# ---- pwm_ctrl_seq_flat ----
**pwm_ctrl_seq_flat: M4 wires**

Supply wires on this layer in grey. Cells faint in the background.
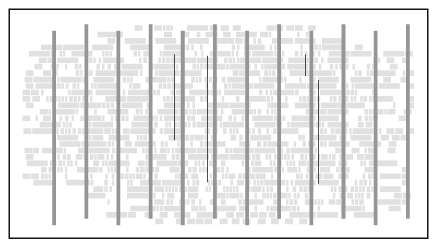

$ cat src/rtl/pwm_ctrl_seq_if.sv
// pwm_ctrl_seq_if: host configuration write channel.
// Master drives the write; slave answers with cfg_ready.
interface pwm_ctrl_seq_if;
    logic        cfg_valid;
    logic        cfg_ready;
    logic [2:0]  cfg_addr;
    logic [15:0] cfg_wdata;

    modport master (
        output cfg_valid,
        output cfg_addr,
        output cfg_wdata,
        input  cfg_ready
    );

    modport slave (
        input  cfg_valid,
        input  cfg_addr,
        input  cfg_wdata,
        output cfg_ready
    );
endinterface

$ cat src/rtl/pwm_ctrl_seq.sv
// pwm_ctrl_seq: shadowed PWM settings committed only at period wrap.
// Optional macro PWM_CTRL_ONESHOT_EN adds a one-period mode bit.
module pwm_ctrl_seq (
    input  logic          clk,
    input  logic          rst_n,
    pwm_ctrl_seq_if.slave cfg,
    input  logic          start,
    input  logic          stop,
    output logic          pwm_en,
    output logic [15:0]   period,
    output logic [1:0]    functions,
    output logic [15:0]   compare1,
    output logic [15:0]   compare2,
    output logic [15:0]   count_val,
    output logic          period_end,
    output logic          busy
);
    typedef enum logic [1:0] {IDLE, RUN, DRAIN} state_t;

    state_t      state;
    logic [15:0] sh_period;
    logic [15:0] sh_cmp1;
    logic [15:0] sh_cmp2;
    logic [1:0]  sh_func;
    logic [7:0]  sh_pre;
    logic [7:0]  act_pre;
    logic [7:0]  prescaler;
    logic        dirty;

    logic [15:0] nx_period;
    logic [15:0] nx_cmp1;
    logic [15:0] nx_cmp2;
    logic [1:0]  nx_func;
    logic [7:0]  nx_pre;
    logic        nx_dirty;

    logic        tick;
    logic        wrap;
    logic        do_start;
    logic        do_commit;
    logic        drain_req;
    logic        shot_done;

`ifdef PWM_CTRL_ONESHOT_EN
    logic        sh_shot;
    logic        act_shot;
    logic        nx_shot;
`endif

    // Shadow image after this cycle's write, so a commit includes it
    always_comb begin
        nx_period = sh_period;
        nx_cmp1   = sh_cmp1;
        nx_cmp2   = sh_cmp2;
        nx_func   = sh_func;
        nx_pre    = sh_pre;
        nx_dirty  = dirty;
`ifdef PWM_CTRL_ONESHOT_EN
        nx_shot   = sh_shot;
`endif
        if (cfg.cfg_valid && cfg.cfg_ready) begin
            case (cfg.cfg_addr)
                3'd0: begin
                    nx_period = cfg.cfg_wdata;
                    nx_dirty  = 1'b1;
                end
                3'd1: begin
                    nx_cmp1  = cfg.cfg_wdata;
                    nx_dirty = 1'b1;
                end
                3'd2: begin
                    nx_cmp2  = cfg.cfg_wdata;
                    nx_dirty = 1'b1;
                end
                3'd3: begin
                    nx_func  = cfg.cfg_wdata[1:0];
                    nx_dirty = 1'b1;
                end
                3'd4: begin
                    nx_pre   = cfg.cfg_wdata[7:0];
                    nx_dirty = 1'b1;
                end
`ifdef PWM_CTRL_ONESHOT_EN
                3'd5: begin
                    nx_shot  = cfg.cfg_wdata[0];
                    nx_dirty = 1'b1;
                end
`endif
                default: ;
            endcase
        end
    end

    assign tick = (state != IDLE) && (prescaler == act_pre);
    // period 0 behaves as period 1: every tick wraps
    assign wrap = tick && ((period <= 16'd1) ||
                           (count_val >= period - 16'd1));
    assign do_start  = (state == IDLE) && start && !stop;
    assign do_commit = do_start || (wrap && nx_dirty);

`ifdef PWM_CTRL_ONESHOT_EN
    assign drain_req = stop || act_shot;
    assign shot_done = act_shot && wrap;
`else
    assign drain_req = stop;
    assign shot_done = 1'b0;
`endif

    // Shadow/active register file and commit handshake
    always_ff @(posedge clk or negedge rst_n) begin
        if (!rst_n) begin
            sh_period     <= '0;
            sh_cmp1       <= '0;
            sh_cmp2       <= '0;
            sh_func       <= '0;
            sh_pre        <= '0;
            period        <= '0;
            compare1      <= '0;
            compare2      <= '0;
            functions     <= '0;
            act_pre       <= '0;
            dirty         <= 1'b0;
            cfg.cfg_ready <= 1'b1;
`ifdef PWM_CTRL_ONESHOT_EN
            sh_shot       <= 1'b0;
            act_shot      <= 1'b0;
`endif
        end else begin
            sh_period     <= nx_period;
            sh_cmp1       <= nx_cmp1;
            sh_cmp2       <= nx_cmp2;
            sh_func       <= nx_func;
            sh_pre        <= nx_pre;
            dirty         <= nx_dirty && !do_commit;
            cfg.cfg_ready <= !do_commit;
`ifdef PWM_CTRL_ONESHOT_EN
            sh_shot       <= nx_shot;
`endif
            if (do_commit) begin
                period    <= nx_period;
                compare1  <= nx_cmp1;
                compare2  <= nx_cmp2;
                functions <= nx_func;
                act_pre   <= nx_pre;
`ifdef PWM_CTRL_ONESHOT_EN
                act_shot  <= nx_shot;
`endif
            end
        end
    end

    // Run-control FSM with prescaler and period counter
    always_ff @(posedge clk or negedge rst_n) begin
        if (!rst_n) begin
            state      <= IDLE;
            pwm_en     <= 1'b0;
            busy       <= 1'b0;
            count_val  <= '0;
            prescaler  <= '0;
            period_end <= 1'b0;
        end else begin
            period_end <= wrap;
            if (state == IDLE) begin
                count_val <= '0;
                prescaler <= '0;
            end else if (tick) begin
                prescaler <= '0;
                count_val <= wrap ? '0 : count_val + 16'd1;
            end else begin
                prescaler <= prescaler + 8'd1;
            end
            unique case (state)
                IDLE: begin
                    if (do_start) begin
                        state  <= RUN;
                        pwm_en <= 1'b1;
                        busy   <= 1'b1;
                    end
                end
                RUN: begin
                    if (shot_done) begin
                        state  <= IDLE;
                        pwm_en <= 1'b0;
                        busy   <= 1'b0;
                    end else if (drain_req) begin
                        state <= DRAIN;
                    end
                end
                DRAIN: begin
                    if (start && !stop) begin
                        state <= RUN;
                    end else if (wrap) begin
                        state  <= IDLE;
                        pwm_en <= 1'b0;
                        busy   <= 1'b0;
                    end
                end
                default: begin
                    state  <= IDLE;
                    pwm_en <= 1'b0;
                    busy   <= 1'b0;
                end
            endcase
        end
    end
endmodule

$ cat src/flat_wrapper.sv
// flat-port wrapper written by rule: the top's interface ports become plain ports
module pwm_ctrl_seq_flat 
  (clk, rst_n, start, stop, pwm_en, period, functions, compare1, compare2, count_val, period_end, busy, cfg_cfg_valid, cfg_cfg_addr, cfg_cfg_wdata, cfg_cfg_ready);
  pwm_ctrl_seq_if cfg_i ();
  input  logic clk;
  input  logic rst_n;
  input  logic start;
  input  logic stop;
  output logic pwm_en;
  output logic [15:0] period;
  output logic [1:0] functions;
  output logic [15:0] compare1;
  output logic [15:0] compare2;
  output logic [15:0] count_val;
  output logic period_end;
  output logic busy;
  input wire logic [$bits(cfg_i.cfg_valid)-1:0] cfg_cfg_valid;
  input wire logic [$bits(cfg_i.cfg_addr)-1:0] cfg_cfg_addr;
  input wire logic [$bits(cfg_i.cfg_wdata)-1:0] cfg_cfg_wdata;
  output wire logic [$bits(cfg_i.cfg_ready)-1:0] cfg_cfg_ready;
  assign cfg_i.cfg_valid = cfg_cfg_valid;
  assign cfg_i.cfg_addr = cfg_cfg_addr;
  assign cfg_i.cfg_wdata = cfg_cfg_wdata;
  assign cfg_cfg_ready = cfg_i.cfg_ready;
  pwm_ctrl_seq u_core (.clk(clk), .rst_n(rst_n), .cfg(cfg_i), .start(start), .stop(stop), .pwm_en(pwm_en), .period(period), .functions(functions), .compare1(compare1), .compare2(compare2), .count_val(count_val), .period_end(period_end), .busy(busy));
endmodule
$ cat config.mk
export PLATFORM = sky130hd
export DESIGN_NAME = pwm_ctrl_seq_flat
export DESIGN_NICKNAME = d
export VERILOG_FILES = /design/src/rtl/pwm_ctrl_seq_if.sv /design/src/rtl/pwm_ctrl_seq.sv /design/src/flat_wrapper.sv
export SDC_FILE = /design/constraint.sdc
export NUM_CORES = 1
export LEC_CHECK = 0
export ABC_AREA = 1
export CORE_AREA = 5 5 171 91
export DETAILED_ROUTE_END_ITERATION = 10
export DIE_AREA = 0 0 176 96
export GPL_TIMING_DRIVEN = 0
export HOLD_SLACK_MARGIN = 0.08
export PLACE_DENSITY = 0.73
export SLEW_MARGIN = 20
export SYNTH_ARGS = -nofsm -noshare
export SYNTH_HDL_FRONTEND = slang
export SYNTH_SLANG_ARGS = --single-unit
$ cat constraint.sdc
create_clock -name clk -period 4 [get_ports clk]
set_clock_uncertainty 0.2 [all_clocks]
set_input_delay 0.8 -clock clk [delete_from_list [all_inputs] [get_ports clk]]
set_output_delay 0.8 -clock clk [all_outputs]
set_load 0.01 [all_outputs]
# ---- pipe_stage_reg_flat ----
==> src/rtl/cpu_pkg.sv <==
// cpu_pkg: shared MIPS core constants (exception codes, reset/handler PCs, nop encoding)
package cpu_pkg;
    localparam int          EXC_W      = 5;
    localparam logic [4:0]  EXC_NONE   = 5'd0;
    localparam logic [4:0]  EXC_INT    = 5'd0;
    localparam logic [4:0]  EXC_ADEL   = 5'd4;
    localparam logic [4:0]  EXC_ADES   = 5'd5;
    localparam logic [4:0]  EXC_RI     = 5'd10;
    localparam logic [4:0]  EXC_OV     = 5'd12;
    localparam logic [31:0] RESET_PC   = 32'h0000_3000;
    localparam logic [31:0] HANDLER_PC = 32'h0000_4180;
    localparam logic [31:0] NOP        = 32'h0000_0000;
endpackage

==> src/rtl/pipe_stage_reg_if.sv <==
// pipe_stage_reg_if: upstream inputs, control and registered outputs of one pipeline register
interface pipe_stage_reg_if #(
    parameter int PAYLOAD_W   = 69,
    parameter int EXC_W       = 5,
    parameter int STALL_CNT_W = 8
);
    logic                   en, flush, req;
    logic [31:0]            instr_i, pc_i;
    logic                   bd_i;
    logic [EXC_W-1:0]       exc_i, exc_new_i;
    logic [PAYLOAD_W-1:0]   payload_i;
    logic [31:0]            instr_o, pc_o;
    logic                   bd_o, valid_o;
    logic [EXC_W-1:0]       exc_o;
    logic [PAYLOAD_W-1:0]   payload_o;
    logic [STALL_CNT_W-1:0] stall_cnt_o;
    modport master (
        output en, flush, req, instr_i, pc_i, bd_i, exc_i, exc_new_i, payload_i,
        input  instr_o, pc_o, bd_o, valid_o, exc_o, payload_o, stall_cnt_o
    );
    modport slave (
        input  en, flush, req, instr_i, pc_i, bd_i, exc_i, exc_new_i, payload_i,
        output instr_o, pc_o, bd_o, valid_o, exc_o, payload_o, stall_cnt_o
    );
endinterface

==> src/rtl/pipe_stage_reg_sat_counter.sv <==
// sat_counter: clearable up-counter that sticks at all-ones
module sat_counter #(
    parameter int W = 8
) (
    input  logic         clk,
    input  logic         clr,
    input  logic         inc,
    output logic [W-1:0] cnt
);
    always_ff @(posedge clk)
        if (clr)
            cnt <= '0;
        else if (inc && cnt != '1)
            cnt <= cnt + 1'b1;
endmodule

==> src/rtl/pipe_stage_reg.sv <==
// pipe_stage_reg: inter-stage register with stall hold, bubble/exception flush and stall counter
module pipe_stage_reg #(
    parameter int          PAYLOAD_W        = 69,
    parameter int          EXC_W            = cpu_pkg::EXC_W,
    parameter logic [31:0] RESET_PC         = cpu_pkg::RESET_PC,
    parameter logic [31:0] HANDLER_PC       = cpu_pkg::HANDLER_PC,
    parameter bit          KEEP_PC_ON_FLUSH = 1'b1,
    parameter int          STALL_CNT_W      = 8
) (
    input logic             clk,
    input logic             reset,
    pipe_stage_reg_if.slave bus
);
    always_ff @(posedge clk)
        if (reset || bus.req) begin
            bus.instr_o   <= cpu_pkg::NOP;
            bus.payload_o <= '0;
            bus.exc_o     <= '0;
            bus.bd_o      <= 1'b0;
            bus.valid_o   <= 1'b0;
            bus.pc_o      <= reset ? RESET_PC : HANDLER_PC;
        end else if (bus.flush) begin
            bus.instr_o   <= cpu_pkg::NOP;
            bus.payload_o <= '0;
            bus.exc_o     <= '0;
            bus.valid_o   <= 1'b0;
            // keeping the PC lets a bubble ahead of a stalled instruction still report a correct EPC
            bus.pc_o      <= KEEP_PC_ON_FLUSH ? bus.pc_i : RESET_PC;
            bus.bd_o      <= KEEP_PC_ON_FLUSH ? bus.bd_i : 1'b0;
        end else if (bus.en) begin
            bus.instr_o   <= bus.instr_i;
            bus.pc_o      <= bus.pc_i;
            bus.bd_o      <= bus.bd_i;
            bus.payload_o <= bus.payload_i;
            bus.valid_o   <= 1'b1;
            bus.exc_o     <= (bus.exc_i != '0) ? bus.exc_i : bus.exc_new_i;
        end
    sat_counter #(.W(STALL_CNT_W)) u_stall_cnt (
        .clk (clk),
        .clr (reset | bus.req | bus.flush | bus.en),
        .inc (1'b1),
        .cnt (bus.stall_cnt_o)
    );
endmodule

==> src/flat_wrapper.sv <==
// flat-port wrapper written by rule: the top's interface ports become plain ports
module pipe_stage_reg_flat 
#(
    parameter int          PAYLOAD_W        = 69,
    parameter int          EXC_W            = cpu_pkg::EXC_W,
    parameter logic [31:0] RESET_PC         = cpu_pkg::RESET_PC,
    parameter logic [31:0] HANDLER_PC       = cpu_pkg::HANDLER_PC,
    parameter bit          KEEP_PC_ON_FLUSH = 1'b1,
    parameter int          STALL_CNT_W      = 8
)
  (clk, reset, bus_en, bus_flush, bus_req, bus_instr_i, bus_pc_i, bus_bd_i, bus_exc_i, bus_exc_new_i, bus_payload_i, bus_instr_o, bus_pc_o, bus_bd_o, bus_valid_o, bus_exc_o, bus_payload_o, bus_stall_cnt_o);
  pipe_stage_reg_if #(.PAYLOAD_W(PAYLOAD_W), .EXC_W(EXC_W), .STALL_CNT_W(STALL_CNT_W)) bus_i ();
  input logic clk;
  input logic reset;
  input wire logic [$bits(bus_i.en)-1:0] bus_en;
  input wire logic [$bits(bus_i.flush)-1:0] bus_flush;
  input wire logic [$bits(bus_i.req)-1:0] bus_req;
  input wire logic [$bits(bus_i.instr_i)-1:0] bus_instr_i;
  input wire logic [$bits(bus_i.pc_i)-1:0] bus_pc_i;
  input wire logic [$bits(bus_i.bd_i)-1:0] bus_bd_i;
  input wire logic [$bits(bus_i.exc_i)-1:0] bus_exc_i;
  input wire logic [$bits(bus_i.exc_new_i)-1:0] bus_exc_new_i;
  input wire logic [$bits(bus_i.payload_i)-1:0] bus_payload_i;
  output wire logic [$bits(bus_i.instr_o)-1:0] bus_instr_o;
  output wire logic [$bits(bus_i.pc_o)-1:0] bus_pc_o;
  output wire logic [$bits(bus_i.bd_o)-1:0] bus_bd_o;
  output wire logic [$bits(bus_i.valid_o)-1:0] bus_valid_o;
  output wire logic [$bits(bus_i.exc_o)-1:0] bus_exc_o;
  output wire logic [$bits(bus_i.payload_o)-1:0] bus_payload_o;
  output wire logic [$bits(bus_i.stall_cnt_o)-1:0] bus_stall_cnt_o;
  assign bus_i.en = bus_en;
  assign bus_i.flush = bus_flush;
  assign bus_i.req = bus_req;
  assign bus_i.instr_i = bus_instr_i;
  assign bus_i.pc_i = bus_pc_i;
  assign bus_i.bd_i = bus_bd_i;
  assign bus_i.exc_i = bus_exc_i;
  assign bus_i.exc_new_i = bus_exc_new_i;
  assign bus_i.payload_i = bus_payload_i;
  assign bus_instr_o = bus_i.instr_o;
  assign bus_pc_o = bus_i.pc_o;
  assign bus_bd_o = bus_i.bd_o;
  assign bus_valid_o = bus_i.valid_o;
  assign bus_exc_o = bus_i.exc_o;
  assign bus_payload_o = bus_i.payload_o;
  assign bus_stall_cnt_o = bus_i.stall_cnt_o;
  pipe_stage_reg #(.PAYLOAD_W(PAYLOAD_W), .EXC_W(EXC_W), .RESET_PC(RESET_PC), .HANDLER_PC(HANDLER_PC), .KEEP_PC_ON_FLUSH(KEEP_PC_ON_FLUSH), .STALL_CNT_W(STALL_CNT_W)) u_core (.clk(clk), .reset(reset), .bus(bus_i));
endmodule
==> config.mk <==
export PLATFORM = sky130hd
export DESIGN_NAME = pipe_stage_reg_flat
export DESIGN_NICKNAME = d
export VERILOG_FILES = /design/src/rtl/cpu_pkg.sv /design/src/rtl/pipe_stage_reg_if.sv /design/src/rtl/pipe_stage_reg_sat_counter.sv /design/src/rtl/pipe_stage_reg.sv /design/src/flat_wrapper.sv
export SDC_FILE = /design/constraint.sdc
export NUM_CORES = 1
export LEC_CHECK = 0
export ABC_AREA = 1
export ABC_CLOCK_PERIOD_IN_PS = 2600
export CAP_MARGIN = 20
export CORE_MARGIN = 5
export CORE_UTILIZATION = 43
export CTS_CLUSTER_DIAMETER = 100
export DETAILED_ROUTE_END_ITERATION = 16
export PLACE_DENSITY_LB_ADDON = 0.08
export SLEW_MARGIN = 20
export SYNTH_ARGS = -nofsm -noshare
export SYNTH_HDL_FRONTEND = slang
export SYNTH_SLANG_ARGS = --single-unit
==> constraint.sdc <==
create_clock -name clk -period 2.6 [get_ports clk]
set_input_delay 0.39 -clock clk [delete_from_list [all_inputs] [get_ports clk]]
set_output_delay 0.39 -clock clk [all_outputs]
set_load 0.01 [all_outputs]
# ---- fetch_unit_flat ----
[config.mk]
export PLATFORM = sky130hd
export DESIGN_NAME = fetch_unit_flat
export DESIGN_NICKNAME = d
export VERILOG_FILES = /design/src/rtl/fetch_if.sv /design/src/rtl/fetch_unit.sv /design/src/flat_wrapper.sv
export SDC_FILE = /design/constraint.sdc
export NUM_CORES = 1
export LEC_CHECK = 0
export CORE_AREA = 4 4 134 188
export CTS_BUF_LIST = sky130_fd_sc_hd__clkbuf_8
export DETAILED_ROUTE_END_ITERATION = 7
export DIE_AREA = 0 0 138 192
export PLACE_DENSITY_LB_ADDON = 0.3
export REMOVE_ABC_BUFFERS = 1
export SLEW_MARGIN = 40
export SYNTH_ARGS = -nofsm -noshare
export SYNTH_HDL_FRONTEND = slang
export SYNTH_SLANG_ARGS = --single-unit
[constraint.sdc]
create_clock -name clk -period 2.3 [get_ports clk]
set_clock_uncertainty 0.1 [all_clocks]
set_input_delay 0.23 -clock clk [delete_from_list [all_inputs] [get_ports clk]]
set_output_delay 0.23 -clock clk [all_outputs]
set_load 0.02 [all_outputs]
[src/rtl/fetch_if.sv]
// Fetch-unit bus bundle: instruction-memory line port, redirect input and decode handshake.
// fsmState exposes the fetch FSM state for observation.
interface fetch_if;
  logic [31:0]  imemAddr;
  logic [127:0] imemQdata;
  logic         imemReady;
  logic         redirect;
  logic [31:0]  redirectPc;
  logic         instValid;
  logic         instReady;
  logic [31:0]  inst;
  logic [31:0]  instPc;
  logic [1:0]   fsmState;

  // Decode handshake: an instruction moves when instValid & instReady are both high
  // at a rising edge; while instValid is high and instReady low, inst/instPc hold.
  modport master (
    output imemAddr, instValid, inst, instPc, fsmState,
    input  imemQdata, imemReady, redirect, redirectPc, instReady
  );
  modport slave (
    input  imemAddr, instValid, inst, instPc, fsmState,
    output imemQdata, imemReady, redirect, redirectPc, instReady
  );
endinterface

[src/rtl/fetch_unit.sv]
// Line-buffered instruction fetch: requests a 16-byte line, then hands its words to decode
// one per transfer; redirects that land in the buffered line skip the memory round trip.
module fetch_unit #(
  parameter logic [31:0] RESET_PC = 32'h0040_0000
) (
  input logic      clk,
  input logic      resetN,
  fetch_if.master  bus
);

  typedef enum logic [1:0] {REQ = 2'd0, WAIT = 2'd1, HAVE = 2'd2} state_t;

  state_t         state_q, state_d;
  logic [31:0]    pc_q, pc_d;
  logic [31:0]    addr_q, addr_d;
  logic [127:0]   line_q, line_d;
  logic [27:0]    tag_q, tag_d;

  logic [31:0]    pc_inc;
  logic [31:0]    tgt;
  logic [31:0]    word;
  logic           xfer;
  logic           hit;
  logic           unused_redirect_lsbs;

  assign unused_redirect_lsbs = ^bus.redirectPc[1:0];

  always_comb begin
    pc_inc = pc_q + 32'd4;
    tgt    = {bus.redirectPc[31:2], 2'b00};
    xfer   = (state_q == HAVE) && bus.instReady;
    hit    = (state_q == HAVE) && (tgt[31:4] == tag_q);
    case (pc_q[3:2])
      2'd0:    word = line_q[127:96];
      2'd1:    word = line_q[95:64];
      2'd2:    word = line_q[63:32];
      default: word = line_q[31:0];
    endcase
  end

  always_comb begin
    state_d = state_q;
    pc_d    = pc_q;
    addr_d  = addr_q;
    line_d  = line_q;
    tag_d   = tag_q;
    if (bus.redirect) begin
      // Redirect overrides everything; an instruction transferred this cycle is still consumed.
      pc_d = tgt;
      if (!hit) begin
        addr_d  = {tgt[31:4], 4'b0000};
        state_d = REQ;
      end
    end else begin
      case (state_q)
        REQ: state_d = WAIT;
        WAIT: begin
          if (bus.imemReady) begin
            line_d  = bus.imemQdata;
            tag_d   = pc_q[31:4];
            state_d = HAVE;
          end
        end
        HAVE: begin
          if (xfer) begin
            pc_d = pc_inc;
            if (pc_q[3:2] == 2'd3) begin
              addr_d  = {pc_inc[31:4], 4'b0000};
              state_d = REQ;
            end
          end
        end
        default: state_d = REQ;
      endcase
    end
  end

  always_ff @(posedge clk or negedge resetN) begin
    if (!resetN) begin
      state_q <= REQ;
      pc_q    <= RESET_PC;
      addr_q  <= {RESET_PC[31:4], 4'b0000};
      line_q  <= '0;
      tag_q   <= '0;
    end else begin
      state_q <= state_d;
      pc_q    <= pc_d;
      addr_q  <= addr_d;
      line_q  <= line_d;
      tag_q   <= tag_d;
    end
  end

  assign bus.imemAddr  = addr_q;
  assign bus.instValid = (state_q == HAVE);
  assign bus.inst      = (state_q == HAVE) ? word : 32'd0;
  assign bus.instPc    = (state_q == HAVE) ? pc_q : 32'd0;
  assign bus.fsmState  = state_q;

endmodule
[src/flat_wrapper.sv]
// flat-port wrapper written by rule: the top's interface ports become plain ports
module fetch_unit_flat 
#(
  parameter logic [31:0] RESET_PC = 32'h0040_0000
)
  (clk, resetN, bus_imemAddr, bus_instValid, bus_inst, bus_instPc, bus_fsmState, bus_imemQdata, bus_imemReady, bus_redirect, bus_redirectPc, bus_instReady);
  fetch_if bus_i ();
  input logic clk;
  input logic resetN;
  output wire logic [$bits(bus_i.imemAddr)-1:0] bus_imemAddr;
  output wire logic [$bits(bus_i.instValid)-1:0] bus_instValid;
  output wire logic [$bits(bus_i.inst)-1:0] bus_inst;
  output wire logic [$bits(bus_i.instPc)-1:0] bus_instPc;
  output wire logic [$bits(bus_i.fsmState)-1:0] bus_fsmState;
  input wire logic [$bits(bus_i.imemQdata)-1:0] bus_imemQdata;
  input wire logic [$bits(bus_i.imemReady)-1:0] bus_imemReady;
  input wire logic [$bits(bus_i.redirect)-1:0] bus_redirect;
  input wire logic [$bits(bus_i.redirectPc)-1:0] bus_redirectPc;
  input wire logic [$bits(bus_i.instReady)-1:0] bus_instReady;
  assign bus_imemAddr = bus_i.imemAddr;
  assign bus_instValid = bus_i.instValid;
  assign bus_inst = bus_i.inst;
  assign bus_instPc = bus_i.instPc;
  assign bus_fsmState = bus_i.fsmState;
  assign bus_i.imemQdata = bus_imemQdata;
  assign bus_i.imemReady = bus_imemReady;
  assign bus_i.redirect = bus_redirect;
  assign bus_i.redirectPc = bus_redirectPc;
  assign bus_i.instReady = bus_instReady;
  fetch_unit #(.RESET_PC(RESET_PC)) u_core (.clk(clk), .resetN(resetN), .bus(bus_i));
endmodule
# ---- mastermind_code_gen ----
$ cat src/rtl/mastermind_pkg.sv
// Shared sizing, types and state encoding for the Mastermind secret-code generator.
package mastermind_pkg;

  localparam int NUM_PEGS   = 4;
  localparam int NUM_COLORS = 6;
  localparam int COLOR_W    = 3;

  typedef logic [COLOR_W-1:0] color_t;
  typedef color_t code_t [NUM_PEGS];

  typedef enum logic [1:0] {
    IDLE    = 2'd0,
    COLLECT = 2'd1,
    DONE    = 2'd2
  } gen_state_t;

endpackage

$ cat src/rtl/mastermind_color_check.sv
// Combinational legality check for one candidate colour, plus the fallback colour
// used when the reject budget for the current peg is exhausted.
module mastermind_color_check
  import mastermind_pkg::*;
#(
  parameter int NUM_PEGS   = mastermind_pkg::NUM_PEGS,
  parameter int NUM_COLORS = mastermind_pkg::NUM_COLORS,
  parameter int COLOR_W    = mastermind_pkg::COLOR_W,
  parameter int IDX_W      = 2
) (
  input  logic [COLOR_W-1:0]          cand,
  input  logic [NUM_PEGS*COLOR_W-1:0] pegs,
  input  logic [IDX_W-1:0]            peg_idx,
  input  logic                        repeat_ok,
  output logic                        accept,
  output logic [COLOR_W-1:0]          fallback
);

  logic [NUM_PEGS-1:0]   filled;
  logic [NUM_PEGS-1:0]   dup_hit;
  logic [NUM_COLORS-1:0] used;
  logic                  in_range;

  // Only pegs below peg_idx have been written for the current code.
  generate
    for (genvar gi = 0; gi < NUM_PEGS; gi++) begin : g_peg
      assign filled[gi]  = (gi < int'(peg_idx));
      assign dup_hit[gi] = filled[gi] && (pegs[gi*COLOR_W +: COLOR_W] == cand);
    end

    for (genvar gi = 0; gi < NUM_COLORS; gi++) begin : g_color
      logic [NUM_PEGS-1:0] hit;
      for (genvar gj = 0; gj < NUM_PEGS; gj++) begin : g_hit
        assign hit[gj] = filled[gj] && (pegs[gj*COLOR_W +: COLOR_W] == COLOR_W'(gi));
      end
      assign used[gi] = |hit;
    end
  endgenerate

  assign in_range = ({1'b0, cand} < (COLOR_W+1)'(NUM_COLORS));
  assign accept   = in_range && (repeat_ok || !(|dup_hit));

  // Descending scan so the lowest unused colour wins; one always exists since NUM_COLORS >= NUM_PEGS.
  always_comb begin
    fallback = '0;
    for (int c = NUM_COLORS - 1; c >= 0; c--) begin
      if (!used[c]) fallback = COLOR_W'(c);
    end
    if (repeat_ok) fallback = '0;
  end

endmodule

$ cat src/rtl/mastermind_code_gen.sv
// Rejection-sampling controller: collects NUM_PEGS legal colours from the LFSR word
// and presents them as one packed secret code with a done pulse.
module mastermind_code_gen
  import mastermind_pkg::*;
#(
  parameter int NUM_PEGS   = mastermind_pkg::NUM_PEGS,
  parameter int NUM_COLORS = mastermind_pkg::NUM_COLORS,
  parameter int COLOR_W    = mastermind_pkg::COLOR_W,
  parameter int RAND_W     = 10,
  parameter int MAX_REJECT = 8
) (
  input  logic                        clock,
  input  logic                        reset,
  input  logic                        start,
  input  logic                        allow_repeat,
  input  logic [RAND_W-1:0]           rand_in,
  output logic [NUM_PEGS*COLOR_W-1:0] code_out,
  output logic                        code_valid,
  output logic                        busy,
  output logic                        done
);

  localparam int IDX_W = (NUM_PEGS > 1) ? $clog2(NUM_PEGS) : 1;
  localparam int REJ_W = (MAX_REJECT > 1) ? $clog2(MAX_REJECT) : 1;

  localparam logic [1:0] S_IDLE    = IDLE;
  localparam logic [1:0] S_COLLECT = COLLECT;
  localparam logic [1:0] S_DONE    = DONE;

  logic [1:0]                  state_reg;
  logic [IDX_W-1:0]            peg_idx_reg;
  logic [REJ_W-1:0]            reject_cnt_reg;
  logic                        repeat_reg;
  logic [NUM_PEGS*COLOR_W-1:0] code_reg;
  logic                        code_valid_reg;
  logic                        busy_reg;
  logic                        done_reg;

  logic [COLOR_W-1:0] cand;
  logic               cand_accept;
  logic [COLOR_W-1:0] fallback;
  logic               forced;
  logic               take;
  logic [COLOR_W-1:0] take_color;
  logic               unused_rand_bits;

  assign cand             = rand_in[COLOR_W-1:0];
  assign unused_rand_bits = ^rand_in[RAND_W-1:COLOR_W];

  mastermind_color_check #(
    .NUM_PEGS   (NUM_PEGS),
    .NUM_COLORS (NUM_COLORS),
    .COLOR_W    (COLOR_W),
    .IDX_W      (IDX_W)
  ) u_color_check (
    .cand      (cand),
    .pegs      (code_reg),
    .peg_idx   (peg_idx_reg),
    .repeat_ok (repeat_reg),
    .accept    (cand_accept),
    .fallback  (fallback)
  );

  assign forced     = (reject_cnt_reg == REJ_W'(MAX_REJECT - 1));
  assign take       = cand_accept || forced;
  assign take_color = cand_accept ? cand : fallback;

  always_ff @(posedge clock) begin
    if (reset) begin
      state_reg      <= S_IDLE;
      peg_idx_reg    <= '0;
      reject_cnt_reg <= '0;
      repeat_reg     <= 1'b0;
      code_reg       <= '0;
      code_valid_reg <= 1'b0;
      busy_reg       <= 1'b0;
      done_reg       <= 1'b0;
    end else begin
      case (state_reg)
        S_IDLE: begin
          done_reg <= 1'b0;
          busy_reg <= 1'b0;
          if (start) begin
            state_reg      <= S_COLLECT;
            repeat_reg     <= allow_repeat;
            code_reg       <= '0;
            code_valid_reg <= 1'b0;
            peg_idx_reg    <= '0;
            reject_cnt_reg <= '0;
            busy_reg       <= 1'b1;
          end
        end
        S_COLLECT: begin
          if (take) begin
            code_reg[peg_idx_reg*COLOR_W +: COLOR_W] <= take_color;
            reject_cnt_reg <= '0;
            if (peg_idx_reg == IDX_W'(NUM_PEGS - 1)) begin
              state_reg      <= S_DONE;
              peg_idx_reg    <= '0;
              done_reg       <= 1'b1;
              code_valid_reg <= 1'b1;
              busy_reg       <= 1'b0;
            end else begin
              peg_idx_reg <= peg_idx_reg + 1'b1;
            end
          end else begin
            reject_cnt_reg <= reject_cnt_reg + 1'b1;
          end
        end
        S_DONE: begin
          done_reg  <= 1'b0;
          state_reg <= S_IDLE;
        end
        default: begin
          state_reg <= S_IDLE;
          busy_reg  <= 1'b0;
          done_reg  <= 1'b0;
        end
      endcase
    end
  end

  assign code_out   = code_reg;
  assign code_valid = code_valid_reg;
  assign busy       = busy_reg;
  assign done       = done_reg;

endmodule

$ cat config.mk
export PLATFORM = sky130hd
export DESIGN_NAME = mastermind_code_gen
export DESIGN_NICKNAME = d
export VERILOG_FILES = /design/src/rtl/mastermind_pkg.sv /design/src/rtl/mastermind_color_check.sv /design/src/rtl/mastermind_code_gen.sv
export SDC_FILE = /design/constraint.sdc
export NUM_CORES = 1
export LEC_CHECK = 0
export CAP_MARGIN = 10
export CORE_MARGIN = 2
export CORE_UTILIZATION = 40
export CTS_CLUSTER_DIAMETER = 150
export DETAILED_ROUTE_END_ITERATION = 16
export GPL_TIMING_DRIVEN = 0
export PLACE_DENSITY = 0.68
export SYNTH_ARGS = -nofsm -noshare
export SYNTH_HDL_FRONTEND = slang
export SYNTH_SLANG_ARGS = --single-unit
$ cat constraint.sdc
create_clock -name clock -period 2.1 [get_ports clock]
set_input_delay 0.315 -clock clock [delete_from_list [all_inputs] [get_ports clock]]
set_output_delay 0.315 -clock clock [all_outputs]
set_load 0.01 [all_outputs]

==> notes/layouts.md <==
Pictures saved along the way, in no particular order.

The metal 1 layer.
Supply wires on this layer in grey.
Plate I
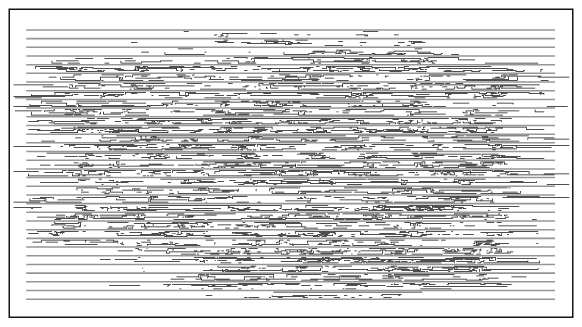
Plate II
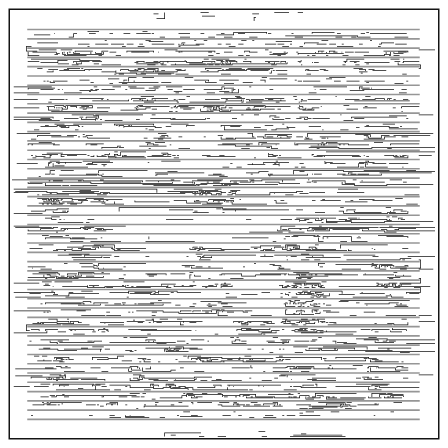
Plate III
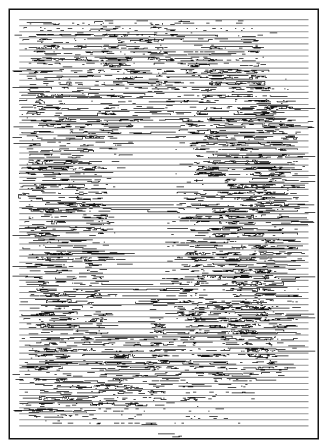
Plate IV
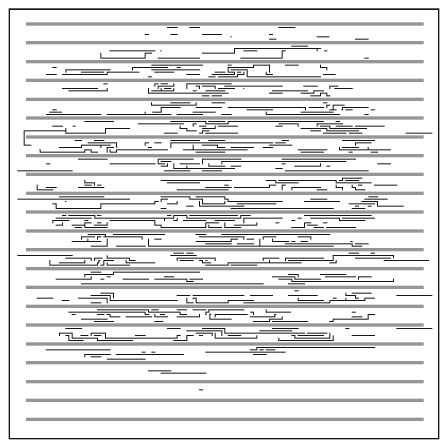
Plate III: fetch_unit_flat
Plate I: pwm_ctrl_seq_flat
Plate IV: mastermind_code_gen
Plate II: pipe_stage_reg_flat

Key to Plate III:
The longest straight run is 36.5 um. The wires run mostly horizontal. The layer carries 11500 um of wire. The layer holds 36% of the routed length. 1241 nets have wire on it.

**mastermind_code_gen: metal 2**

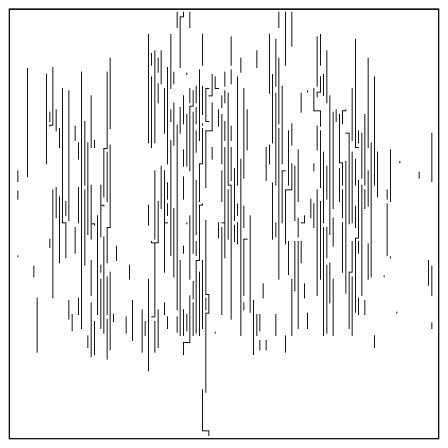
The wires run mostly vertical. 168 nets have wire on it.

==> ci_impl_report.md, mastermind_code_gen <==
## Synthesis and layout report

| Metric | Value |
|---|---|
| Most common cell in the netlist | dfxtp_1 |
| Status | finished with violations |
| Ports | 29 |
| Max rail drop VDD | 0.378 mV |
| Critical path capture point type | register |
| # setup viols final | 4 |
| Violations in the final reports | setup timing |
| Synthesized Nets | 167 |
| Metal2 WL | 1790 um |
| Setup WS post-layout | -0.0591 ns |
| CLK BUF | 4 |
| Top cell excl fill/tap | dfxtp_1 |
| P&R area growth vs syn | 33.8% |
| AND-OR/OR-AND Cells, Area Fraction | 22.6% |
| Logic share of the area | 49.7% |
[mastermind_code_gen: worst min path at each step]
| stage | start | to |
|---|---|---|
| after floorplan | allow_repeat | repeat_reg$_SDFFE_PP0P_ |
| after global placement | code_out[10]$_SDFFE_PP0P_ | code_out[10]$_SDFFE_PP0P_ |
| after detailed placement | code_out[11]$_SDFFE_PP0P_ | code_out[11]$_SDFFE_PP0P_ |
| after CTS | reset | code_out[0]$_SDFFE_PP0P_ |
| after global routing | rand_in[1] | code_out[8]$_SDFFE_PP0P_ |
| final | rand_in[1] | code_out[8]$_SDFFE_PP0P_ |
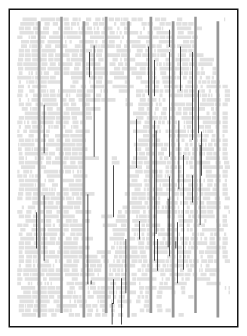
**Above:** fetch_unit_flat (M4 wires).
Supply wires on this layer in grey. Cells faint in the background.
The layer carries 1110 um of wire. The wires run mostly vertical. The longest straight run is 85.0 um.

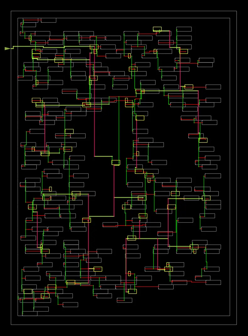
**Above:** fetch_unit_flat (the clock network).
Flops: 216
Sink Count: 216
Latency at later pin: 0.51 ns
Clock Power: 3090 uW

==> ci_impl_report.md, fetch_unit_flat <==
## Synthesis and layout report

| Metric | Value |
|---|---|
| Ys flop type | dfrtp_1 |
| Sw Share | 29.2% |
| Met3 Track Usage GR | 6.43% |
| Well-tap cell count | 310 |
| NetSw | 3380 uW |
| Tightest Hold Check Type | in2async |
| AND-OR/OR-AND Cells, Area Fraction | 7.79% |
| Synth Area per Inst | 11.6 sq um |
| Registers, synthesis | 216 |
| P&R area growth vs syn | 41.2% |
| Initial antenna violation count | 0 |
| Vias in the first global route | 9210 |
| Data buffer area share | 23.5% |
| Violations in the final reports | setup timing |
| Non-Clock Inverter Count | 11 |
| Drt initial violations | 393 |
| Finished Cell Area | 15100 sq um |
| Critical path capture point type | output pin |
| Setup WS post-layout | -0.242 ns |
| Top cells by area | dfrtp_1 (50%), mux2_2 (22%), nor2_1 (3.1%) |
| Final worst-path cycle share | 111% |
| Design Power | 11600 uW |
| Status | finished with violations |
| # setup viols final | 32 |
-- fetch_unit_flat: flip-flops by register name, summed over array words and instances, names as in the netlist --
name / count
u_core.pc_q: 30
u_core.tag_q: 28
u_core.bus.fsmState: 2
u_core.line_q: 128
u_core.bus.imemAddr: 28
-- fetch_unit_flat: cells in the mapped netlist (13+ instances only) --
library cell / count
nand4_1: 23
nor2_1: 89
and2_1: 23
clkbuf_1: 59
nand2_1: 30
xor2_1: 36
o21ai_0: 13
a222oi_1: 32
nand3_1: 15
a21oi_1: 42
nor3_1: 13
mux2_2: 205
xnor2_1: 27
dfrtp_1: 214
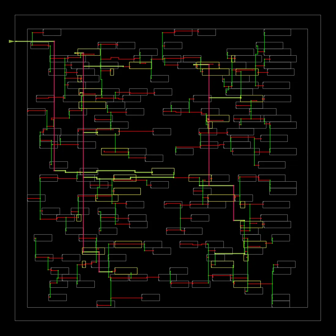
**Above:** pipe_stage_reg_flat (the clock network).
clock skew: 0.00431 ns
Flops: 148

==> ci_impl_report.md, pipe_stage_reg_flat <==
## Synthesis and layout report

| Metric | Value |
|---|---|
| Final wirelength | 17600 um |
| Worst hold slack | 0.432 ns |
| Fin util | 71.9% |
| Unrepaired setup endpoints after global routing | no |
| Kind of critical path | reg2out |
| Required time worst endpoint | 2.21 ns |
| Post-CTS sizing | 0 |
| Min cycle time layout | 1.86 ns |
| DP Worst Slack | 0.560 ns |
| Pwr per Cell Area | 619 nW/um^2 |
| CP max-delay cell | clkdlybuf4s50_1 |
| CTS Root Cell | clkbuf_16 |
| Finished Cell Area | 9440 sq um |
| Register share after synthesis | 57.3% |
| Worst Hold Depth | 3 |
| Port bufs | 296 |
| Clk slew on worst S/H paths | 0.06 ns |
| Hold_sp | bus_en |
| Static Leak | 0.00351 uW |
| Ports | 297 |
| Max Slew Vio Count | 0 |
| First drt pass iteration count | 4 |
| Data buffer area share | 32.4% |
| Status | complete, no violations |
| ClkCell Share | 7.10% |
[pipe_stage_reg_flat: cells in the mapped netlist, drive strengths merged]
| library cell | count |
|---|---|
| clkinv | 1 |
| dfxtp | 116 |
| clkbuf | 12 |
| a21oi | 111 |
| nand3 | 8 |
| nand2 | 226 |
| nor2 | 50 |
| edfxtp | 32 |
| nand4 | 6 |
| o211ai | 1 |
| a31oi | 2 |
| o21ai | 7 |
| inv | 42 |
| ha | 1 |
| buf | 25 |
[pipe_stage_reg_flat: power by group]
part	switching [uW]	internal, uW
Sequential	26.7	2410
Combinational	259	356
Clock	901	1890
Total	1190	4650
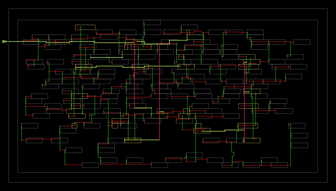
**Above:** pwm_ctrl_seq_flat (the clock network).
Latency at later pin: 0.42 ns
CTS buffer count: 17

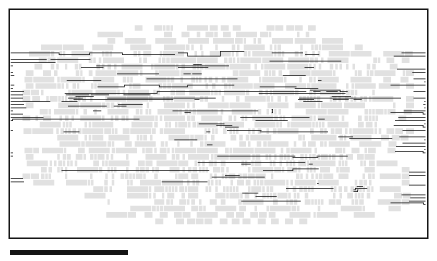
**Above:** pwm_ctrl_seq_flat (the metal 3 layer).
The bar under the picture is 50 um long. Cells faint in the background.
The layer holds 9.8% of the routed length. 117 nets have wire on it. The wires run mostly horizontal. The layer carries 1750 um of wire. The longest straight run is 62.8 um.

About 'M4 wires' of pwm_ctrl_seq_flat:
3 nets have wire on it. The layer carries 141 um of wire.

==> ci_impl_report.md, pwm_ctrl_seq_flat <==
## Synthesis and layout report

| Metric | Value |
|---|---|
| Status | complete, no violations |
| Drt initial violations | 649 |
| CP max stage delay | 0.45 ns |
| Critical path capture point type | register |
| CP startpoint kind | register |
| Total Neg Setup Slack | 0 ns |
| Final worst-path cycle share | 91.7% |
| Mux share | 0% |
| Most numerous logic cells after layout | nand2_1 (255), dfrtp_1 (145), clkdlybuf4s50_1 (92) |
| Final cell count without fillers | 1102 |
| Design Power | 6310 uW |
| Placement Cell Area | 7920 sq um |
| Die W | 176 um |
| Final hold vios | 0 |
| Kind of critical path | reg2reg |
| Synth async-reset ratio | 100% |
| Number of remaining DRC errors | 0 |
| Post-route ant nets | 0 |
| Top cell excl fill/tap | nand2_1 |
| Yosys stat cell total | 796 |
| Main logic family after synthesis | simple AND/OR/NAND/NOR gates |
| Static Leak | 0.00432 uW |
| YS warnings | 0 |
| Reg-to-Reg Start | u_core.period[0]$_DFFE_PN0P_ |
| Registers, synthesis | 146 |
## pwm_ctrl_seq_flat: cell families after synthesis
family          count (synthesis)
compound gates                 96
xor+xnor                       27
fa+ha+maj                      20
buf+inv                       107
flops                         146
simple gates                  400
## pwm_ctrl_seq_flat: report_power, final
part	switching [uW]	total, uW	internal, uW
Sequential	335	2250	1920
Clock	639	1760	1120
Combinational	1260	2290	1030
Total	2230	6310	4070

# ---- reg_wb_buffer ----
**reg_wb_buffer: metal 2**

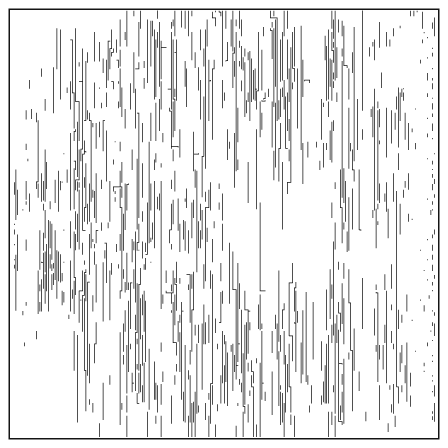

### src/rtl/reg_wb_buffer_pkg.sv
// Shared types and constants for the register-file writeback buffer.
package reg_wb_buffer_pkg;

  localparam int unsigned XLEN     = 32;
  localparam int unsigned AW       = 5;
  localparam int unsigned WB_DEPTH = 4;

  localparam logic [AW-1:0] REG_X0 = 5'd0;

  // One queued register write.
  typedef struct packed {
    logic [AW-1:0]   rd;
    logic [XLEN-1:0] data;
  } wb_entry_t;

  // True when a pending entry targets a real (non-x0) register matching addr.
  function automatic logic entryMatches(input wb_entry_t entry, input logic [AW-1:0] addr);
    return (addr != REG_X0) && (entry.rd == addr);
  endfunction

endpackage

### src/rtl/reg_wb_buffer_fifo.sv
// In-order storage for pending register writes: array, pointers and occupancy.
module wb_fifo
  import reg_wb_buffer_pkg::*;
#(
  parameter  int unsigned DEPTH = WB_DEPTH,
  localparam int unsigned PW    = $clog2(DEPTH),
  localparam int unsigned CW    = PW + 1
) (
  input  logic                  clk,
  input  logic                  rst,
  input  logic                  push,
  input  wb_entry_t             pushEntry,
  input  logic                  pop,
  output wb_entry_t [DEPTH-1:0] entries,
  output logic      [PW-1:0]    rdPtr,
  output logic      [CW-1:0]    count
);

  wb_entry_t [DEPTH-1:0] mem;
  logic      [PW-1:0]    wrPtr;

  assign entries = mem;

  // Pointers wrap naturally because DEPTH is a power of two.
  always_ff @(posedge clk) begin
    if (rst) begin
      wrPtr <= '0;
      rdPtr <= '0;
      count <= '0;
    end else begin
      if (push) wrPtr <= wrPtr + PW'(1);
      if (pop)  rdPtr <= rdPtr + PW'(1);
      case ({push, pop})
        2'b10:   count <= count + CW'(1);
        2'b01:   count <= count - CW'(1);
        default: count <= count;
      endcase
    end
  end

  // Storage needs no reset; only occupied slots are ever observed.
  always_ff @(posedge clk) begin
    if (!rst && push) mem[wrPtr] <= pushEntry;
  end

endmodule

### src/rtl/reg_wb_buffer.sv
// Writeback buffer feeding the register file write port, with pending-write lookup.
// Build option: REG_WB_BUFFER_FWD_EN enables the forwarding comparators.
module reg_wb_buffer
  import reg_wb_buffer_pkg::*;
#(
  parameter  int unsigned DEPTH = WB_DEPTH,
  localparam int unsigned PW    = $clog2(DEPTH),
  localparam int unsigned CW    = PW + 1
) (
  input  logic            clk,
  input  logic            rst,
  input  logic            in_valid,
  output logic            in_ready,
  input  logic [AW-1:0]   in_rd,
  input  logic [XLEN-1:0] in_data,
  input  logic            hold,
  output logic            write_en,
  output logic [AW-1:0]   RW,
  output logic [XLEN-1:0] busW,
  input  logic [AW-1:0]   RA,
  input  logic [AW-1:0]   RB,
  output logic            fwd_a_hit,
  output logic [XLEN-1:0] fwd_a_data,
  output logic            fwd_b_hit,
  output logic [XLEN-1:0] fwd_b_data,
  output logic [CW-1:0]   count
);

  wb_entry_t [DEPTH-1:0] entries;
  wb_entry_t             headEntry;
  wb_entry_t             pushEntry;
  logic      [PW-1:0]    rdPtr;
  logic                  accept;
  logic                  push;
  logic                  pop;
  logic                  notEmpty;

  // No pass-through when full: a same-cycle pop does not free a slot.
  assign in_ready  = (count < CW'(DEPTH)) && !rst;
  assign accept    = in_valid && in_ready;
  assign push      = accept && (in_rd != REG_X0);
  assign notEmpty  = (count != '0);
  assign write_en  = notEmpty && !hold && !rst;
  assign pop       = write_en;
  assign pushEntry = '{rd: in_rd, data: in_data};
  assign headEntry = entries[rdPtr];
  assign RW        = notEmpty ? headEntry.rd   : '0;
  assign busW      = notEmpty ? headEntry.data : '0;

  wb_fifo #(.DEPTH(DEPTH)) uFifo (
    .clk      (clk),
    .rst      (rst),
    .push     (push),
    .pushEntry(pushEntry),
    .pop      (pop),
    .entries  (entries),
    .rdPtr    (rdPtr),
    .count    (count)
  );

`ifdef REG_WB_BUFFER_FWD_EN
  // Walk oldest to youngest so the last match wins.
  always_comb begin
    fwd_a_hit  = 1'b0;
    fwd_a_data = '0;
    fwd_b_hit  = 1'b0;
    fwd_b_data = '0;
    for (int i = 0; i < DEPTH; i++) begin
      if (CW'(i) < count) begin
        if (entryMatches(entries[rdPtr + PW'(i)], RA)) begin
          fwd_a_hit  = 1'b1;
          fwd_a_data = entries[rdPtr + PW'(i)].data;
        end
        if (entryMatches(entries[rdPtr + PW'(i)], RB)) begin
          fwd_b_hit  = 1'b1;
          fwd_b_data = entries[rdPtr + PW'(i)].data;
        end
      end
    end
  end
`else
  logic unusedFwd;
  assign unusedFwd  = ^{RA, RB};
  assign fwd_a_hit  = 1'b0;
  assign fwd_a_data = '0;
  assign fwd_b_hit  = 1'b0;
  assign fwd_b_data = '0;
`endif

endmodule
### config.mk
export PLATFORM = sky130hd
export DESIGN_NAME = reg_wb_buffer
export DESIGN_NICKNAME = d
export VERILOG_FILES = /design/src/rtl/reg_wb_buffer_pkg.sv /design/src/rtl/reg_wb_buffer_fifo.sv /design/src/rtl/reg_wb_buffer.sv
export SDC_FILE = /design/constraint.sdc
export NUM_CORES = 1
export LEC_CHECK = 0
export CORE_UTILIZATION = 51
export CTS_BUF_LIST = sky130_fd_sc_hd__clkbuf_4 sky130_fd_sc_hd__clkbuf_8
export DETAILED_ROUTE_END_ITERATION = 7
export GPL_ROUTABILITY_DRIVEN = 1
export HOLD_SLACK_MARGIN = 0.08
export PLACE_DENSITY = 0.87
export SETUP_SLACK_MARGIN = 0.05
export SLEW_MARGIN = 20
export SYNTH_ARGS = -nofsm -noshare
export SYNTH_HDL_FRONTEND = slang
export SYNTH_HIERARCHICAL = 1
export SYNTH_SLANG_ARGS = --single-unit
### constraint.sdc
create_clock -name clk -period 2.46 [get_ports clk]
set_input_delay 0.369 -clock clk [delete_from_list [all_inputs] [get_ports clk]]
set_output_delay 0.369 -clock clk [all_outputs]
set_load 0.01 [all_outputs]
# ---- hm01b0_capture ----
<file path="src/rtl/hm01b0_pkg.sv">
// hm01b0_pkg
//   Shared definitions for the HM01B0 parallel camera receiver.
//   - Default sensor geometry (active pixels per line, active lines per frame).
//   - Capture FSM state encoding, kept as plain 2-bit constants so the
//     state can be exported on a debug port and compared directly.
//   - Width of one tagged pixel tuple {data, x, y, sof, eof} as stored in
//     the output FIFO.
package hm01b0_pkg;

   localparam int unsigned HM01B0_WIDTH  = 320;
   localparam int unsigned HM01B0_HEIGHT = 240;
   localparam int unsigned HM01B0_PIX_W  = 8;

   // Capture FSM encoding.
   localparam logic [1:0] ST_WAIT_IDLE = 2'd0;  // waiting for vsync low
   localparam logic [1:0] ST_WAIT_VS   = 2'd1;  // waiting for vsync rise
   localparam logic [1:0] ST_IN_FRAME  = 2'd2;  // capturing active lines

   // Tuple layout, MSB first: data[7:0], x[x_w-1:0], y[y_w-1:0], sof, eof.
   function automatic int unsigned tuple_width(input int unsigned x_w,
                                               input int unsigned y_w);
      return HM01B0_PIX_W + x_w + y_w + 2;
   endfunction

   localparam int unsigned HM01B0_TUPLE_W = tuple_width(9, 8);

endpackage

</file>
<file path="src/rtl/hm01b0_capture_fifo.sv">
// hm01b0_capture_fifo
//   Synchronous first-word-fall-through FIFO: rdata always shows the oldest
//   entry while empty is low. A push while full is accepted only when a pop
//   happens in the same cycle; otherwise it is ignored (the caller decides
//   what that means). Pops while empty are ignored.
// Ports
//   clk    in   clock, posedge
//   rst_n  in   asynchronous active-low reset, empties the FIFO
//   push   in   write wdata this cycle
//   wdata  in   WIDTH-bit entry
//   pop    in   drop the head entry this cycle
//   rdata  out  head entry (valid while empty==0)
//   full   out  DEPTH entries stored
//   empty  out  no entries stored
module hm01b0_capture_fifo #(
   parameter int unsigned WIDTH = 8,
   parameter int unsigned DEPTH = 16
) (
   input  logic             clk,
   input  logic             rst_n,
   input  logic             push,
   input  logic [WIDTH-1:0] wdata,
   input  logic             pop,
   output logic [WIDTH-1:0] rdata,
   output logic             full,
   output logic             empty
);

   localparam int unsigned AW = $clog2(DEPTH);
   localparam int unsigned CW = AW + 1;

   logic [WIDTH-1:0] mem_q [DEPTH];
   logic [AW-1:0]    wr_ptr_q, wr_ptr_d;
   logic [AW-1:0]    rd_ptr_q, rd_ptr_d;
   logic [CW-1:0]    count_q, count_d;
   logic             do_push;
   logic             do_pop;

   assign full  = (count_q == CW'(DEPTH));
   assign empty = (count_q == '0);
   assign rdata = mem_q[rd_ptr_q];

   // A pop frees the slot the simultaneous push needs, so full+pop+push is lossless.
   assign do_pop  = pop && !empty;
   assign do_push = push && (!full || do_pop);

   always_comb begin
      wr_ptr_d = wr_ptr_q;
      rd_ptr_d = rd_ptr_q;
      count_d  = count_q;
      if (do_push) wr_ptr_d = wr_ptr_q + 1'b1;
      if (do_pop)  rd_ptr_d = rd_ptr_q + 1'b1;
      case ({do_push, do_pop})
         2'b10:   count_d = count_q + 1'b1;
         2'b01:   count_d = count_q - 1'b1;
         default: count_d = count_q;
      endcase
   end

   always_ff @(posedge clk or negedge rst_n) begin
      if (!rst_n) begin
         wr_ptr_q <= '0;
         rd_ptr_q <= '0;
         count_q  <= '0;
      end else begin
         wr_ptr_q <= wr_ptr_d;
         rd_ptr_q <= rd_ptr_d;
         count_q  <= count_d;
      end
   end

   // Storage needs no reset: it is only observed through non-empty reads.
   always_ff @(posedge clk) begin
      if (do_push) mem_q[wr_ptr_q] <= wdata;
   end

endmodule

</file>
<file path="src/rtl/hm01b0_capture.sv">
// hm01b0_capture
//   Receiver for the HM01B0 parallel camera bus. Registers the pins, tracks
//   pixel coordinates inside an enabled frame, checks line length and line
//   count, and streams tagged pixels {data,x,y,sof,eof} through a FWFT FIFO.
//
//   Output handshake: a tuple is transferred on a rising mclk edge where
//   out_valid and out_ready are both high. out_valid never depends on
//   out_ready; the tuple fields stay stable while out_valid is high and
//   out_ready is low. Tuple fields read as zero while out_valid is low.
// Ports
//   mclk, nreset            clock (posedge) and async active-low reset
//   capture_en              arms capture; only looked at on vsync rise
//   err_clear               pulse, clears the sticky error flags
//   pixdata, hsync, vsync   camera bus
//   out_valid/out_ready     tuple stream handshake
//   out_data/x/y/sof/eof    tuple fields
//   busy                    a frame is being captured
//   frame_count             error-free frames completed (wraps)
//   err_overflow/line/frame sticky error flags
//   dbg_state               capture FSM state (hm01b0_pkg encoding)
module hm01b0_capture
   import hm01b0_pkg::*;
#(
   parameter int unsigned WIDTH      = HM01B0_WIDTH,
   parameter int unsigned HEIGHT     = HM01B0_HEIGHT,
   parameter int unsigned X_W        = 9,
   parameter int unsigned Y_W        = 8,
   parameter int unsigned FIFO_DEPTH = 16
) (
   input  logic           mclk,
   input  logic           nreset,
   input  logic           capture_en,
   input  logic           err_clear,
   input  logic [7:0]     pixdata,
   input  logic           hsync,
   input  logic           vsync,
   output logic           out_valid,
   input  logic           out_ready,
   output logic [7:0]     out_data,
   output logic [X_W-1:0] out_x,
   output logic [Y_W-1:0] out_y,
   output logic           out_sof,
   output logic           out_eof,
   output logic           busy,
   output logic [15:0]    frame_count,
   output logic           err_overflow,
   output logic           err_line,
   output logic           err_frame,
   output logic [1:0]     dbg_state
);

   localparam int unsigned TW = tuple_width(X_W, Y_W);

   localparam logic [X_W-1:0] X_END  = X_W'(WIDTH);
   localparam logic [X_W-1:0] X_LAST = X_W'(WIDTH - 1);
   localparam logic [Y_W-1:0] Y_END  = Y_W'(HEIGHT);
   localparam logic [Y_W-1:0] Y_LAST = Y_W'(HEIGHT - 1);

   // Pin registers and the second stage used for edge detection.
   logic [7:0]     pd_q, pd_d;
   logic           hs_q, hs_d;
   logic           vs_q, vs_d;
   logic           hs_prev_q, hs_prev_d;
   logic           vs_prev_q, vs_prev_d;
   // Counts real samples since reset; edges are not trusted before it saturates.
   logic [1:0]     prime_q, prime_d;

   logic [1:0]     state_q, state_d;
   logic [X_W-1:0] x_q, x_d;
   logic [Y_W-1:0] y_q, y_d;
   logic           frame_err_q, frame_err_d;
   logic [15:0]    frame_count_q, frame_count_d;
   logic           err_overflow_q, err_overflow_d;
   logic           err_line_q, err_line_d;
   logic           err_frame_q, err_frame_d;

   logic           pix;
   logic           vs_rise, vs_fall, hs_fall;
   logic           start;
   logic           active;
   logic [X_W-1:0] x_cur;
   logic [Y_W-1:0] y_cur;
   logic           frame_err_cur;
   logic           push;
   logic [TW-1:0]  tuple;
   logic           new_line_err;
   logic           new_frame_err;
   logic           new_ovf_err;
   logic           any_err;

   logic [TW-1:0]  fifo_rdata;
   logic           fifo_full;
   logic           fifo_empty;
   logic           pop;

   assign pix     = vs_q & hs_q;
   assign vs_rise = vs_q & ~vs_prev_q;
   assign vs_fall = ~vs_q & vs_prev_q;
   assign hs_fall = ~hs_q & hs_prev_q;

   assign out_valid = ~fifo_empty;
   assign pop       = out_valid & out_ready;

   // Frame starts on the vsync rise itself; that cycle already counts as in-frame.
   assign start  = (state_q == ST_WAIT_VS) && vs_rise && capture_en;
   assign active = (state_q == ST_IN_FRAME) || start;
   assign x_cur  = start ? '0 : x_q;
   assign y_cur  = start ? '0 : y_q;
   assign frame_err_cur = start ? 1'b0 : frame_err_q;

   always_comb begin
      pd_d          = pixdata;
      hs_d          = hsync;
      vs_d          = vsync;
      hs_prev_d     = hs_q;
      vs_prev_d     = vs_q;
      prime_d       = (prime_q == 2'd2) ? prime_q : prime_q + 2'd1;
      state_d       = state_q;
      x_d           = x_cur;
      y_d           = y_cur;
      push          = 1'b0;
      tuple         = '0;
      new_line_err  = 1'b0;
      new_frame_err = 1'b0;

      case (state_q)
         ST_WAIT_IDLE: if ((prime_q == 2'd2) && !vs_q) state_d = ST_WAIT_VS;
         ST_WAIT_VS:   if (start) state_d = ST_IN_FRAME;
         ST_IN_FRAME:  if (vs_fall) state_d = ST_WAIT_IDLE;
         default:      state_d = ST_WAIT_IDLE;
      endcase

      if (active) begin
         if (pix) begin
            if (y_cur == Y_END) begin
               // Line beyond the frame height: dropped.
               new_frame_err = 1'b1;
            end else if (x_cur == X_END) begin
               // Pixel beyond the line width: dropped.
               new_line_err = 1'b1;
            end else begin
               push  = 1'b1;
               tuple = {pd_q, x_cur, y_cur,
                        (x_cur == '0) && (y_cur == '0),
                        (x_cur == X_LAST) && (y_cur == Y_LAST)};
               x_d   = x_cur + 1'b1;
            end
         end

         // A line that was already open when vsync rose is blanking, not a frame line.
         if (hs_fall && !start) begin
            if (y_cur == Y_END) begin
               new_frame_err = 1'b1;
            end else begin
               if (x_cur != X_END) new_line_err = 1'b1;
               y_d = y_cur + 1'b1;
            end
            x_d = '0;
         end

         // y_d already includes a line closing in this same cycle.
         if (vs_fall && ((y_d != Y_END) || hs_q)) new_frame_err = 1'b1;
      end
   end

   assign new_ovf_err = push && fifo_full && !pop;
   assign any_err     = new_line_err | new_frame_err | new_ovf_err;

   always_comb begin
      frame_err_d    = frame_err_cur | any_err;
      frame_count_d  = frame_count_q;
      if (active && vs_fall && !(frame_err_cur || any_err)) begin
         frame_count_d = frame_count_q + 16'd1;
      end
      // A new error in the same cycle as err_clear leaves the flag set.
      err_overflow_d = (err_overflow_q & ~err_clear) | new_ovf_err;
      err_line_d     = (err_line_q & ~err_clear) | new_line_err;
      err_frame_d    = (err_frame_q & ~err_clear) | new_frame_err;
   end

   always_ff @(posedge mclk or negedge nreset) begin
      if (!nreset) begin
         pd_q           <= '0;
         hs_q           <= 1'b0;
         vs_q           <= 1'b0;
         hs_prev_q      <= 1'b0;
         vs_prev_q      <= 1'b0;
         prime_q        <= '0;
         state_q        <= ST_WAIT_IDLE;
         x_q            <= '0;
         y_q            <= '0;
         frame_err_q    <= 1'b0;
         frame_count_q  <= '0;
         err_overflow_q <= 1'b0;
         err_line_q     <= 1'b0;
         err_frame_q    <= 1'b0;
      end else begin
         pd_q           <= pd_d;
         hs_q           <= hs_d;
         vs_q           <= vs_d;
         hs_prev_q      <= hs_prev_d;
         vs_prev_q      <= vs_prev_d;
         prime_q        <= prime_d;
         state_q        <= state_d;
         x_q            <= x_d;
         y_q            <= y_d;
         frame_err_q    <= frame_err_d;
         frame_count_q  <= frame_count_d;
         err_overflow_q <= err_overflow_d;
         err_line_q     <= err_line_d;
         err_frame_q    <= err_frame_d;
      end
   end

   hm01b0_capture_fifo #(
      .WIDTH (TW),
      .DEPTH (FIFO_DEPTH)
   ) u_fifo (
      .clk   (mclk),
      .rst_n (nreset),
      .push  (push),
      .wdata (tuple),
      .pop   (pop),
      .rdata (fifo_rdata),
      .full  (fifo_full),
      .empty (fifo_empty)
   );

   // Fields are forced to zero when nothing is valid so the idle bus is clean.
   assign out_data = out_valid ? fifo_rdata[TW-1 -: 8]     : '0;
   assign out_x    = out_valid ? fifo_rdata[2+Y_W +: X_W]  : '0;
   assign out_y    = out_valid ? fifo_rdata[2 +: Y_W]      : '0;
   assign out_sof  = out_valid ? fifo_rdata[1]             : 1'b0;
   assign out_eof  = out_valid ? fifo_rdata[0]             : 1'b0;

   assign busy         = (state_q == ST_IN_FRAME);
   assign frame_count  = frame_count_q;
   assign err_overflow = err_overflow_q;
   assign err_line     = err_line_q;
   assign err_frame    = err_frame_q;
   assign dbg_state    = state_q;

endmodule

</file>
<file path="config.mk">
export PLATFORM = sky130hd
export DESIGN_NAME = hm01b0_capture
export DESIGN_NICKNAME = d
export VERILOG_FILES = /design/src/rtl/hm01b0_pkg.sv /design/src/rtl/hm01b0_capture_fifo.sv /design/src/rtl/hm01b0_capture.sv
export SDC_FILE = /design/constraint.sdc
export NUM_CORES = 1
export LEC_CHECK = 0
export CAP_MARGIN = 30
export CORE_MARGIN = 1
export CORE_UTILIZATION = 35
export CTS_CLUSTER_SIZE = 8
export DETAILED_ROUTE_END_ITERATION = 7
export PLACE_DENSITY = 0.47
export SLEW_MARGIN = 30
export SYNTH_ARGS = -nofsm -noshare
export SYNTH_HDL_FRONTEND = slang
export SYNTH_SLANG_ARGS = --single-unit
export TNS_END_PERCENT = 5
</file>
<file path="constraint.sdc">
create_clock -name mclk -period 11.85 [get_ports mclk]
set_input_delay 2.37 -clock mclk [delete_from_list [all_inputs] [get_ports mclk]]
set_output_delay 2.37 -clock mclk [all_outputs]
set_load 0.02 [all_outputs]
</file>
# ---- pipe_hazard_ctrl ----
`src/rtl/pipe_hazard_ctrl.sv`:
```
// Pipeline hazard controller: load-use / branch-operand stalls, redirect flushes, front-end freeze.
// Latency: control outputs are combinational in the current cycle; state, remain and stall counter update on the next edge.
// Backpressure: ext_freeze holds the whole front end (all writes low) and freezes the FSM and counter.
//
// Ports:
//   clk, rst                        clock and synchronous active-high reset
//   id_rs/id_rt, id_use_rs/rt       ID-stage source registers and read-enables
//   id_branch, id_jump              ID holds a conditional branch / unconditional jump
//   ex_dst/regwrite/memread         EX-stage destination and controls
//   mem_dst/regwrite/memread        MEM-stage destination and controls
//   br_taken                        resolved branch outcome (ID or EX depending on BR_STAGE)
//   ext_freeze                      memory not ready, freeze the front end
//   cnt_clr                         clear the stall counter
//   pc_write, ifid_write/flush,
//   idex_write/flush                pipeline register controls
//   fsm_state                       0 = RUN, 1 = LSTALL
//   stall_cnt                       saturating count of hazard-stall cycles
module pipe_hazard_ctrl #(
  parameter int REG_AW   = 5,
  parameter int LOAD_LAT = 1,
  parameter int BR_STAGE = 0,
  parameter int CNT_W    = 16
) (
  input  logic              clk,
  input  logic              rst,
  input  logic [REG_AW-1:0] id_rs,
  input  logic [REG_AW-1:0] id_rt,
  input  logic              id_use_rs,
  input  logic              id_use_rt,
  input  logic              id_branch,
  input  logic              id_jump,
  input  logic [REG_AW-1:0] ex_dst,
  input  logic              ex_regwrite,
  input  logic              ex_memread,
  input  logic [REG_AW-1:0] mem_dst,
  input  logic              mem_regwrite,
  input  logic              mem_memread,
  input  logic              br_taken,
  input  logic              ext_freeze,
  input  logic              cnt_clr,
  output logic              pc_write,
  output logic              ifid_write,
  output logic              ifid_flush,
  output logic              idex_write,
  output logic              idex_flush,
  output logic [1:0]        fsm_state,
  output logic [CNT_W-1:0]  stall_cnt
);

  typedef enum logic [1:0] {
    RUN    = 2'd0,
    LSTALL = 2'd1
  } state_t;

  // Branches resolved in EX flush both front-end registers and outrank load-use.
  localparam bit               BR_IN_EX  = (BR_STAGE != 0);
  localparam bit               MULTI_LAT = (LOAD_LAT > 1);
  // The first load-use stall cycle is spent in RUN, so LSTALL covers the rest.
  localparam logic [2:0]       LU_REMAIN = 3'(LOAD_LAT - 1);
  localparam logic [CNT_W-1:0] CNT_MAX   = '1;

  state_t     state;
  state_t     state_nxt;
  logic [2:0] remain;
  logic [2:0] remain_nxt;
  logic       cnt_inc;

  logic ex_hit;
  logic mem_hit;
  logic lu;
  logic bh;
  logic rd;

  // Register 0 is hard-wired, so it never creates a dependency.
  assign ex_hit  = (id_use_rs && (id_rs == ex_dst)  && (id_rs != '0)) ||
                   (id_use_rt && (id_rt == ex_dst)  && (id_rt != '0));
  assign mem_hit = (id_use_rs && (id_rs == mem_dst) && (id_rs != '0)) ||
                   (id_use_rt && (id_rt == mem_dst) && (id_rt != '0));

  assign lu = ex_memread && ex_regwrite && ex_hit;

  // A branch compared in ID needs its operands now: any ALU result still in
  // EX, or a load still in MEM, is not yet forwardable.
  assign bh = !BR_IN_EX && id_branch &&
              ((ex_regwrite && ex_hit) ||
               (mem_memread && mem_regwrite && mem_hit));

  assign rd = br_taken || id_jump;

  assign fsm_state = state;

  always_comb begin
    pc_write   = 1'b1;
    ifid_write = 1'b1;
    ifid_flush = 1'b0;
    idex_write = 1'b1;
    idex_flush = 1'b0;
    state_nxt  = state;
    remain_nxt = remain;
    cnt_inc    = 1'b0;

    if (rst) begin
      // Hold the PC and fill the pipeline with bubbles while in reset.
      pc_write   = 1'b0;
      ifid_write = 1'b0;
      ifid_flush = 1'b1;
      idex_write = 1'b1;
      idex_flush = 1'b1;
    end else begin
      case (state)
        RUN: begin
          if (ext_freeze) begin
            pc_write   = 1'b0;
            ifid_write = 1'b0;
            idex_write = 1'b0;
          end else if (BR_IN_EX && rd) begin
            // The instruction in ID is on the wrong path too: squash both.
            ifid_flush = 1'b1;
            idex_flush = 1'b1;
          end else if (lu || bh) begin
            pc_write   = 1'b0;
            ifid_write = 1'b0;
            idex_flush = 1'b1;
            cnt_inc    = 1'b1;
            if (lu && MULTI_LAT) begin
              state_nxt  = LSTALL;
              remain_nxt = LU_REMAIN;
            end
          end else if (rd) begin
            // Branch in ID: only the fetched slot is wrong-path.
            ifid_flush = 1'b1;
          end
        end

        LSTALL: begin
          if (ext_freeze) begin
            pc_write   = 1'b0;
            ifid_write = 1'b0;
            idex_write = 1'b0;
          end else if (BR_IN_EX && br_taken) begin
            // A taken branch in EX makes the stalled consumer wrong-path.
            ifid_flush = 1'b1;
            idex_flush = 1'b1;
            state_nxt  = RUN;
            remain_nxt = 3'd0;
          end else begin
            pc_write   = 1'b0;
            ifid_write = 1'b0;
            idex_flush = 1'b1;
            cnt_inc    = 1'b1;
            if (remain <= 3'd1) begin
              state_nxt  = RUN;
              remain_nxt = 3'd0;
            end else begin
              remain_nxt = remain - 3'd1;
            end
          end
        end

        default: begin
          state_nxt  = RUN;
          remain_nxt = 3'd0;
        end
      endcase
    end
  end

  always_ff @(posedge clk) begin
    if (rst) begin
      state     <= RUN;
      remain    <= 3'd0;
      stall_cnt <= '0;
    end else begin
      state  <= state_nxt;
      remain <= remain_nxt;
      if (cnt_clr) begin
        stall_cnt <= '0;
      end else if (cnt_inc && (stall_cnt != CNT_MAX)) begin
        stall_cnt <= stall_cnt + CNT_W'(1);
      end
    end
  end

endmodule

```
`config.mk`:
```
export PLATFORM = sky130hd
export DESIGN_NAME = pipe_hazard_ctrl
export DESIGN_NICKNAME = d
export VERILOG_FILES = /design/src/rtl/pipe_hazard_ctrl.sv
export SDC_FILE = /design/constraint.sdc
export NUM_CORES = 1
export LEC_CHECK = 0
export CORE_MARGIN = 8
export CORE_UTILIZATION = 42
export CTS_BUF_LIST = sky130_fd_sc_hd__clkbuf_4
export CTS_CLUSTER_SIZE = 30
export DETAILED_ROUTE_END_ITERATION = 8
export PLACE_DENSITY_LB_ADDON = 0.15
export SLEW_MARGIN = 20
export SYNTH_ARGS = -nofsm -noshare
export SYNTH_HDL_FRONTEND = slang
export SYNTH_SLANG_ARGS = --single-unit
```
`constraint.sdc`:
```
create_clock -name clk -period 3.1 [get_ports clk]
set_input_delay 0.62 -clock clk [delete_from_list [all_inputs] [get_ports clk]]
set_output_delay 0.62 -clock clk [all_outputs]
set_load 0.03 [all_outputs]
```
**hm01b0_capture: the metal 1 layer**

Supply wires on this layer in grey.
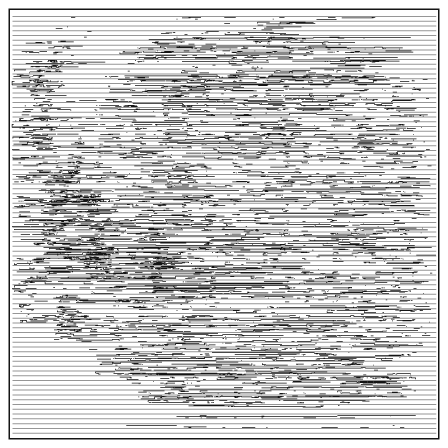
The longest straight run is 91.1 um. The wires run mostly horizontal.

==> ci_impl_report.md, hm01b0_capture <==
## Synthesis and layout report

| Metric | Value |
|---|---|
| Gate power share | 23.4% |
| CP Launch Point | u_fifo.rd_ptr_q[1]$_DFFE_PN0P_ |
| Status | complete, no violations |
| Most numerous logic cells after layout | edfxtp_1 (432), mux4_2 (135), clkbuf_16 (74) |
| Design Power | 5190 uW |
| WP data arrival | 4.21 ns |
| Setup WS post-layout | 5.27 ns |
| Grt met1 use | 22.3% |
| Sw Share | 27.5% |
| Largest net degree at the start of global routing | 67 |
| CP max-delay cell | dfrtp_4 |
| Top cell excl fill/tap | edfxtp_1 |
| Number of remaining DRC errors | 0 |
| Drt initial violations | 703 |
| Finished Cell Area | 24000 sq um |
| Required time worst endpoint | 9.48 ns |
| Worst rel slew slack | 36.9% |
| Via Count | 9971 |
## hm01b0_capture: cell families after synthesis
group	count (synthesis)	synth area share (%)
mux	139	15.2
buf+inv	82	1.84
fa+ha+maj	17	1.08
xor+xnor	39	1.68
flops	498	71.9
compound gates	48	1.64
simple gates	226	6.64
## hm01b0_capture: layout make-up
type	count	area share [%]
diodes	2	0.0208
clock buffers	113	8.40
clock inverters	5	0.307
inverters	24	0.375
multi-input cells	469	22.4
flip-flops and latches	498	60.9
well taps	756	3.94
repair buffers	82	3.61
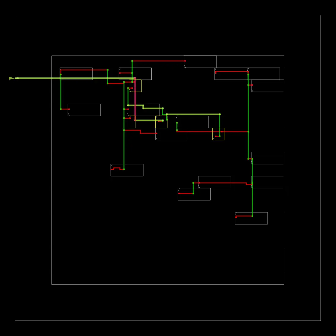
**Above:** pipe_hazard_ctrl (the clock network).
CTS buffer count: 3
Latency at later pin: 0.29 ns
clock skew: 0.000763 ns
Flops: 16

==> ci_impl_report.md, pipe_hazard_ctrl <==
## Synthesis and layout report

| Metric | Value |
|---|---|
| Status | complete, no violations |
| Ports | 56 |
| Final hold vios | 0 |
| Avg WL per Cell | 16.0 um |
| Worst hold slack | 0.505 ns |
| Port bufs | 53 |
| Final cell count without fillers | 242 |
| Yosys stat cell total | 149 |
| Sink Count | 16 |
| Delay-heaviest family, CP | simple AND/OR/NAND/NOR gates |
| FP Rows | 19 |
| Top area contributor share | 27.1% |
| Via Count | 1389 |
| Gate power share | 26.3% |
| Hold_sp | stall_cnt[4]$_SDFFE_PP0P_ |
| NetSw | 126 uW |
| Worst slew pin tran | 0.617 ns |
| Required time worst endpoint | 2.48 ns |
| EDFF count, synth | 0 |
| Mapped Cells | 149 |
| Post-route ant nets | 0 |
| Global-route wire length before repair | 6150 um |
| Simple Share, Synth | 29.3% |
| Post-CTS sizing | 22 |
| Routability Congestion | 0.824 |
| CP Max Fanout | 3 |
| Tightest Hold Check Type | reg2reg |
| Top cell excl fill/tap | clkdlybuf4s50_1 |
==> pipe_hazard_ctrl: final cells by class <==
| cell class | instances | area [sq um] |
|---|---|---|
| multi-input combinational | 123 | 833 |
| sequential | 16 | 320 |
| fill | 242 | 880 |
| timing repair buffer | 66 | 604 |
| clock buffer | 3 | 22.5 |
| inverter | 2 | 7.51 |
| tap | 31 | 38.8 |
| clock inverter | 1 | 3.75 |
==> pipe_hazard_ctrl: worst register-to-register path: cells and delay by family, from the launching register on <==
| kind | cells | cell delay [ns] |
|---|---|---|
| simple gates | 5 | 1.47 |
| flops | 1 | 0.43 |
| compound gates | 1 | 0.14 |
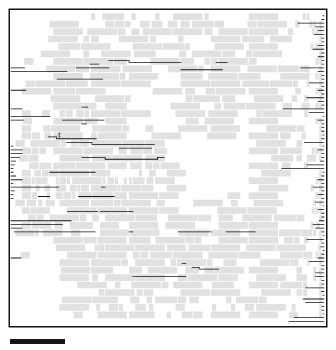
**Above:** reg_wb_buffer (the metal 3 layer).
The bar under the picture is 20 um long. Cells faint in the background.
The layer holds 6.3% of the routed length. The wires run mostly horizontal. The longest straight run is 29.4 um. The layer carries 696 um of wire.

## Picture notes: 'metal 2' of reg_wb_buffer
The longest straight run is 52.7 um. The layer holds 52% of the routed length. The layer carries 5690 um of wire.

==> ci_impl_report.md, reg_wb_buffer <==
## Synthesis and layout report

| Metric | Value |
|---|---|
| Crit path depth | 5 |
| Reg2Reg Depth | 7 |
| Critical-path cell list | buf_12, buf_4, mux4_2, and2_4, clkdlybuf4s15_2 |
| H-tree levels | 4 |
| Mapped Cells | 345 |
| Min cycle time layout | 2.37 ns |
| Grt total ovfl | 0 |
| Synth unique cells | 26 |
| Final wirelength | 11000 um |
| Hold_sp | uFifo/count[2]$_SDFFE_PP0P_ |
| Global-route wire length before repair | 17200 um |
| Register share after synthesis | 70.0% |
| Worst Hold Depth | 2 |
| Clock skew | 0.0122 ns |
| CP Launch Point | uFifo/rdPtr[0]$_SDFFE_PP0P_ |
| Int Pwr | 4490 uW |
| Die area | 13300 sq um |
| Post-route ant nets | 0 |
| Combinational power | 780 uW |
| Worst Path Buf+Inv | 3 |
| EDFF count, synth | 148 |
| WHS Endpoint | uFifo/count[2]$_SDFFE_PP0P_ |
| Port bufs | 82 |
| Mux share | 13.4% |
| AND-OR/OR-AND Cells, Area Fraction | 0.306% |
| Sink Count | 155 |
| Biggest consumer | registers |
| P&R area growth vs syn | 23.3% |
| Top area contributor share | 67.9% |
| Status | complete, no violations |
## reg_wb_buffer: registers in the layout, summed over array words and instances, names as in the netlist
| name | cells |
|---|---|
| uFifo/count | 3 |
| uFifo/wrPtr | 2 |
| uFifo/entries | 148 |
| uFifo/rdPtr | 2 |
## reg_wb_buffer: layout make-up
class / count / area, sq um
Clock buffer: 21 / 264
Clock inverter: 11 / 169
Fill cell: 881 / 4490
Inverter: 3 / 11.3
Multi-Input combinational cell: 173 / 1600
Sequential cell: 155 / 4590
Tap cell: 172 / 215
Timing Repair Buffer: 120 / 1220

# ---- seq_divider ----
**seq_divider: the metal 3 layer**

The bar under the picture is 50 um long. Cells faint in the background.
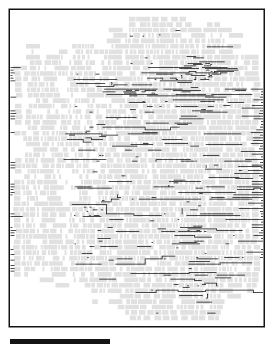

[config.mk]
export PLATFORM = sky130hd
export DESIGN_NAME = seq_divider
export DESIGN_NICKNAME = d
export VERILOG_FILES = /design/src/rtl/cpu_pkg.sv /design/src/rtl/div_step.sv /design/src/rtl/seq_divider.sv
export SDC_FILE = /design/constraint.sdc
export NUM_CORES = 1
export LEC_CHECK = 0
export ABC_CLOCK_PERIOD_IN_PS = 14110
export CAP_MARGIN = 20
export CORE_ASPECT_RATIO = 1.25
export CORE_UTILIZATION = 60
export CTS_CLUSTER_DIAMETER = 80
export DETAILED_ROUTE_END_ITERATION = 7
export PLACE_DENSITY = 0.95
export SLEW_MARGIN = 20
export SYNTH_ARGS = -nofsm -noshare
export SYNTH_HDL_FRONTEND = slang
export SYNTH_SLANG_ARGS = --single-unit
[constraint.sdc]
create_clock -name i_clock -period 14.11 [get_ports i_clock]
set_input_delay 4.233 -clock i_clock [delete_from_list [all_inputs] [get_ports i_clock]]
set_output_delay 4.233 -clock i_clock [all_outputs]
set_load 0.01 [all_outputs]
[src/rtl/cpu_pkg.sv]
// Shared CPU constants: divider width, divider state encoding and the
// quotient value reported on a divide by zero.
package cpu_pkg;

  localparam int DIV_WIDTH = 32;

  localparam logic [1:0] DIV_IDLE = 2'd0;
  localparam logic [1:0] DIV_CALC = 2'd1;
  localparam logic [1:0] DIV_FIX  = 2'd2;
  localparam logic [1:0] DIV_DONE = 2'd3;

  localparam logic [DIV_WIDTH-1:0] DIV_DBZ_QUO = 32'hFFFFFFFF;

endpackage

[src/rtl/div_step.sv]
// One restoring-division iteration on unsigned magnitudes, MSB first.
module div_step #(
  parameter int W = 32
) (
  input  logic [W-1:0] i_rem,
  input  logic [W-1:0] i_quo,
  input  logic [W-1:0] i_dvs,
  output logic [W-1:0] o_rem,
  output logic [W-1:0] o_quo
);

  logic [W:0] w_shifted;
  logic       w_ge;

  // The shifted partial remainder can exceed W bits before the compare.
  assign w_shifted = {i_rem, i_quo[W-1]};
  assign w_ge      = (w_shifted >= {1'b0, i_dvs});
  assign o_rem     = w_ge ? (w_shifted[W-1:0] - i_dvs) : w_shifted[W-1:0];
  assign o_quo     = {i_quo[W-2:0], w_ge};

endmodule

[src/rtl/seq_divider.sv]
// Multi-cycle signed truncating divider feeding the Z register pair
// (quotient -> LO, remainder -> HI); Busy stalls the control unit in div3.
//
// state     | meaning
// DIV_IDLE  | waiting for Start, outputs hold last result
// DIV_CALC  | one restoring step per cycle, WIDTH steps
// DIV_FIX   | apply signs (or divide-by-zero values), load outputs
// DIV_DONE  | Done pulse, back to IDLE on next edge
import cpu_pkg::*;

module seq_divider #(
  parameter int WIDTH = DIV_WIDTH,
  parameter int CNT_W = 6
) (
  input  logic             i_clock,
  input  logic             i_reset_n,
  input  logic             i_start,
  input  logic [WIDTH-1:0] i_dividend,
  input  logic [WIDTH-1:0] i_divisor,
  output logic             o_busy,
  output logic             o_done,
  output logic [WIDTH-1:0] o_quotient,
  output logic [WIDTH-1:0] o_remainder,
  output logic             o_div_by_zero
);

  logic [1:0]       r_state;
  logic [CNT_W-1:0] r_cnt;
  logic [WIDTH-1:0] r_rem;
  logic [WIDTH-1:0] r_quo;
  logic [WIDTH-1:0] r_dvs;
  logic             r_qneg;
  logic             r_rneg;
  logic             r_dbz_pend;
  logic [WIDTH-1:0] r_quotient;
  logic [WIDTH-1:0] r_remainder;
  logic             r_div_by_zero;

  logic [WIDTH-1:0] w_dvd_abs;
  logic [WIDTH-1:0] w_dvs_abs;
  logic [WIDTH-1:0] w_rem_next;
  logic [WIDTH-1:0] w_quo_next;
  logic [WIDTH-1:0] w_rem_mag;
  logic [WIDTH-1:0] w_quo_fix;
  logic [WIDTH-1:0] w_rem_fix;

  // Magnitudes are unsigned WIDTH bits, so |-2^(WIDTH-1)| is exact.
  assign w_dvd_abs = i_dividend[WIDTH-1] ? (~i_dividend + 1'b1) : i_dividend;
  assign w_dvs_abs = i_divisor[WIDTH-1]  ? (~i_divisor + 1'b1)  : i_divisor;

  div_step #(.W(WIDTH)) u_step (
    .i_rem (r_rem),
    .i_quo (r_quo),
    .i_dvs (r_dvs),
    .o_rem (w_rem_next),
    .o_quo (w_quo_next)
  );

  // On divide by zero the dividend magnitude is still in r_quo; re-signing it
  // reproduces the original dividend for the remainder.
  assign w_rem_mag = r_dbz_pend ? r_quo : r_rem;
  assign w_quo_fix = r_qneg ? (~r_quo + 1'b1) : r_quo;
  assign w_rem_fix = r_rneg ? (~w_rem_mag + 1'b1) : w_rem_mag;

  always_ff @(posedge i_clock) begin
    if (!i_reset_n) begin
      r_state       <= DIV_IDLE;
      r_cnt         <= '0;
      r_rem         <= '0;
      r_quo         <= '0;
      r_dvs         <= '0;
      r_qneg        <= 1'b0;
      r_rneg        <= 1'b0;
      r_dbz_pend    <= 1'b0;
      r_quotient    <= '0;
      r_remainder   <= '0;
      r_div_by_zero <= 1'b0;
    end else begin
      case (r_state)
        DIV_IDLE: begin
          if (i_start) begin
            r_rem         <= '0;
            r_quo         <= w_dvd_abs;
            r_dvs         <= w_dvs_abs;
            r_qneg        <= i_dividend[WIDTH-1] ^ i_divisor[WIDTH-1];
            r_rneg        <= i_dividend[WIDTH-1];
            r_cnt         <= '0;
            r_div_by_zero <= 1'b0;
            r_dbz_pend    <= (i_divisor == '0);
            r_state       <= (i_divisor == '0) ? DIV_FIX : DIV_CALC;
          end
        end
        DIV_CALC: begin
          r_rem <= w_rem_next;
          r_quo <= w_quo_next;
          if (r_cnt == CNT_W'(WIDTH - 1)) begin
            r_state <= DIV_FIX;
          end else begin
            r_cnt <= r_cnt + 1'b1;
          end
        end
        DIV_FIX: begin
          r_quotient    <= r_dbz_pend ? WIDTH'(DIV_DBZ_QUO) : w_quo_fix;
          r_remainder   <= w_rem_fix;
          r_div_by_zero <= r_dbz_pend;
          r_state       <= DIV_DONE;
        end
        DIV_DONE: r_state <= DIV_IDLE;
        default:  r_state <= DIV_IDLE;
      endcase
    end
  end

  assign o_busy        = (r_state != DIV_IDLE);
  assign o_done        = (r_state == DIV_DONE);
  assign o_quotient    = r_quotient;
  assign o_remainder   = r_remainder;
  assign o_div_by_zero = r_div_by_zero;

endmodule

# ---- ysyx_22040365_seq ----
## config.mk

```make
export PLATFORM = sky130hd
export DESIGN_NAME = ysyx_22040365_seq
export DESIGN_NICKNAME = d
export VERILOG_FILES = /design/src/rtl/ysyx_22040365_seq_pkg.sv /design/src/rtl/ysyx_22040365_seq_cnt64.sv /design/src/rtl/ysyx_22040365_seq.sv
export SDC_FILE = /design/constraint.sdc
export NUM_CORES = 1
export LEC_CHECK = 0
export CAP_MARGIN = 20
export CORE_AREA = 2 2 110 155
export CTS_BUF_LIST = sky130_fd_sc_hd__clkbuf_8
export CTS_CLUSTER_DIAMETER = 30
export DETAILED_ROUTE_END_ITERATION = 7
export DIE_AREA = 0 0 112 157
export HOLD_SLACK_MARGIN = 0.02
export PLACE_DENSITY_LB_ADDON = 0.1
export SLEW_MARGIN = 20
export SYNTH_ARGS = -nofsm -noshare
export SYNTH_HDL_FRONTEND = slang
export SYNTH_HIERARCHICAL = 1
export SYNTH_SLANG_ARGS = --single-unit
```

## constraint.sdc

```tcl
create_clock -name clk -period 4.8 [get_ports clk]
set_input_delay 1.2 -clock clk [delete_from_list [all_inputs] [get_ports clk]]
set_output_delay 1.2 -clock clk [all_outputs]
set_load 0.005 [all_outputs]
```

## src/rtl/ysyx_22040365_seq_pkg.sv

```systemverilog
// Shared constants for the instruction sequencer: state encoding, the ebreak
// opcode and the halt-cause codes reported on err.
package ysyx_22040365_seq_pkg;

  localparam logic [2:0] ST_RESET  = 3'd0;
  localparam logic [2:0] ST_FETCH  = 3'd1;
  localparam logic [2:0] ST_DECODE = 3'd2;
  localparam logic [2:0] ST_EXEC   = 3'd3;
  localparam logic [2:0] ST_WB     = 3'd4;
  localparam logic [2:0] ST_HALT   = 3'd5;

  localparam logic [31:0] EBREAK_INST = 32'h0010_0073;

  localparam logic [1:0] ERR_EBREAK  = 2'd0;
  localparam logic [1:0] ERR_ILLEGAL = 2'd1;
  localparam logic [1:0] ERR_TIMEOUT = 2'd2;

  function automatic logic is_ebreak(input logic [31:0] word);
    return word == EBREAK_INST;
  endfunction

endpackage

```

## src/rtl/ysyx_22040365_seq_cnt64.sv

```systemverilog
// 64-bit event counter with synchronous clear and enable; wraps modulo 2^64.
module ysyx_22040365_cnt64 (
  input  logic        clk,
  input  logic        clr,
  input  logic        en,
  output logic [63:0] count
);

  always_ff @(posedge clk) begin
    if (clr) begin
      count <= 64'd0;
    end else if (en) begin
      count <= count + 64'd1;
    end
  end

endmodule

```

## src/rtl/ysyx_22040365_seq.sv

```systemverilog
// Multi-cycle instruction sequencer: fetch, decode, execute, write-back,
// with sticky halt on ebreak, illegal instruction or fetch timeout.
//
// state  | meaning
// RESET  | one settling cycle after rst, then fetch
// FETCH  | imem_req high at pc, wait for imem_valid (bounded)
// DECODE | ren_rs1 pulse; ebreak / illegal check
// EXEC   | ex_en pulse
// WB     | wen_rd pulse, pc += 4, retired += 1
// HALT   | stopped until rst; err holds the cause
module ysyx_22040365_seq
  import ysyx_22040365_seq_pkg::*;
#(
  parameter logic [63:0] RESET_PC      = 64'h8000_0000,
  parameter int          FETCH_TIMEOUT = 16
) (
  input  logic        clk,
  input  logic        rst,
  output logic        imem_req,
  output logic [63:0] imem_addr,
  input  logic        imem_valid,
  input  logic [31:0] imem_rdata,
  output logic [31:0] inst,
  input  logic        inst_legal,
  output logic        ren_rs1,
  output logic        ex_en,
  output logic        wen_rd,
  output logic [63:0] pc,
  output logic        halt,
  output logic [1:0]  err,
  output logic [63:0] retired
);

  localparam int WCW = $clog2(FETCH_TIMEOUT + 1);
  // Last waiting cycle: a missing valid here means FETCH_TIMEOUT empty cycles.
  localparam logic [WCW-1:0] WAIT_LAST = WCW'(FETCH_TIMEOUT - 1);

  logic [2:0]     state;
  logic [WCW-1:0] wait_cnt;

  always_ff @(posedge clk) begin
    if (rst) begin
      state    <= ST_RESET;
      pc       <= RESET_PC;
      inst     <= 32'd0;
      err      <= ERR_EBREAK;
      wait_cnt <= '0;
    end else begin
      case (state)
        ST_RESET: state <= ST_FETCH;
        ST_FETCH: begin
          if (imem_valid) begin
            inst     <= imem_rdata;
            wait_cnt <= '0;
            state    <= ST_DECODE;
          end else if (wait_cnt == WAIT_LAST) begin
            wait_cnt <= '0;
            err      <= ERR_TIMEOUT;
            state    <= ST_HALT;
          end else begin
            wait_cnt <= wait_cnt + WCW'(1);
          end
        end
        ST_DECODE: begin
          if (is_ebreak(inst)) begin
            err   <= ERR_EBREAK;
            state <= ST_HALT;
          end else if (!inst_legal) begin
            err   <= ERR_ILLEGAL;
            state <= ST_HALT;
          end else begin
            state <= ST_EXEC;
          end
        end
        ST_EXEC: state <= ST_WB;
        ST_WB: begin
          pc    <= pc + 64'd4;
          state <= ST_FETCH;
        end
        ST_HALT: state <= ST_HALT;
        default: state <= ST_RESET;
      endcase
    end
  end

  assign imem_req  = (state == ST_FETCH);
  assign imem_addr = pc;
  assign ren_rs1   = (state == ST_DECODE);
  assign ex_en     = (state == ST_EXEC);
  assign wen_rd    = (state == ST_WB);
  assign halt      = (state == ST_HALT);

  ysyx_22040365_cnt64 u_retired (
    .clk   (clk),
    .clr   (rst),
    .en    (wen_rd),
    .count (retired)
  );

endmodule

```

**ysyx_22040365_seq: the clock network**

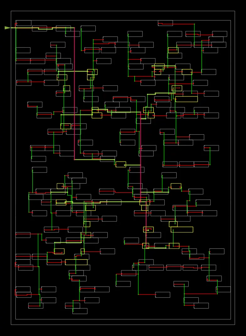
Latency at later pin: 0.46 ns
Sink Count: 168

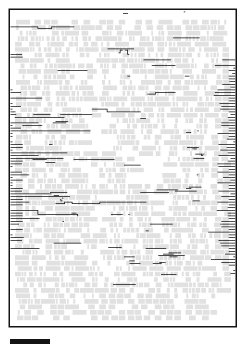
**Above:** ysyx_22040365_seq (the metal 3 layer).
The bar under the picture is 20 um long. Cells faint in the background.
171 nets have wire on it. The longest straight run is 39.3 um.

==> ci_impl_report.md, ysyx_22040365_seq <==
## Synthesis and layout report

| Metric | Value |
|---|---|
| Kind of critical path | reg2out |
| GRT busiest layer | met2 |
| YS warnings | 6 |
| Avg WL per Cell | 16.1 um |
| Worst slew pin tran | 0.901 ns |
| Int Pwr | 2030 uW |
| Yosys synthesis chip area | 8260 sq um |
| Ports | 267 |
| CTS Hold Bufs | 0 |
| Max reg flops | 64 |
| ANT cells | 0 |
| Port bufs | 262 |
| Worst rel slew slack | 39.9% |
| Metal2 WL | 11700 um |
| Max Slew Vio Count | 0 |
| Status | complete, no violations |
| H-tree levels | 4 |
| Registers, synthesis | 168 |
| Critical path capture point type | output pin |
| Routability Congestion | 0.837 |
| Post-route ant nets | 0 |
| Die W | 112 um |
| R2r setup slk | 1.79 ns |
| Sw Share | 24.5% |
| Reg2Reg Depth | 6 |
| Total Neg Setup Slack | 0 ns |
ysyx_22040365_seq: worst max-delay path: stages, from the launching register on:
cell and delay (ns):
dfxtp_1 0.47, or3b_4 0.44, clkinv_1 0.26, clkdlybuf4s50_1 0.60
ysyx_22040365_seq: logic make-up after synthesis:
group	Yosys count	share of synthesized area (%)
flip-flops	168	40.7
XOR/XNOR	71	7.53
multiplexers	4	0.515
buffers and inverters	119	8.56
adder cells (fa/ha/maj)	3	0.455
AND/OR/NAND/NOR	489	32.2
other	1	0.0454
AND-OR/OR-AND	151	9.91
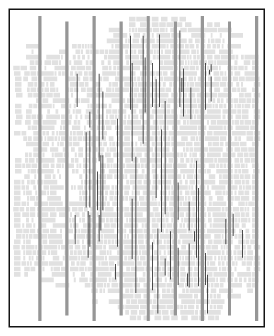
**Above:** seq_divider (M4 wires).
Supply wires on this layer in grey. Cells faint in the background.
The layer holds 4.2% of the routed length. The layer carries 1350 um of wire. The wires run mostly vertical. 47 nets have wire on it. The longest straight run is 68.0 um.

## Picture notes: 'the metal 3 layer' of seq_divider
The layer holds 6.9% of the routed length. The wires run mostly horizontal. The layer carries 2220 um of wire.

==> ci_impl_report.md, seq_divider <==
## Synthesis and layout report

| Metric | Value |
|---|---|
| Status | complete, no violations |
| CTS buffer count | 17 |
| Largest net degree at the start of global routing | 90 |
| Synth unique cells | 70 |
| CLK BUF | 19 |
| Reg2Reg Depth | 9 |
| Die W | 127 um |
| Share of cells above drive strength 1 | 5.84% |
| Top area contributor share | 29.4% |
| Post-CTS Repair Setup Buffers | 0 |
| Most numerous logic cells after layout | nand2_1 (199), dfxtp_1 (170), o21ai_0 (149) |
| Hold_sp | o_remainder[25]$_SDFFE_PN0P_ |
| CTS tree | done |
| DP Worst Slack | 6.82 ns |
| Reg-to-Reg End | o_remainder[28]$_SDFFE_PN0P_ |
| Most common cell in the netlist | nand2_1 |
| Initial antenna violation count | 0 |
| Seq area share | 25.2% |
| Die y size | 158 um |
| Latency at later pin | 0.44 ns |
| Final wirelength | 32100 um |
| Global-route wire length before repair | 52900 um |
seq_divider: logic make-up (layout without fill, tap and decap cells):
group	count (synthesis)	in the layout	synth area share (%)
and+or+nand+nor	450	450	19.1
AOI/OAI and AO/OA	440	440	24.3
DFF	172	172	29.4
buffers and inverters	149	229	4.99
xor gates and xnor gates	146	146	10.9
muxes	78	78	6.75
adders and majority gates	42	42	4.55
seq_divider: through the flow:
step,utilization (%),hold WS (ns)
floorplan,-,0.447
CTS,72.4,0.449
finish,72.4,0.447
detailed placement,69.0,0.439
global placement,69.0,0.438
global route,72.4,0.486

==> screenshots <==
Metal 2.
shot_01.png
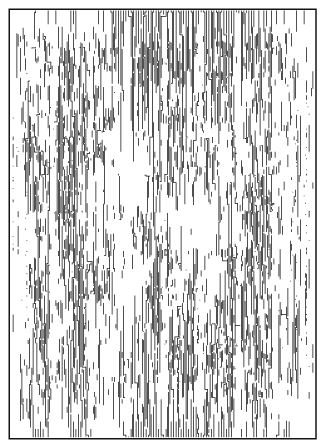
shot_02.png
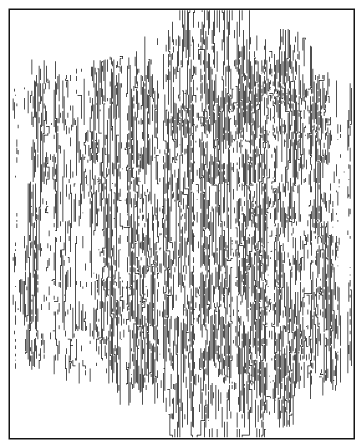
- seq_divider = shot_02.png
- ysyx_22040365_seq = shot_01.png

Key to shot_02.png:
1427 nets have wire on it. The layer carries 15300 um of wire. The wires run mostly vertical. The layer holds 47% of the routed length. The longest straight run is 50.3 um.


# ---- ra_2r1w_32x32_bist ----
**ra_2r1w_32x32_bist: the metal 3 layer**

The bar under the picture is 50 um long. Cells faint in the background.
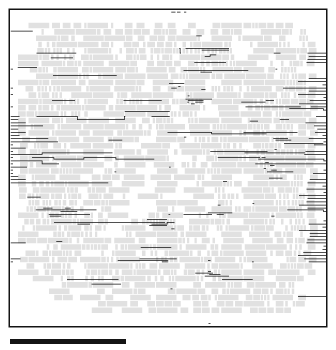

[config.mk]
export PLATFORM = sky130hd
export DESIGN_NAME = ra_2r1w_32x32_bist
export DESIGN_NICKNAME = d
export VERILOG_FILES = /design/src/rtl/ra_2r1w_32x32_bist.sv
export SDC_FILE = /design/constraint.sdc
export NUM_CORES = 1
export LEC_CHECK = 0
export ABC_AREA = 1
export CAP_MARGIN = 20
export CORE_MARGIN = 3
export CORE_UTILIZATION = 57
export DETAILED_ROUTE_END_ITERATION = 10
export GPL_TIMING_DRIVEN = 0
export PLACE_DENSITY_LB_ADDON = 0.25
export REMOVE_ABC_BUFFERS = 1
export SLEW_MARGIN = 30
export SYNTH_ARGS = -nofsm -noshare
export SYNTH_HDL_FRONTEND = slang
export SYNTH_SLANG_ARGS = --single-unit
[constraint.sdc]
create_clock -name i_clk -period 20.7 [get_ports i_clk]
set_input_delay 3.105 -clock i_clk [delete_from_list [all_inputs] [get_ports i_clk]]
set_output_delay 3.105 -clock i_clk [all_outputs]
set_load 0.02 [all_outputs]
[src/rtl/ra_2r1w_32x32_bist.sv]
// March-test initiator for the 2R1W 32x32 array wrapper.
// Issues one op per cycle and checks read data after the wrapper's read latency.
module ra_2r1w_32x32_bist #(
  parameter int unsigned LATCHRD = 1
) (
  input  logic        i_clk,
  input  logic        i_reset,
  input  logic        i_start,
  input  logic [0:31] i_pattern,
  output logic        o_busy,
  output logic        o_done,
  output logic        o_fail,
  output logic [0:4]  o_fail_adr,
  output logic [0:2]  o_fail_elem,
  output logic [0:1]  o_fail_port,
  output logic [0:7]  o_fail_cnt,
  output logic        o_rd_enb_0,
  output logic        o_rd_enb_1,
  output logic [0:4]  o_rd_adr_0,
  output logic [0:4]  o_rd_adr_1,
  input  logic [0:31] i_rd_dat_0,
  input  logic [0:31] i_rd_dat_1,
  output logic        o_wr_enb_0,
  output logic [0:4]  o_wr_adr_0,
  output logic [0:31] o_wr_dat_0
);

  localparam int unsigned RD_LAT = 1 + LATCHRD;
  localparam int unsigned LAST   = RD_LAT - 1;
  localparam int unsigned AW     = 5;
  localparam int unsigned DW     = 32;
  localparam int unsigned EW     = 3;

  typedef enum logic [1:0] {S_IDLE, S_RUN, S_DRAIN, S_DONE} state_t;

  state_t          r_state, w_state_nxt;
  logic [EW-1:0]   r_elem, w_elem_nxt;
  logic [0:AW-1]   r_adr, w_adr_nxt;
  logic            r_ph, w_ph_nxt;
  logic            r_end, w_end_nxt;
  logic [1:0]      r_drain, w_drain_nxt;
  logic [0:DW-1]   r_pat, w_pat;
  logic            w_accept, w_issue;
  logic            w_iss_rd, w_iss_wr;
  logic [0:AW-1]   w_iss_adr;
  logic [0:DW-1]   w_iss_dat, w_iss_exp;
  logic [0:DW-1]   r_iss_exp;
  logic [EW-1:0]   r_iss_elem;

  logic            r_pv    [RD_LAT];
  logic [0:AW-1]   r_padr  [RD_LAT];
  logic [EW-1:0]   r_pelem [RD_LAT];
  logic [0:DW-1]   r_pexp  [RD_LAT];
  logic            w_mis0, w_mis1;

  // State and march cursor; the cursor points at the op issued on the next edge.
  always_ff @(posedge i_clk or posedge i_reset) begin
    if (i_reset) begin
      r_state <= S_IDLE;
      r_elem  <= '0;
      r_adr   <= '0;
      r_ph    <= 1'b0;
      r_end   <= 1'b0;
      r_drain <= '0;
      r_pat   <= '0;
    end else begin
      r_state <= w_state_nxt;
      r_elem  <= w_elem_nxt;
      r_adr   <= w_adr_nxt;
      r_ph    <= w_ph_nxt;
      r_end   <= w_end_nxt;
      r_drain <= w_drain_nxt;
      r_pat   <= w_pat;
    end
  end

  always_comb begin
    w_state_nxt = r_state;
    w_drain_nxt = r_drain;
    w_accept    = 1'b0;
    w_issue     = 1'b0;
    w_elem_nxt  = r_elem;
    w_adr_nxt   = r_adr;
    w_ph_nxt    = r_ph;
    w_end_nxt   = r_end;
    w_iss_rd    = 1'b0;
    w_iss_wr    = 1'b0;
    w_iss_adr   = r_adr;
    w_iss_dat   = '0;
    w_iss_exp   = '0;

    case (r_state)
      S_IDLE, S_DONE: begin
        if (i_start) begin
          w_accept    = 1'b1;
          w_issue     = 1'b1;
          w_state_nxt = S_RUN;
        end
      end
      S_RUN: begin
        if (r_end) begin
          w_state_nxt = S_DRAIN;
          w_drain_nxt = '0;
        end else begin
          w_issue = 1'b1;
        end
      end
      S_DRAIN: begin
        if (r_drain == 2'(LAST)) w_state_nxt = S_DONE;
        else                     w_drain_nxt = r_drain + 2'd1;
      end
      default: w_state_nxt = S_IDLE;
    endcase

    w_pat = w_accept ? i_pattern : r_pat;

    // Odd elements read P and write ~P; even elements the reverse.
    if (w_issue) begin
      case (r_elem)
        3'd0: begin
          w_iss_wr  = 1'b1;
          w_iss_dat = w_pat;
          if (r_adr == 5'd31) begin
            w_elem_nxt = 3'd1;
            w_adr_nxt  = '0;
          end else begin
            w_adr_nxt = r_adr + 5'd1;
          end
        end
        3'd5: begin
          w_iss_rd  = 1'b1;
          w_iss_exp = w_pat;
          if (r_adr == 5'd0) w_end_nxt = 1'b1;
          else               w_adr_nxt = r_adr - 5'd1;
        end
        default: begin
          if (!r_ph) begin
            w_iss_rd  = 1'b1;
            w_iss_exp = r_elem[0] ? w_pat : ~w_pat;
            w_ph_nxt  = 1'b1;
          end else begin
            w_iss_wr  = 1'b1;
            w_iss_dat = r_elem[0] ? ~w_pat : w_pat;
            w_ph_nxt  = 1'b0;
            if (r_elem <= 3'd2) begin
              if (r_adr == 5'd31) begin
                w_elem_nxt = r_elem + 3'd1;
                w_adr_nxt  = (r_elem == 3'd1) ? 5'd0 : 5'd31;
              end else begin
                w_adr_nxt = r_adr + 5'd1;
              end
            end else begin
              if (r_adr == 5'd0) begin
                w_elem_nxt = r_elem + 3'd1;
                w_adr_nxt  = 5'd31;
              end else begin
                w_adr_nxt = r_adr - 5'd1;
              end
            end
          end
        end
      endcase
    end

    if (w_state_nxt != S_RUN) begin
      w_elem_nxt = '0;
      w_adr_nxt  = '0;
      w_ph_nxt   = 1'b0;
      w_end_nxt  = 1'b0;
    end
  end

  // Compare pipeline aligned to the wrapper read latency.
  always_ff @(posedge i_clk or posedge i_reset) begin
    if (i_reset) begin
      for (int unsigned i = 0; i < RD_LAT; i++) begin
        r_pv[i]    <= 1'b0;
        r_padr[i]  <= '0;
        r_pelem[i] <= '0;
        r_pexp[i]  <= '0;
      end
    end else begin
      r_pv[0]    <= o_rd_enb_0;
      r_padr[0]  <= o_rd_adr_0;
      r_pelem[0] <= r_iss_elem;
      r_pexp[0]  <= r_iss_exp;
      for (int unsigned i = 1; i < RD_LAT; i++) begin
        r_pv[i]    <= r_pv[i-1];
        r_padr[i]  <= r_padr[i-1];
        r_pelem[i] <= r_pelem[i-1];
        r_pexp[i]  <= r_pexp[i-1];
      end
    end
  end

  assign w_mis0 = r_pv[LAST] && (i_rd_dat_0 != r_pexp[LAST]);
  assign w_mis1 = r_pv[LAST] && (i_rd_dat_1 != r_pexp[LAST]);

  always_ff @(posedge i_clk or posedge i_reset) begin
    if (i_reset) begin
      o_busy      <= 1'b0;
      o_done      <= 1'b0;
      o_fail      <= 1'b0;
      o_fail_adr  <= '0;
      o_fail_elem <= '0;
      o_fail_port <= '0;
      o_fail_cnt  <= '0;
      o_rd_enb_0  <= 1'b0;
      o_rd_enb_1  <= 1'b0;
      o_rd_adr_0  <= '0;
      o_rd_adr_1  <= '0;
      o_wr_enb_0  <= 1'b0;
      o_wr_adr_0  <= '0;
      o_wr_dat_0  <= '0;
      r_iss_exp   <= '0;
      r_iss_elem  <= '0;
    end else begin
      o_busy     <= (w_state_nxt == S_RUN) || (w_state_nxt == S_DRAIN);
      o_done     <= (w_state_nxt == S_DONE);
      o_rd_enb_0 <= w_iss_rd;
      o_rd_enb_1 <= w_iss_rd;
      o_rd_adr_0 <= w_iss_rd ? w_iss_adr : '0;
      o_rd_adr_1 <= w_iss_rd ? w_iss_adr : '0;
      o_wr_enb_0 <= w_iss_wr;
      o_wr_adr_0 <= w_iss_wr ? w_iss_adr : '0;
      o_wr_dat_0 <= w_iss_dat;
      r_iss_exp  <= w_iss_exp;
      r_iss_elem <= r_elem;
      if (w_accept) begin
        o_fail      <= 1'b0;
        o_fail_adr  <= '0;
        o_fail_elem <= '0;
        o_fail_port <= '0;
        o_fail_cnt  <= '0;
      end else if (w_mis0 || w_mis1) begin
        o_fail <= 1'b1;
        if (o_fail_cnt != 8'hFF) o_fail_cnt <= o_fail_cnt + 8'd1;
        if (!o_fail) begin
          o_fail_adr  <= r_padr[LAST];
          o_fail_elem <= r_pelem[LAST];
          o_fail_port <= {w_mis1, w_mis0};
        end
      end
    end
  end

endmodule

# ---- mem_arbiter ----
## src/rtl/mem_arbiter_pkg.sv

```systemverilog
// Shared memory-interface definitions: default bus widths and arbiter state encodings.
package mem_arbiter_pkg;

    localparam int unsigned DEF_ADDR_W = 32;
    localparam int unsigned DEF_DATA_W = 32;

    typedef enum logic [1:0] {
        ST_IDLE  = 2'd0,
        ST_GNT_I = 2'd1,
        ST_GNT_D = 2'd2
    } arb_state_e;

endpackage

```

## src/rtl/mem_arbiter.sv

```systemverilog
// Two-requester (fetch/data) arbiter onto a single memory port, data-priority with fetch anti-starvation streak.
// Latency: grant on the edge after the request is seen in IDLE, done one cycle after ack (2 cycles min).
// Backpressure: access holds in GNT until mem_ack_i; requesters hold req/operands until their done pulse.
module mem_arbiter
    import mem_arbiter_pkg::*;
#(
    parameter int unsigned ADDR_W       = DEF_ADDR_W,
    parameter int unsigned DATA_W       = DEF_DATA_W,
    parameter int unsigned MAX_D_STREAK = 4
) (
    input  logic                clk_i,
    input  logic                reset_i,
    input  logic                enable_i,
    input  logic                if_req_i,
    input  logic [ADDR_W-1:0]   if_addr_i,
    output logic [DATA_W-1:0]   if_rdata_o,
    output logic                if_done_o,
    input  logic                d_req_i,
    input  logic                d_we_i,
    input  logic [ADDR_W-1:0]   d_addr_i,
    input  logic [DATA_W-1:0]   d_wdata_i,
    input  logic [DATA_W/8-1:0] d_be_i,
    output logic [DATA_W-1:0]   d_rdata_o,
    output logic                d_done_o,
    output logic                mem_req_o,
    output logic                mem_we_o,
    output logic [ADDR_W-1:0]   mem_addr_o,
    output logic [DATA_W-1:0]   mem_wdata_o,
    output logic [DATA_W/8-1:0] mem_be_o,
    input  logic                mem_ack_i,
    input  logic [DATA_W-1:0]   mem_rdata_i,
    output logic                busy_o
);

    localparam int unsigned CNT_W = (MAX_D_STREAK < 1) ? 1 : $clog2(MAX_D_STREAK + 1);
    localparam logic [CNT_W-1:0] STREAK_MAX = CNT_W'(MAX_D_STREAK);

    arb_state_e       state;
    logic [CNT_W-1:0] streak;

    logic if_elig;
    logic d_elig;
    logic at_max;
    logic gnt_i;
    logic gnt_d;

    assign at_max  = (streak == STREAK_MAX);
    assign if_elig = if_req_i && !if_done_o;
    assign d_elig  = d_req_i && !d_done_o;

    // A data requester still in its done cycle keeps priority, so fetch cannot slip in
    // between consecutive data accesses unless the streak has saturated.
    assign gnt_d = (state == ST_IDLE) && enable_i && d_elig && !(if_elig && at_max);
    assign gnt_i = (state == ST_IDLE) && enable_i && if_elig && (at_max || !d_req_i);

    always_ff @(posedge clk_i) begin
        if (reset_i) begin
            state       <= ST_IDLE;
            streak      <= '0;
            mem_req_o   <= 1'b0;
            mem_we_o    <= 1'b0;
            mem_addr_o  <= '0;
            mem_wdata_o <= '0;
            mem_be_o    <= '0;
            if_done_o   <= 1'b0;
            d_done_o    <= 1'b0;
            if_rdata_o  <= '0;
            d_rdata_o   <= '0;
            busy_o      <= 1'b0;
        end else begin
            if_done_o <= 1'b0;
            d_done_o  <= 1'b0;
            unique case (state)
                ST_IDLE: begin
                    if (!if_req_i) begin
                        streak <= '0;
                    end
                    if (gnt_i) begin
                        state       <= ST_GNT_I;
                        busy_o      <= 1'b1;
                        mem_req_o   <= 1'b1;
                        mem_we_o    <= 1'b0;
                        mem_addr_o  <= if_addr_i;
                        mem_wdata_o <= '0;
                        mem_be_o    <= '1;
                        streak      <= '0;
                    end else if (gnt_d) begin
                        state       <= ST_GNT_D;
                        busy_o      <= 1'b1;
                        mem_req_o   <= 1'b1;
                        mem_we_o    <= d_we_i;
                        mem_addr_o  <= d_addr_i;
                        mem_wdata_o <= d_wdata_i;
                        mem_be_o    <= d_be_i;
                        if (if_elig && !at_max) begin
                            streak <= streak + CNT_W'(1);
                        end
                    end
                end
                ST_GNT_I: begin
                    if (mem_ack_i) begin
                        state      <= ST_IDLE;
                        busy_o     <= 1'b0;
                        mem_req_o  <= 1'b0;
                        if_done_o  <= 1'b1;
                        if_rdata_o <= mem_rdata_i;
                    end
                end
                ST_GNT_D: begin
                    if (mem_ack_i) begin
                        state     <= ST_IDLE;
                        busy_o    <= 1'b0;
                        mem_req_o <= 1'b0;
                        mem_we_o  <= 1'b0;
                        d_done_o  <= 1'b1;
                        if (!mem_we_o) begin
                            d_rdata_o <= mem_rdata_i;
                        end
                    end
                end
                default: begin
                    state     <= ST_IDLE;
                    busy_o    <= 1'b0;
                    mem_req_o <= 1'b0;
                end
            endcase
        end
    end

endmodule

```

## config.mk

```make
export PLATFORM = sky130hd
export DESIGN_NAME = mem_arbiter
export DESIGN_NICKNAME = d
export VERILOG_FILES = /design/src/rtl/mem_arbiter_pkg.sv /design/src/rtl/mem_arbiter.sv
export SDC_FILE = /design/constraint.sdc
export NUM_CORES = 1
export LEC_CHECK = 0
export CAP_MARGIN = 20
export CELL_PAD_IN_SITES_DETAIL_PLACEMENT = 1
export CELL_PAD_IN_SITES_GLOBAL_PLACEMENT = 1
export CORE_AREA = 2 2 153 125
export CTS_CLUSTER_DIAMETER = 200
export DETAILED_ROUTE_END_ITERATION = 8
export DIE_AREA = 0 0 155 127
export GPL_TIMING_DRIVEN = 1
export PLACE_DENSITY = 0.92
export SYNTH_ARGS = -nofsm -noshare
export SYNTH_HDL_FRONTEND = slang
export SYNTH_SLANG_ARGS = --single-unit
```

## constraint.sdc

```tcl
create_clock -name clk_i -period 5.1 [get_ports clk_i]
set_input_delay 1.02 -clock clk_i [delete_from_list [all_inputs] [get_ports clk_i]]
set_output_delay 1.02 -clock clk_i [all_outputs]
set_load 0.01 [all_outputs]
```


==> notes/layouts.md <==
Pictures saved along the way, in no particular order.

Metal 2.
(a)
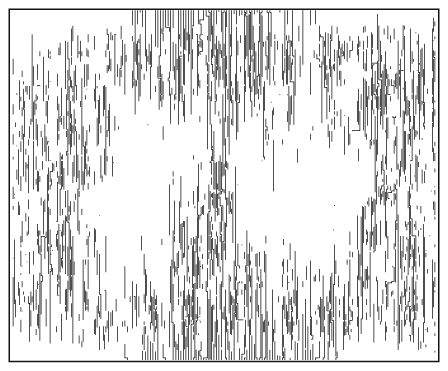
(b)
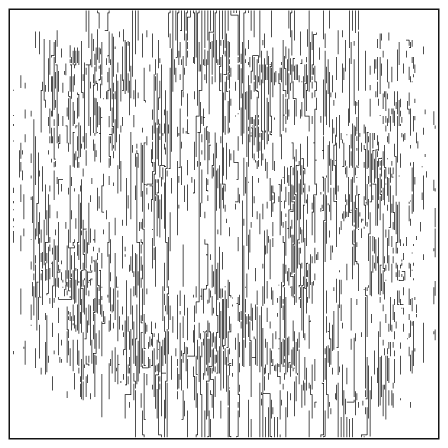
(b) -> ra_2r1w_32x32_bist
(a) -> mem_arbiter

Key to (b):
The longest straight run is 53.9 um. The layer holds 49% of the routed length.

**mem_arbiter: the metal 3 layer**

The bar under the picture is 50 um long. Cells faint in the background.
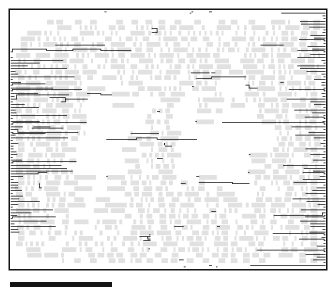
178 nets have wire on it. The layer holds 9.0% of the routed length. The wires run mostly horizontal. The longest straight run is 49.9 um.

==> ci_impl_report.md, mem_arbiter <==
## Synthesis and layout report

| Metric | Value |
|---|---|
| Metal2 WL | 9630 um |
| EDFF count, synth | 0 |
| Dpl cells | 1141 |
| Latency at later pin | 0.41 ns |
| NumNets Final | 1074 |
| Critical-path cell list | clkdlybuf4s50_1, and4b_1, or2_2, buf_4, nand3_1, a21oi_1 |
| Sink Count | 141 |
| Via Count | 5759 |
| Commonest cells in the netlist | nand2_1 (228), dfxtp_1 (141), a21oi_1 (103) |
| Placement Cell Area | 8280 sq um |
| Reg-to-Reg Start | state[0]$_SDFFE_PP0P_ |
| Ports | 276 |
| Synth unique cells | 31 |
| Avg WL per Cell | 17.2 um |
| Initial antenna violation count | 0 |
| CTS Hold Bufs | 0 |
| Achievable Freq | 323 MHz |
| DP HPWL | 14300 um |
| CTS tree | done |
| Fillers | 2112 |
| Status | complete, no violations |
| Total Neg Setup Slack | 0 ns |
[mem_arbiter: area by class of cell]
class	count	share of cell area (%)
multi-input cells	479	25.9
well taps	230	3.22
repair buffers	283	31.7
inverters	8	0.336
clock buffers	18	4.92
flip-flops and latches	141	31.6
clock inverters	13	2.38
[mem_arbiter: logic make-up (layout without fill, tap and decap cells)]
group	Yosys count	count (layout)	synth area share, %
buf+inv	65	322	5.17
compound gates	150	150	16.9
fa+ha+maj	5	5	1.16
flops	141	141	52.3
simple gates	324	324	24.5
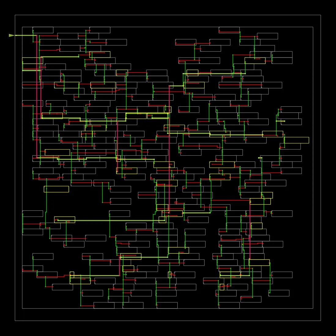
**Above:** ra_2r1w_32x32_bist (the clock network).
Latency at later pin: 0.51 ns
CTS buffer count: 23

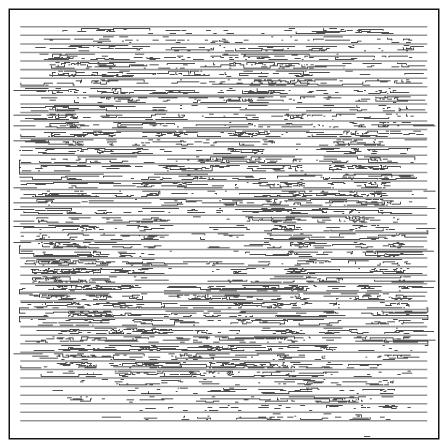
**Above:** ra_2r1w_32x32_bist (the metal 1 layer).
Supply wires on this layer in grey.
1142 nets have wire on it. The longest straight run is 58.4 um. The layer holds 42% of the routed length. The layer carries 9410 um of wire. The wires run mostly horizontal.

## Picture notes: 'the metal 3 layer' of ra_2r1w_32x32_bist
The wires run mostly horizontal. The layer carries 1540 um of wire. The layer holds 6.9% of the routed length.

==> ci_impl_report.md, ra_2r1w_32x32_bist <==
## Synthesis and layout report

| Metric | Value |
|---|---|
| Ys flop type | dfrtp_1 |
| Most common cell in the netlist | nand2_1 |
| Global-route wire length before repair | 36500 um |
| Via Count | 7225 |
| Flops | 228 |
| CTS max path bufs | 3 |
| Reg-to-Reg Start | r_elem[0]$_DFFE_PP0P_ |
| # setup viols final | 0 |
| Min cycle time layout | 5.55 ns |
| Vias per cell | 5.18 |
| Port bufs | 169 |
| Worst Setup EP | o_wr_adr_0[2]$_DFF_PP0_ |
| Vias in the first global route | 7508 |
| Worst Path Buf+Inv | 3 |
| Most flops, register | r_pexp |
| Metal2 WL | 10800 um |
| Hold_sp | r_iss_exp[10]$_DFF_PP0_ |
| Data buffer area share | 14.3% |
| Yosys synthesis chip area | 9620 sq um |
| Top cells by area | dfrtp_1 (59%), nand2_1 (13%), xnor2_1 (4.6%) |
| Area taken by flip-flops and latches | 5710 sq um |
| Synth unique cells | 39 |
| Status | complete, no violations |
| Clock skew | 0.0151 ns |
| Comb area | 3410 sq um |
| Delay-heaviest family, CP | buffers and inverters |
| YS warnings | 0 |
| Final hold vios | 0 |
-- ra_2r1w_32x32_bist: metrics by stage --
stage          hold WS [ns]  utilization [%]  power [uW]  cell area (sq um)  instances
3_5_place_dp          0.335             71.0        1440              11500       1352
3_3_place_gp          0.331             70.4        1410              11400       1349
5_1_grt               0.345             76.5        2040              12400       1394
6_report              0.341             76.5        1920              12400       1394
4_1_cts               0.342             76.5        1930              12400       1394
2_1_floorplan         0.331                -        1180               9420        964

# ---- fifo_byte_serializer ----
**fifo_byte_serializer: the metal 1 layer**

Supply wires on this layer in grey.
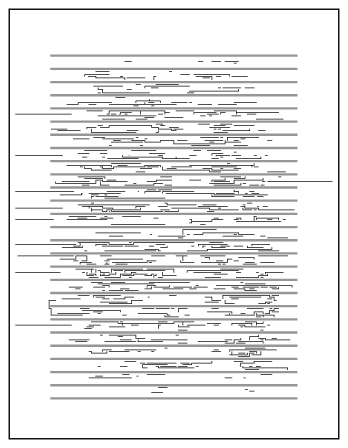
**fifo_byte_serializer: M4 wires**

Supply wires on this layer in grey. Cells faint in the background.
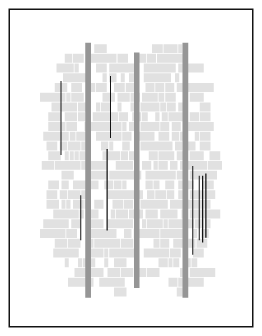
`src/rtl/fifo_byte_serializer.sv`:
```
// -----------------------------------------------------------------------------
// fifo_byte_serializer
//
// Drain stage for the 16-bit synchronous FIFO. Pops one word at a time,
// emits it as two bytes (high byte first) on a valid/ready byte stream and
// groups words into bursts of BURST_LEN words, flagging the last byte of
// each burst with m_last.
//
// Optional feature (compile-time macro SER_CHECKSUM_EN):
//   When defined, an XOR checksum of all data bytes of the burst is appended
//   as an extra byte after the final low byte. That checksum byte carries
//   m_last and the final low byte does not.
//   When undefined, there is no checksum logic and m_last marks the final
//   low byte of each burst.
//
// Ports:
//   clk         in   clock
//   rst         in   synchronous, active-high reset
//   fifo_empty  in   FIFO empty flag
//   fifo_write  in   snoop of the FIFO write strobe (write beats read)
//   fifo_rd     out  FIFO read strobe, combinational, asserted only in IDLE
//   fifo_dout   in   FIFO read data, valid the cycle after an accepted read
//   m_data      out  output byte
//   m_valid     out  output byte valid
//   m_ready     in   downstream accept
//   m_last      out  last byte of burst, qualified by m_valid
//   busy        out  high whenever the FSM is not in IDLE
// -----------------------------------------------------------------------------
module fifo_byte_serializer #(
    parameter int unsigned BURST_LEN = 4,
    parameter int unsigned CNT_W     = 8
) (
    input  logic        clk,
    input  logic        rst,
    input  logic        fifo_empty,
    input  logic        fifo_write,
    output logic        fifo_rd,
    input  logic [15:0] fifo_dout,
    output logic [7:0]  m_data,
    output logic        m_valid,
    input  logic        m_ready,
    output logic        m_last,
    output logic        busy
);

    localparam int unsigned WORD_W = 16;
    localparam int unsigned BYTE_W = 8;
`ifdef SER_CHECKSUM_EN
    localparam int unsigned STATE_W = 3;
`else
    localparam int unsigned STATE_W = 2;
`endif

    localparam logic [CNT_W-1:0] LAST_WORD = CNT_W'(BURST_LEN - 1);

    typedef enum logic [STATE_W-1:0] {
        ST_IDLE,
        ST_CAPTURE,
        ST_SEND_HI,
        ST_SEND_LO
`ifdef SER_CHECKSUM_EN
        ,
        ST_SEND_CS
`endif
    } state_t;

    state_t              state_q;
    state_t              state_d;
    logic [WORD_W-1:0]   word_reg_q;
    logic [WORD_W-1:0]   word_reg_d;
    logic [BYTE_W-1:0]   m_data_q;
    logic [BYTE_W-1:0]   m_data_d;
    logic                m_valid_q;
    logic                m_valid_d;
    logic                m_last_q;
    logic                m_last_d;
    logic                busy_q;
    logic                busy_d;
    logic [CNT_W-1:0]    word_cnt_q;
    logic [CNT_W-1:0]    word_cnt_d;
`ifdef SER_CHECKSUM_EN
    logic [BYTE_W-1:0]   csum_q;
    logic [BYTE_W-1:0]   csum_d;
`endif

    logic                xfer;
    logic                last_word;
    logic                pop;

    // A byte moves on every edge where the presented byte is accepted.
    assign xfer      = m_valid_q & m_ready;
    assign last_word = (word_cnt_q == LAST_WORD);

    // Never read while the FIFO is accepting a write, so every issued read
    // is accepted; suppressed during reset so a reset never starts a pop.
    assign pop     = (state_q == ST_IDLE) & ~fifo_empty & ~fifo_write & ~rst;
    assign fifo_rd = pop;

    assign m_data  = m_data_q;
    assign m_valid = m_valid_q;
    assign m_last  = m_last_q;
    assign busy    = busy_q;

    // State register.
    always_ff @(posedge clk) begin
        if (rst) begin
            state_q <= ST_IDLE;
        end else begin
            state_q <= state_d;
        end
    end

    // Next-state logic.
    always_comb begin
        state_d = state_q;
        unique case (state_q)
            ST_IDLE: begin
                if (pop) begin
                    state_d = ST_CAPTURE;
                end
            end
            ST_CAPTURE: begin
                state_d = ST_SEND_HI;
            end
            ST_SEND_HI: begin
                if (xfer) begin
                    state_d = ST_SEND_LO;
                end
            end
            ST_SEND_LO: begin
                if (xfer) begin
`ifdef SER_CHECKSUM_EN
                    state_d = last_word ? ST_SEND_CS : ST_IDLE;
`else
                    state_d = ST_IDLE;
`endif
                end
            end
`ifdef SER_CHECKSUM_EN
            ST_SEND_CS: begin
                if (xfer) begin
                    state_d = ST_IDLE;
                end
            end
`endif
            default: begin
                state_d = ST_IDLE;
            end
        endcase
    end

    // Output and datapath next values.
    always_comb begin
        word_reg_d = word_reg_q;
        m_data_d   = m_data_q;
        m_valid_d  = m_valid_q;
        m_last_d   = m_last_q;
        word_cnt_d = word_cnt_q;
`ifdef SER_CHECKSUM_EN
        csum_d     = csum_q;
`endif
        busy_d     = (state_d != ST_IDLE);

        unique case (state_q)
            ST_CAPTURE: begin
                // fifo_dout is valid in this cycle only.
                word_reg_d = fifo_dout;
                m_data_d   = fifo_dout[15:8];
                m_valid_d  = 1'b1;
                m_last_d   = 1'b0;
            end
            ST_SEND_HI: begin
                if (xfer) begin
                    m_data_d = word_reg_q[7:0];
`ifdef SER_CHECKSUM_EN
                    csum_d   = csum_q ^ m_data_q;
                    m_last_d = 1'b0;
`else
                    m_last_d = last_word;
`endif
                end else begin
                    // Holds the presented high byte while stalled.
                    m_data_d = word_reg_q[15:8];
                end
            end
            ST_SEND_LO: begin
                if (xfer) begin
                    if (!last_word) begin
                        word_cnt_d = word_cnt_q + CNT_W'(1);
                        m_valid_d  = 1'b0;
                        m_last_d   = 1'b0;
                    end else begin
                        word_cnt_d = '0;
`ifdef SER_CHECKSUM_EN
                        // Checksum byte follows directly; it folds in the
                        // low byte being accepted on this edge.
                        csum_d     = csum_q ^ m_data_q;
                        m_data_d   = csum_q ^ m_data_q;
                        m_last_d   = 1'b1;
`else
                        m_valid_d  = 1'b0;
                        m_last_d   = 1'b0;
`endif
                    end
`ifdef SER_CHECKSUM_EN
                    if (!last_word) begin
                        csum_d = csum_q ^ m_data_q;
                    end
`endif
                end
            end
`ifdef SER_CHECKSUM_EN
            ST_SEND_CS: begin
                if (xfer) begin
                    csum_d    = '0;
                    m_valid_d = 1'b0;
                    m_last_d  = 1'b0;
                end
            end
`endif
            default: begin
            end
        endcase
    end

    // Datapath and output registers.
    always_ff @(posedge clk) begin
        if (rst) begin
            word_reg_q <= '0;
            m_data_q   <= '0;
            m_valid_q  <= 1'b0;
            m_last_q   <= 1'b0;
            busy_q     <= 1'b0;
            word_cnt_q <= '0;
`ifdef SER_CHECKSUM_EN
            csum_q     <= '0;
`endif
        end else begin
            word_reg_q <= word_reg_d;
            m_data_q   <= m_data_d;
            m_valid_q  <= m_valid_d;
            m_last_q   <= m_last_d;
            busy_q     <= busy_d;
            word_cnt_q <= word_cnt_d;
`ifdef SER_CHECKSUM_EN
            csum_q     <= csum_d;
`endif
        end
    end

endmodule

```
`config.mk`:
```
export PLATFORM = sky130hd
export DESIGN_NAME = fifo_byte_serializer
export DESIGN_NICKNAME = d
export VERILOG_FILES = /design/src/rtl/fifo_byte_serializer.sv
export SDC_FILE = /design/constraint.sdc
export NUM_CORES = 1
export LEC_CHECK = 0
export CORE_ASPECT_RATIO = 1.4
export CORE_MARGIN = 8
export CORE_UTILIZATION = 46
export DETAILED_ROUTE_END_ITERATION = 8
export PLACE_DENSITY = 0.75
export SLEW_MARGIN = 20
export SYNTH_ARGS = -nofsm -noshare
export SYNTH_HDL_FRONTEND = slang
export SYNTH_SLANG_ARGS = --single-unit
export TNS_END_PERCENT = 10
```
`constraint.sdc`:
```
create_clock -name clk -period 1.4 [get_ports clk]
set_input_delay 0.35 -clock clk [delete_from_list [all_inputs] [get_ports clk]]
set_output_delay 0.35 -clock clk [all_outputs]
set_load 0.005 [all_outputs]
```
==> ci_impl_report.md <==
## Synthesis and layout report

| Metric | Value |
|---|---|
| Status | finished with violations |
| Violations in the final reports | setup timing |
| Via Count | 1618 |
| P&R area growth vs syn | 41.8% |
| # setup viols final | 3 |
| Setup WS post-layout | -0.147 ns |
| Main logic family after synthesis | simple AND/OR/NAND/NOR gates |
| Final wirelength | 4700 um |
| Vias in the first global route | 1681 |
| Yosys synthesis chip area | 1720 sq um |
| WHS Endpoint | m_last$_SDFFE_PP0P_ |
| Worst Hold Depth | 2 |
| Top cell excl fill/tap | dfxtp_1 |
| CP Launch Point | state_q[0]$_SDFF_PP0_ |
| DP Worst Slack | -0.640 ns |
| Min cycle time layout | 1.55 ns |
| Latency at later pin | 0.29 ns |
| Total Neg Setup Slack | -0.176 ns |
| Final worst-path cycle share | 110% |
| CTS Hold Bufs | 0 |
| Metal2 WL | 2450 um |
| Post-CTS sizing | 38 |
About 'the metal 1 layer' of fifo_byte_serializer:
The layer carries 1860 um of wire. 237 nets have wire on it. The layer holds 39% of the routed length.

About 'M4 wires' of fifo_byte_serializer:
The wires run mostly vertical. 8 nets have wire on it. The layer holds 3.2% of the routed length. The layer carries 150 um of wire. The longest straight run is 24.5 um.

[sequential cells by signal, summed over array words and instances (netlist names)]
signal      count
busy            1
m_data          8
m_last          1
word_cnt_q      8
state_q         2
m_valid         1
word_reg_q     16
[power by group through the flow]
stage	Combinational, uW	Clock, uW	Sequential [uW]
global route	321	816	1110
CTS	285	761	1110
global placement	276	0	1130
finish	295	752	1110
floorplan	132	0	1130
detailed placement	286	0	1140
[cell type report]
type	count	area, sq um
flip-flops and latches	37	752
well taps	42	52.6
multi-input cells	133	1040
clock inverters	3	17.5
repair buffers	56	488
clock buffers	5	68.8
fillers	315	1170
inverters	4	15.0


==> notes/layouts.md <==
Pictures saved along the way, in no particular order.

Metal 2.
picture 1
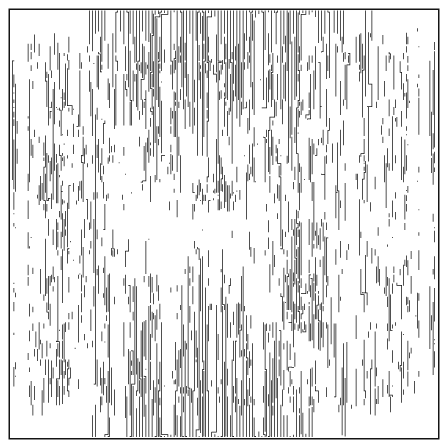
picture 2
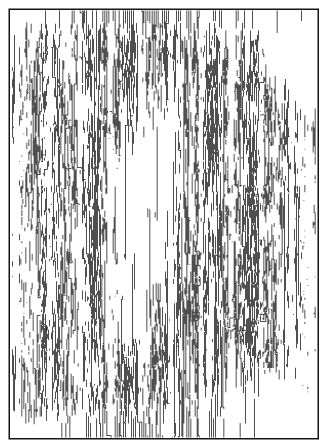
picture 3
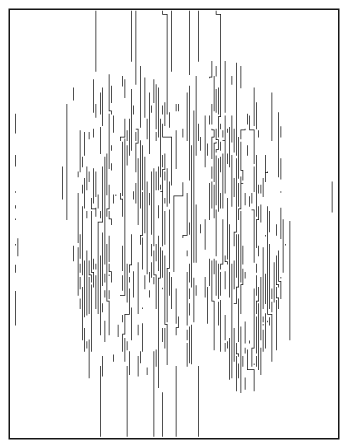
picture 4
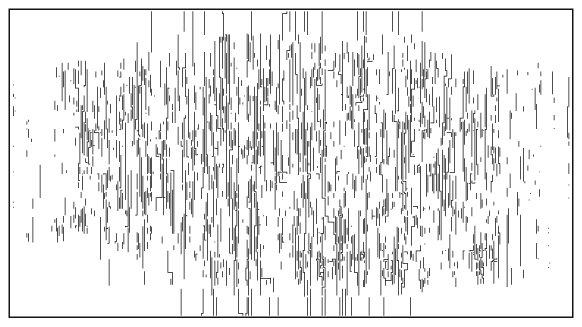
picture 5
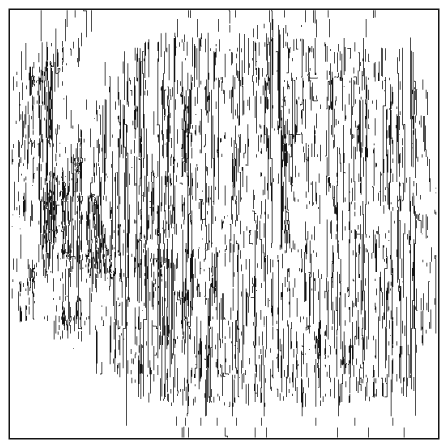
picture 6
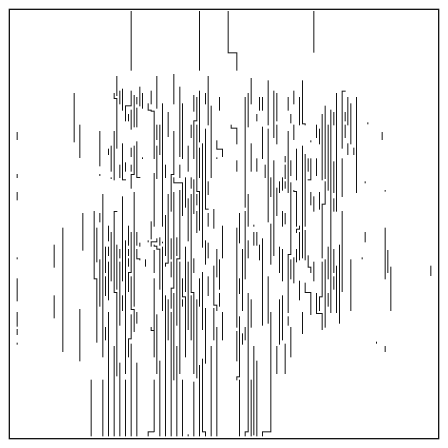
pipe_stage_reg_flat -> picture 1
fetch_unit_flat -> picture 2
fifo_byte_serializer -> picture 3
hm01b0_capture -> picture 5
pwm_ctrl_seq_flat -> picture 4
pipe_hazard_ctrl -> picture 6


==> screenshots <==
Selected gate families.
panel A
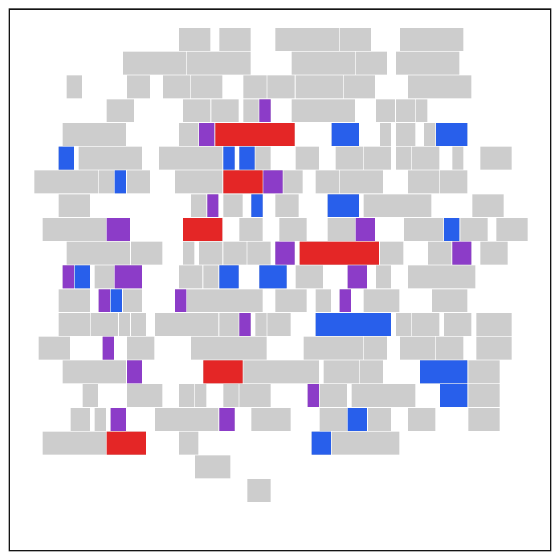
panel B
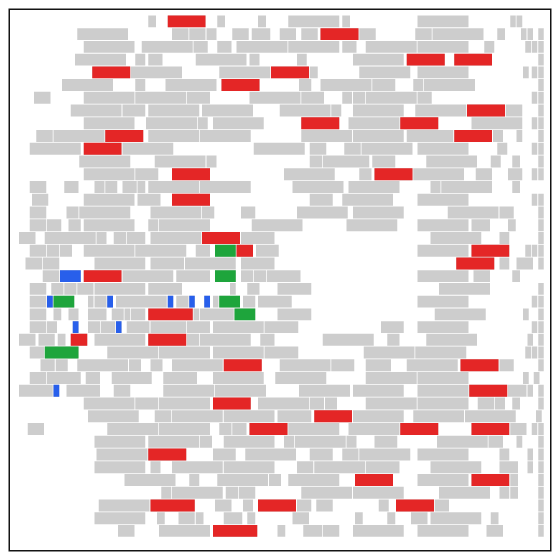
panel C
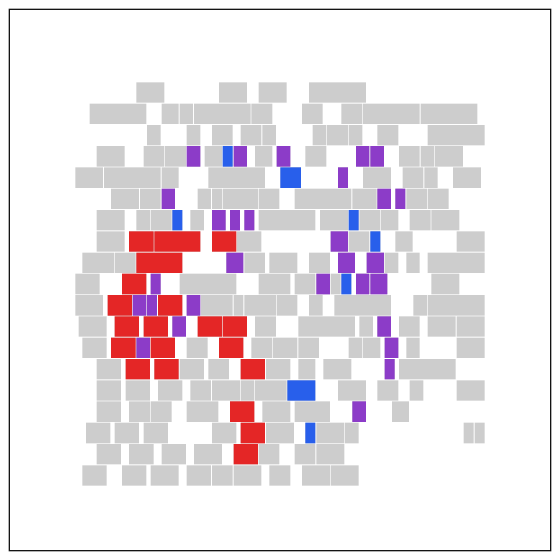
panel A: mastermind_code_gen
panel C: pipe_hazard_ctrl
panel B: reg_wb_buffer

Power figures rest on the tool's default switching activity, not on a simulated workload.
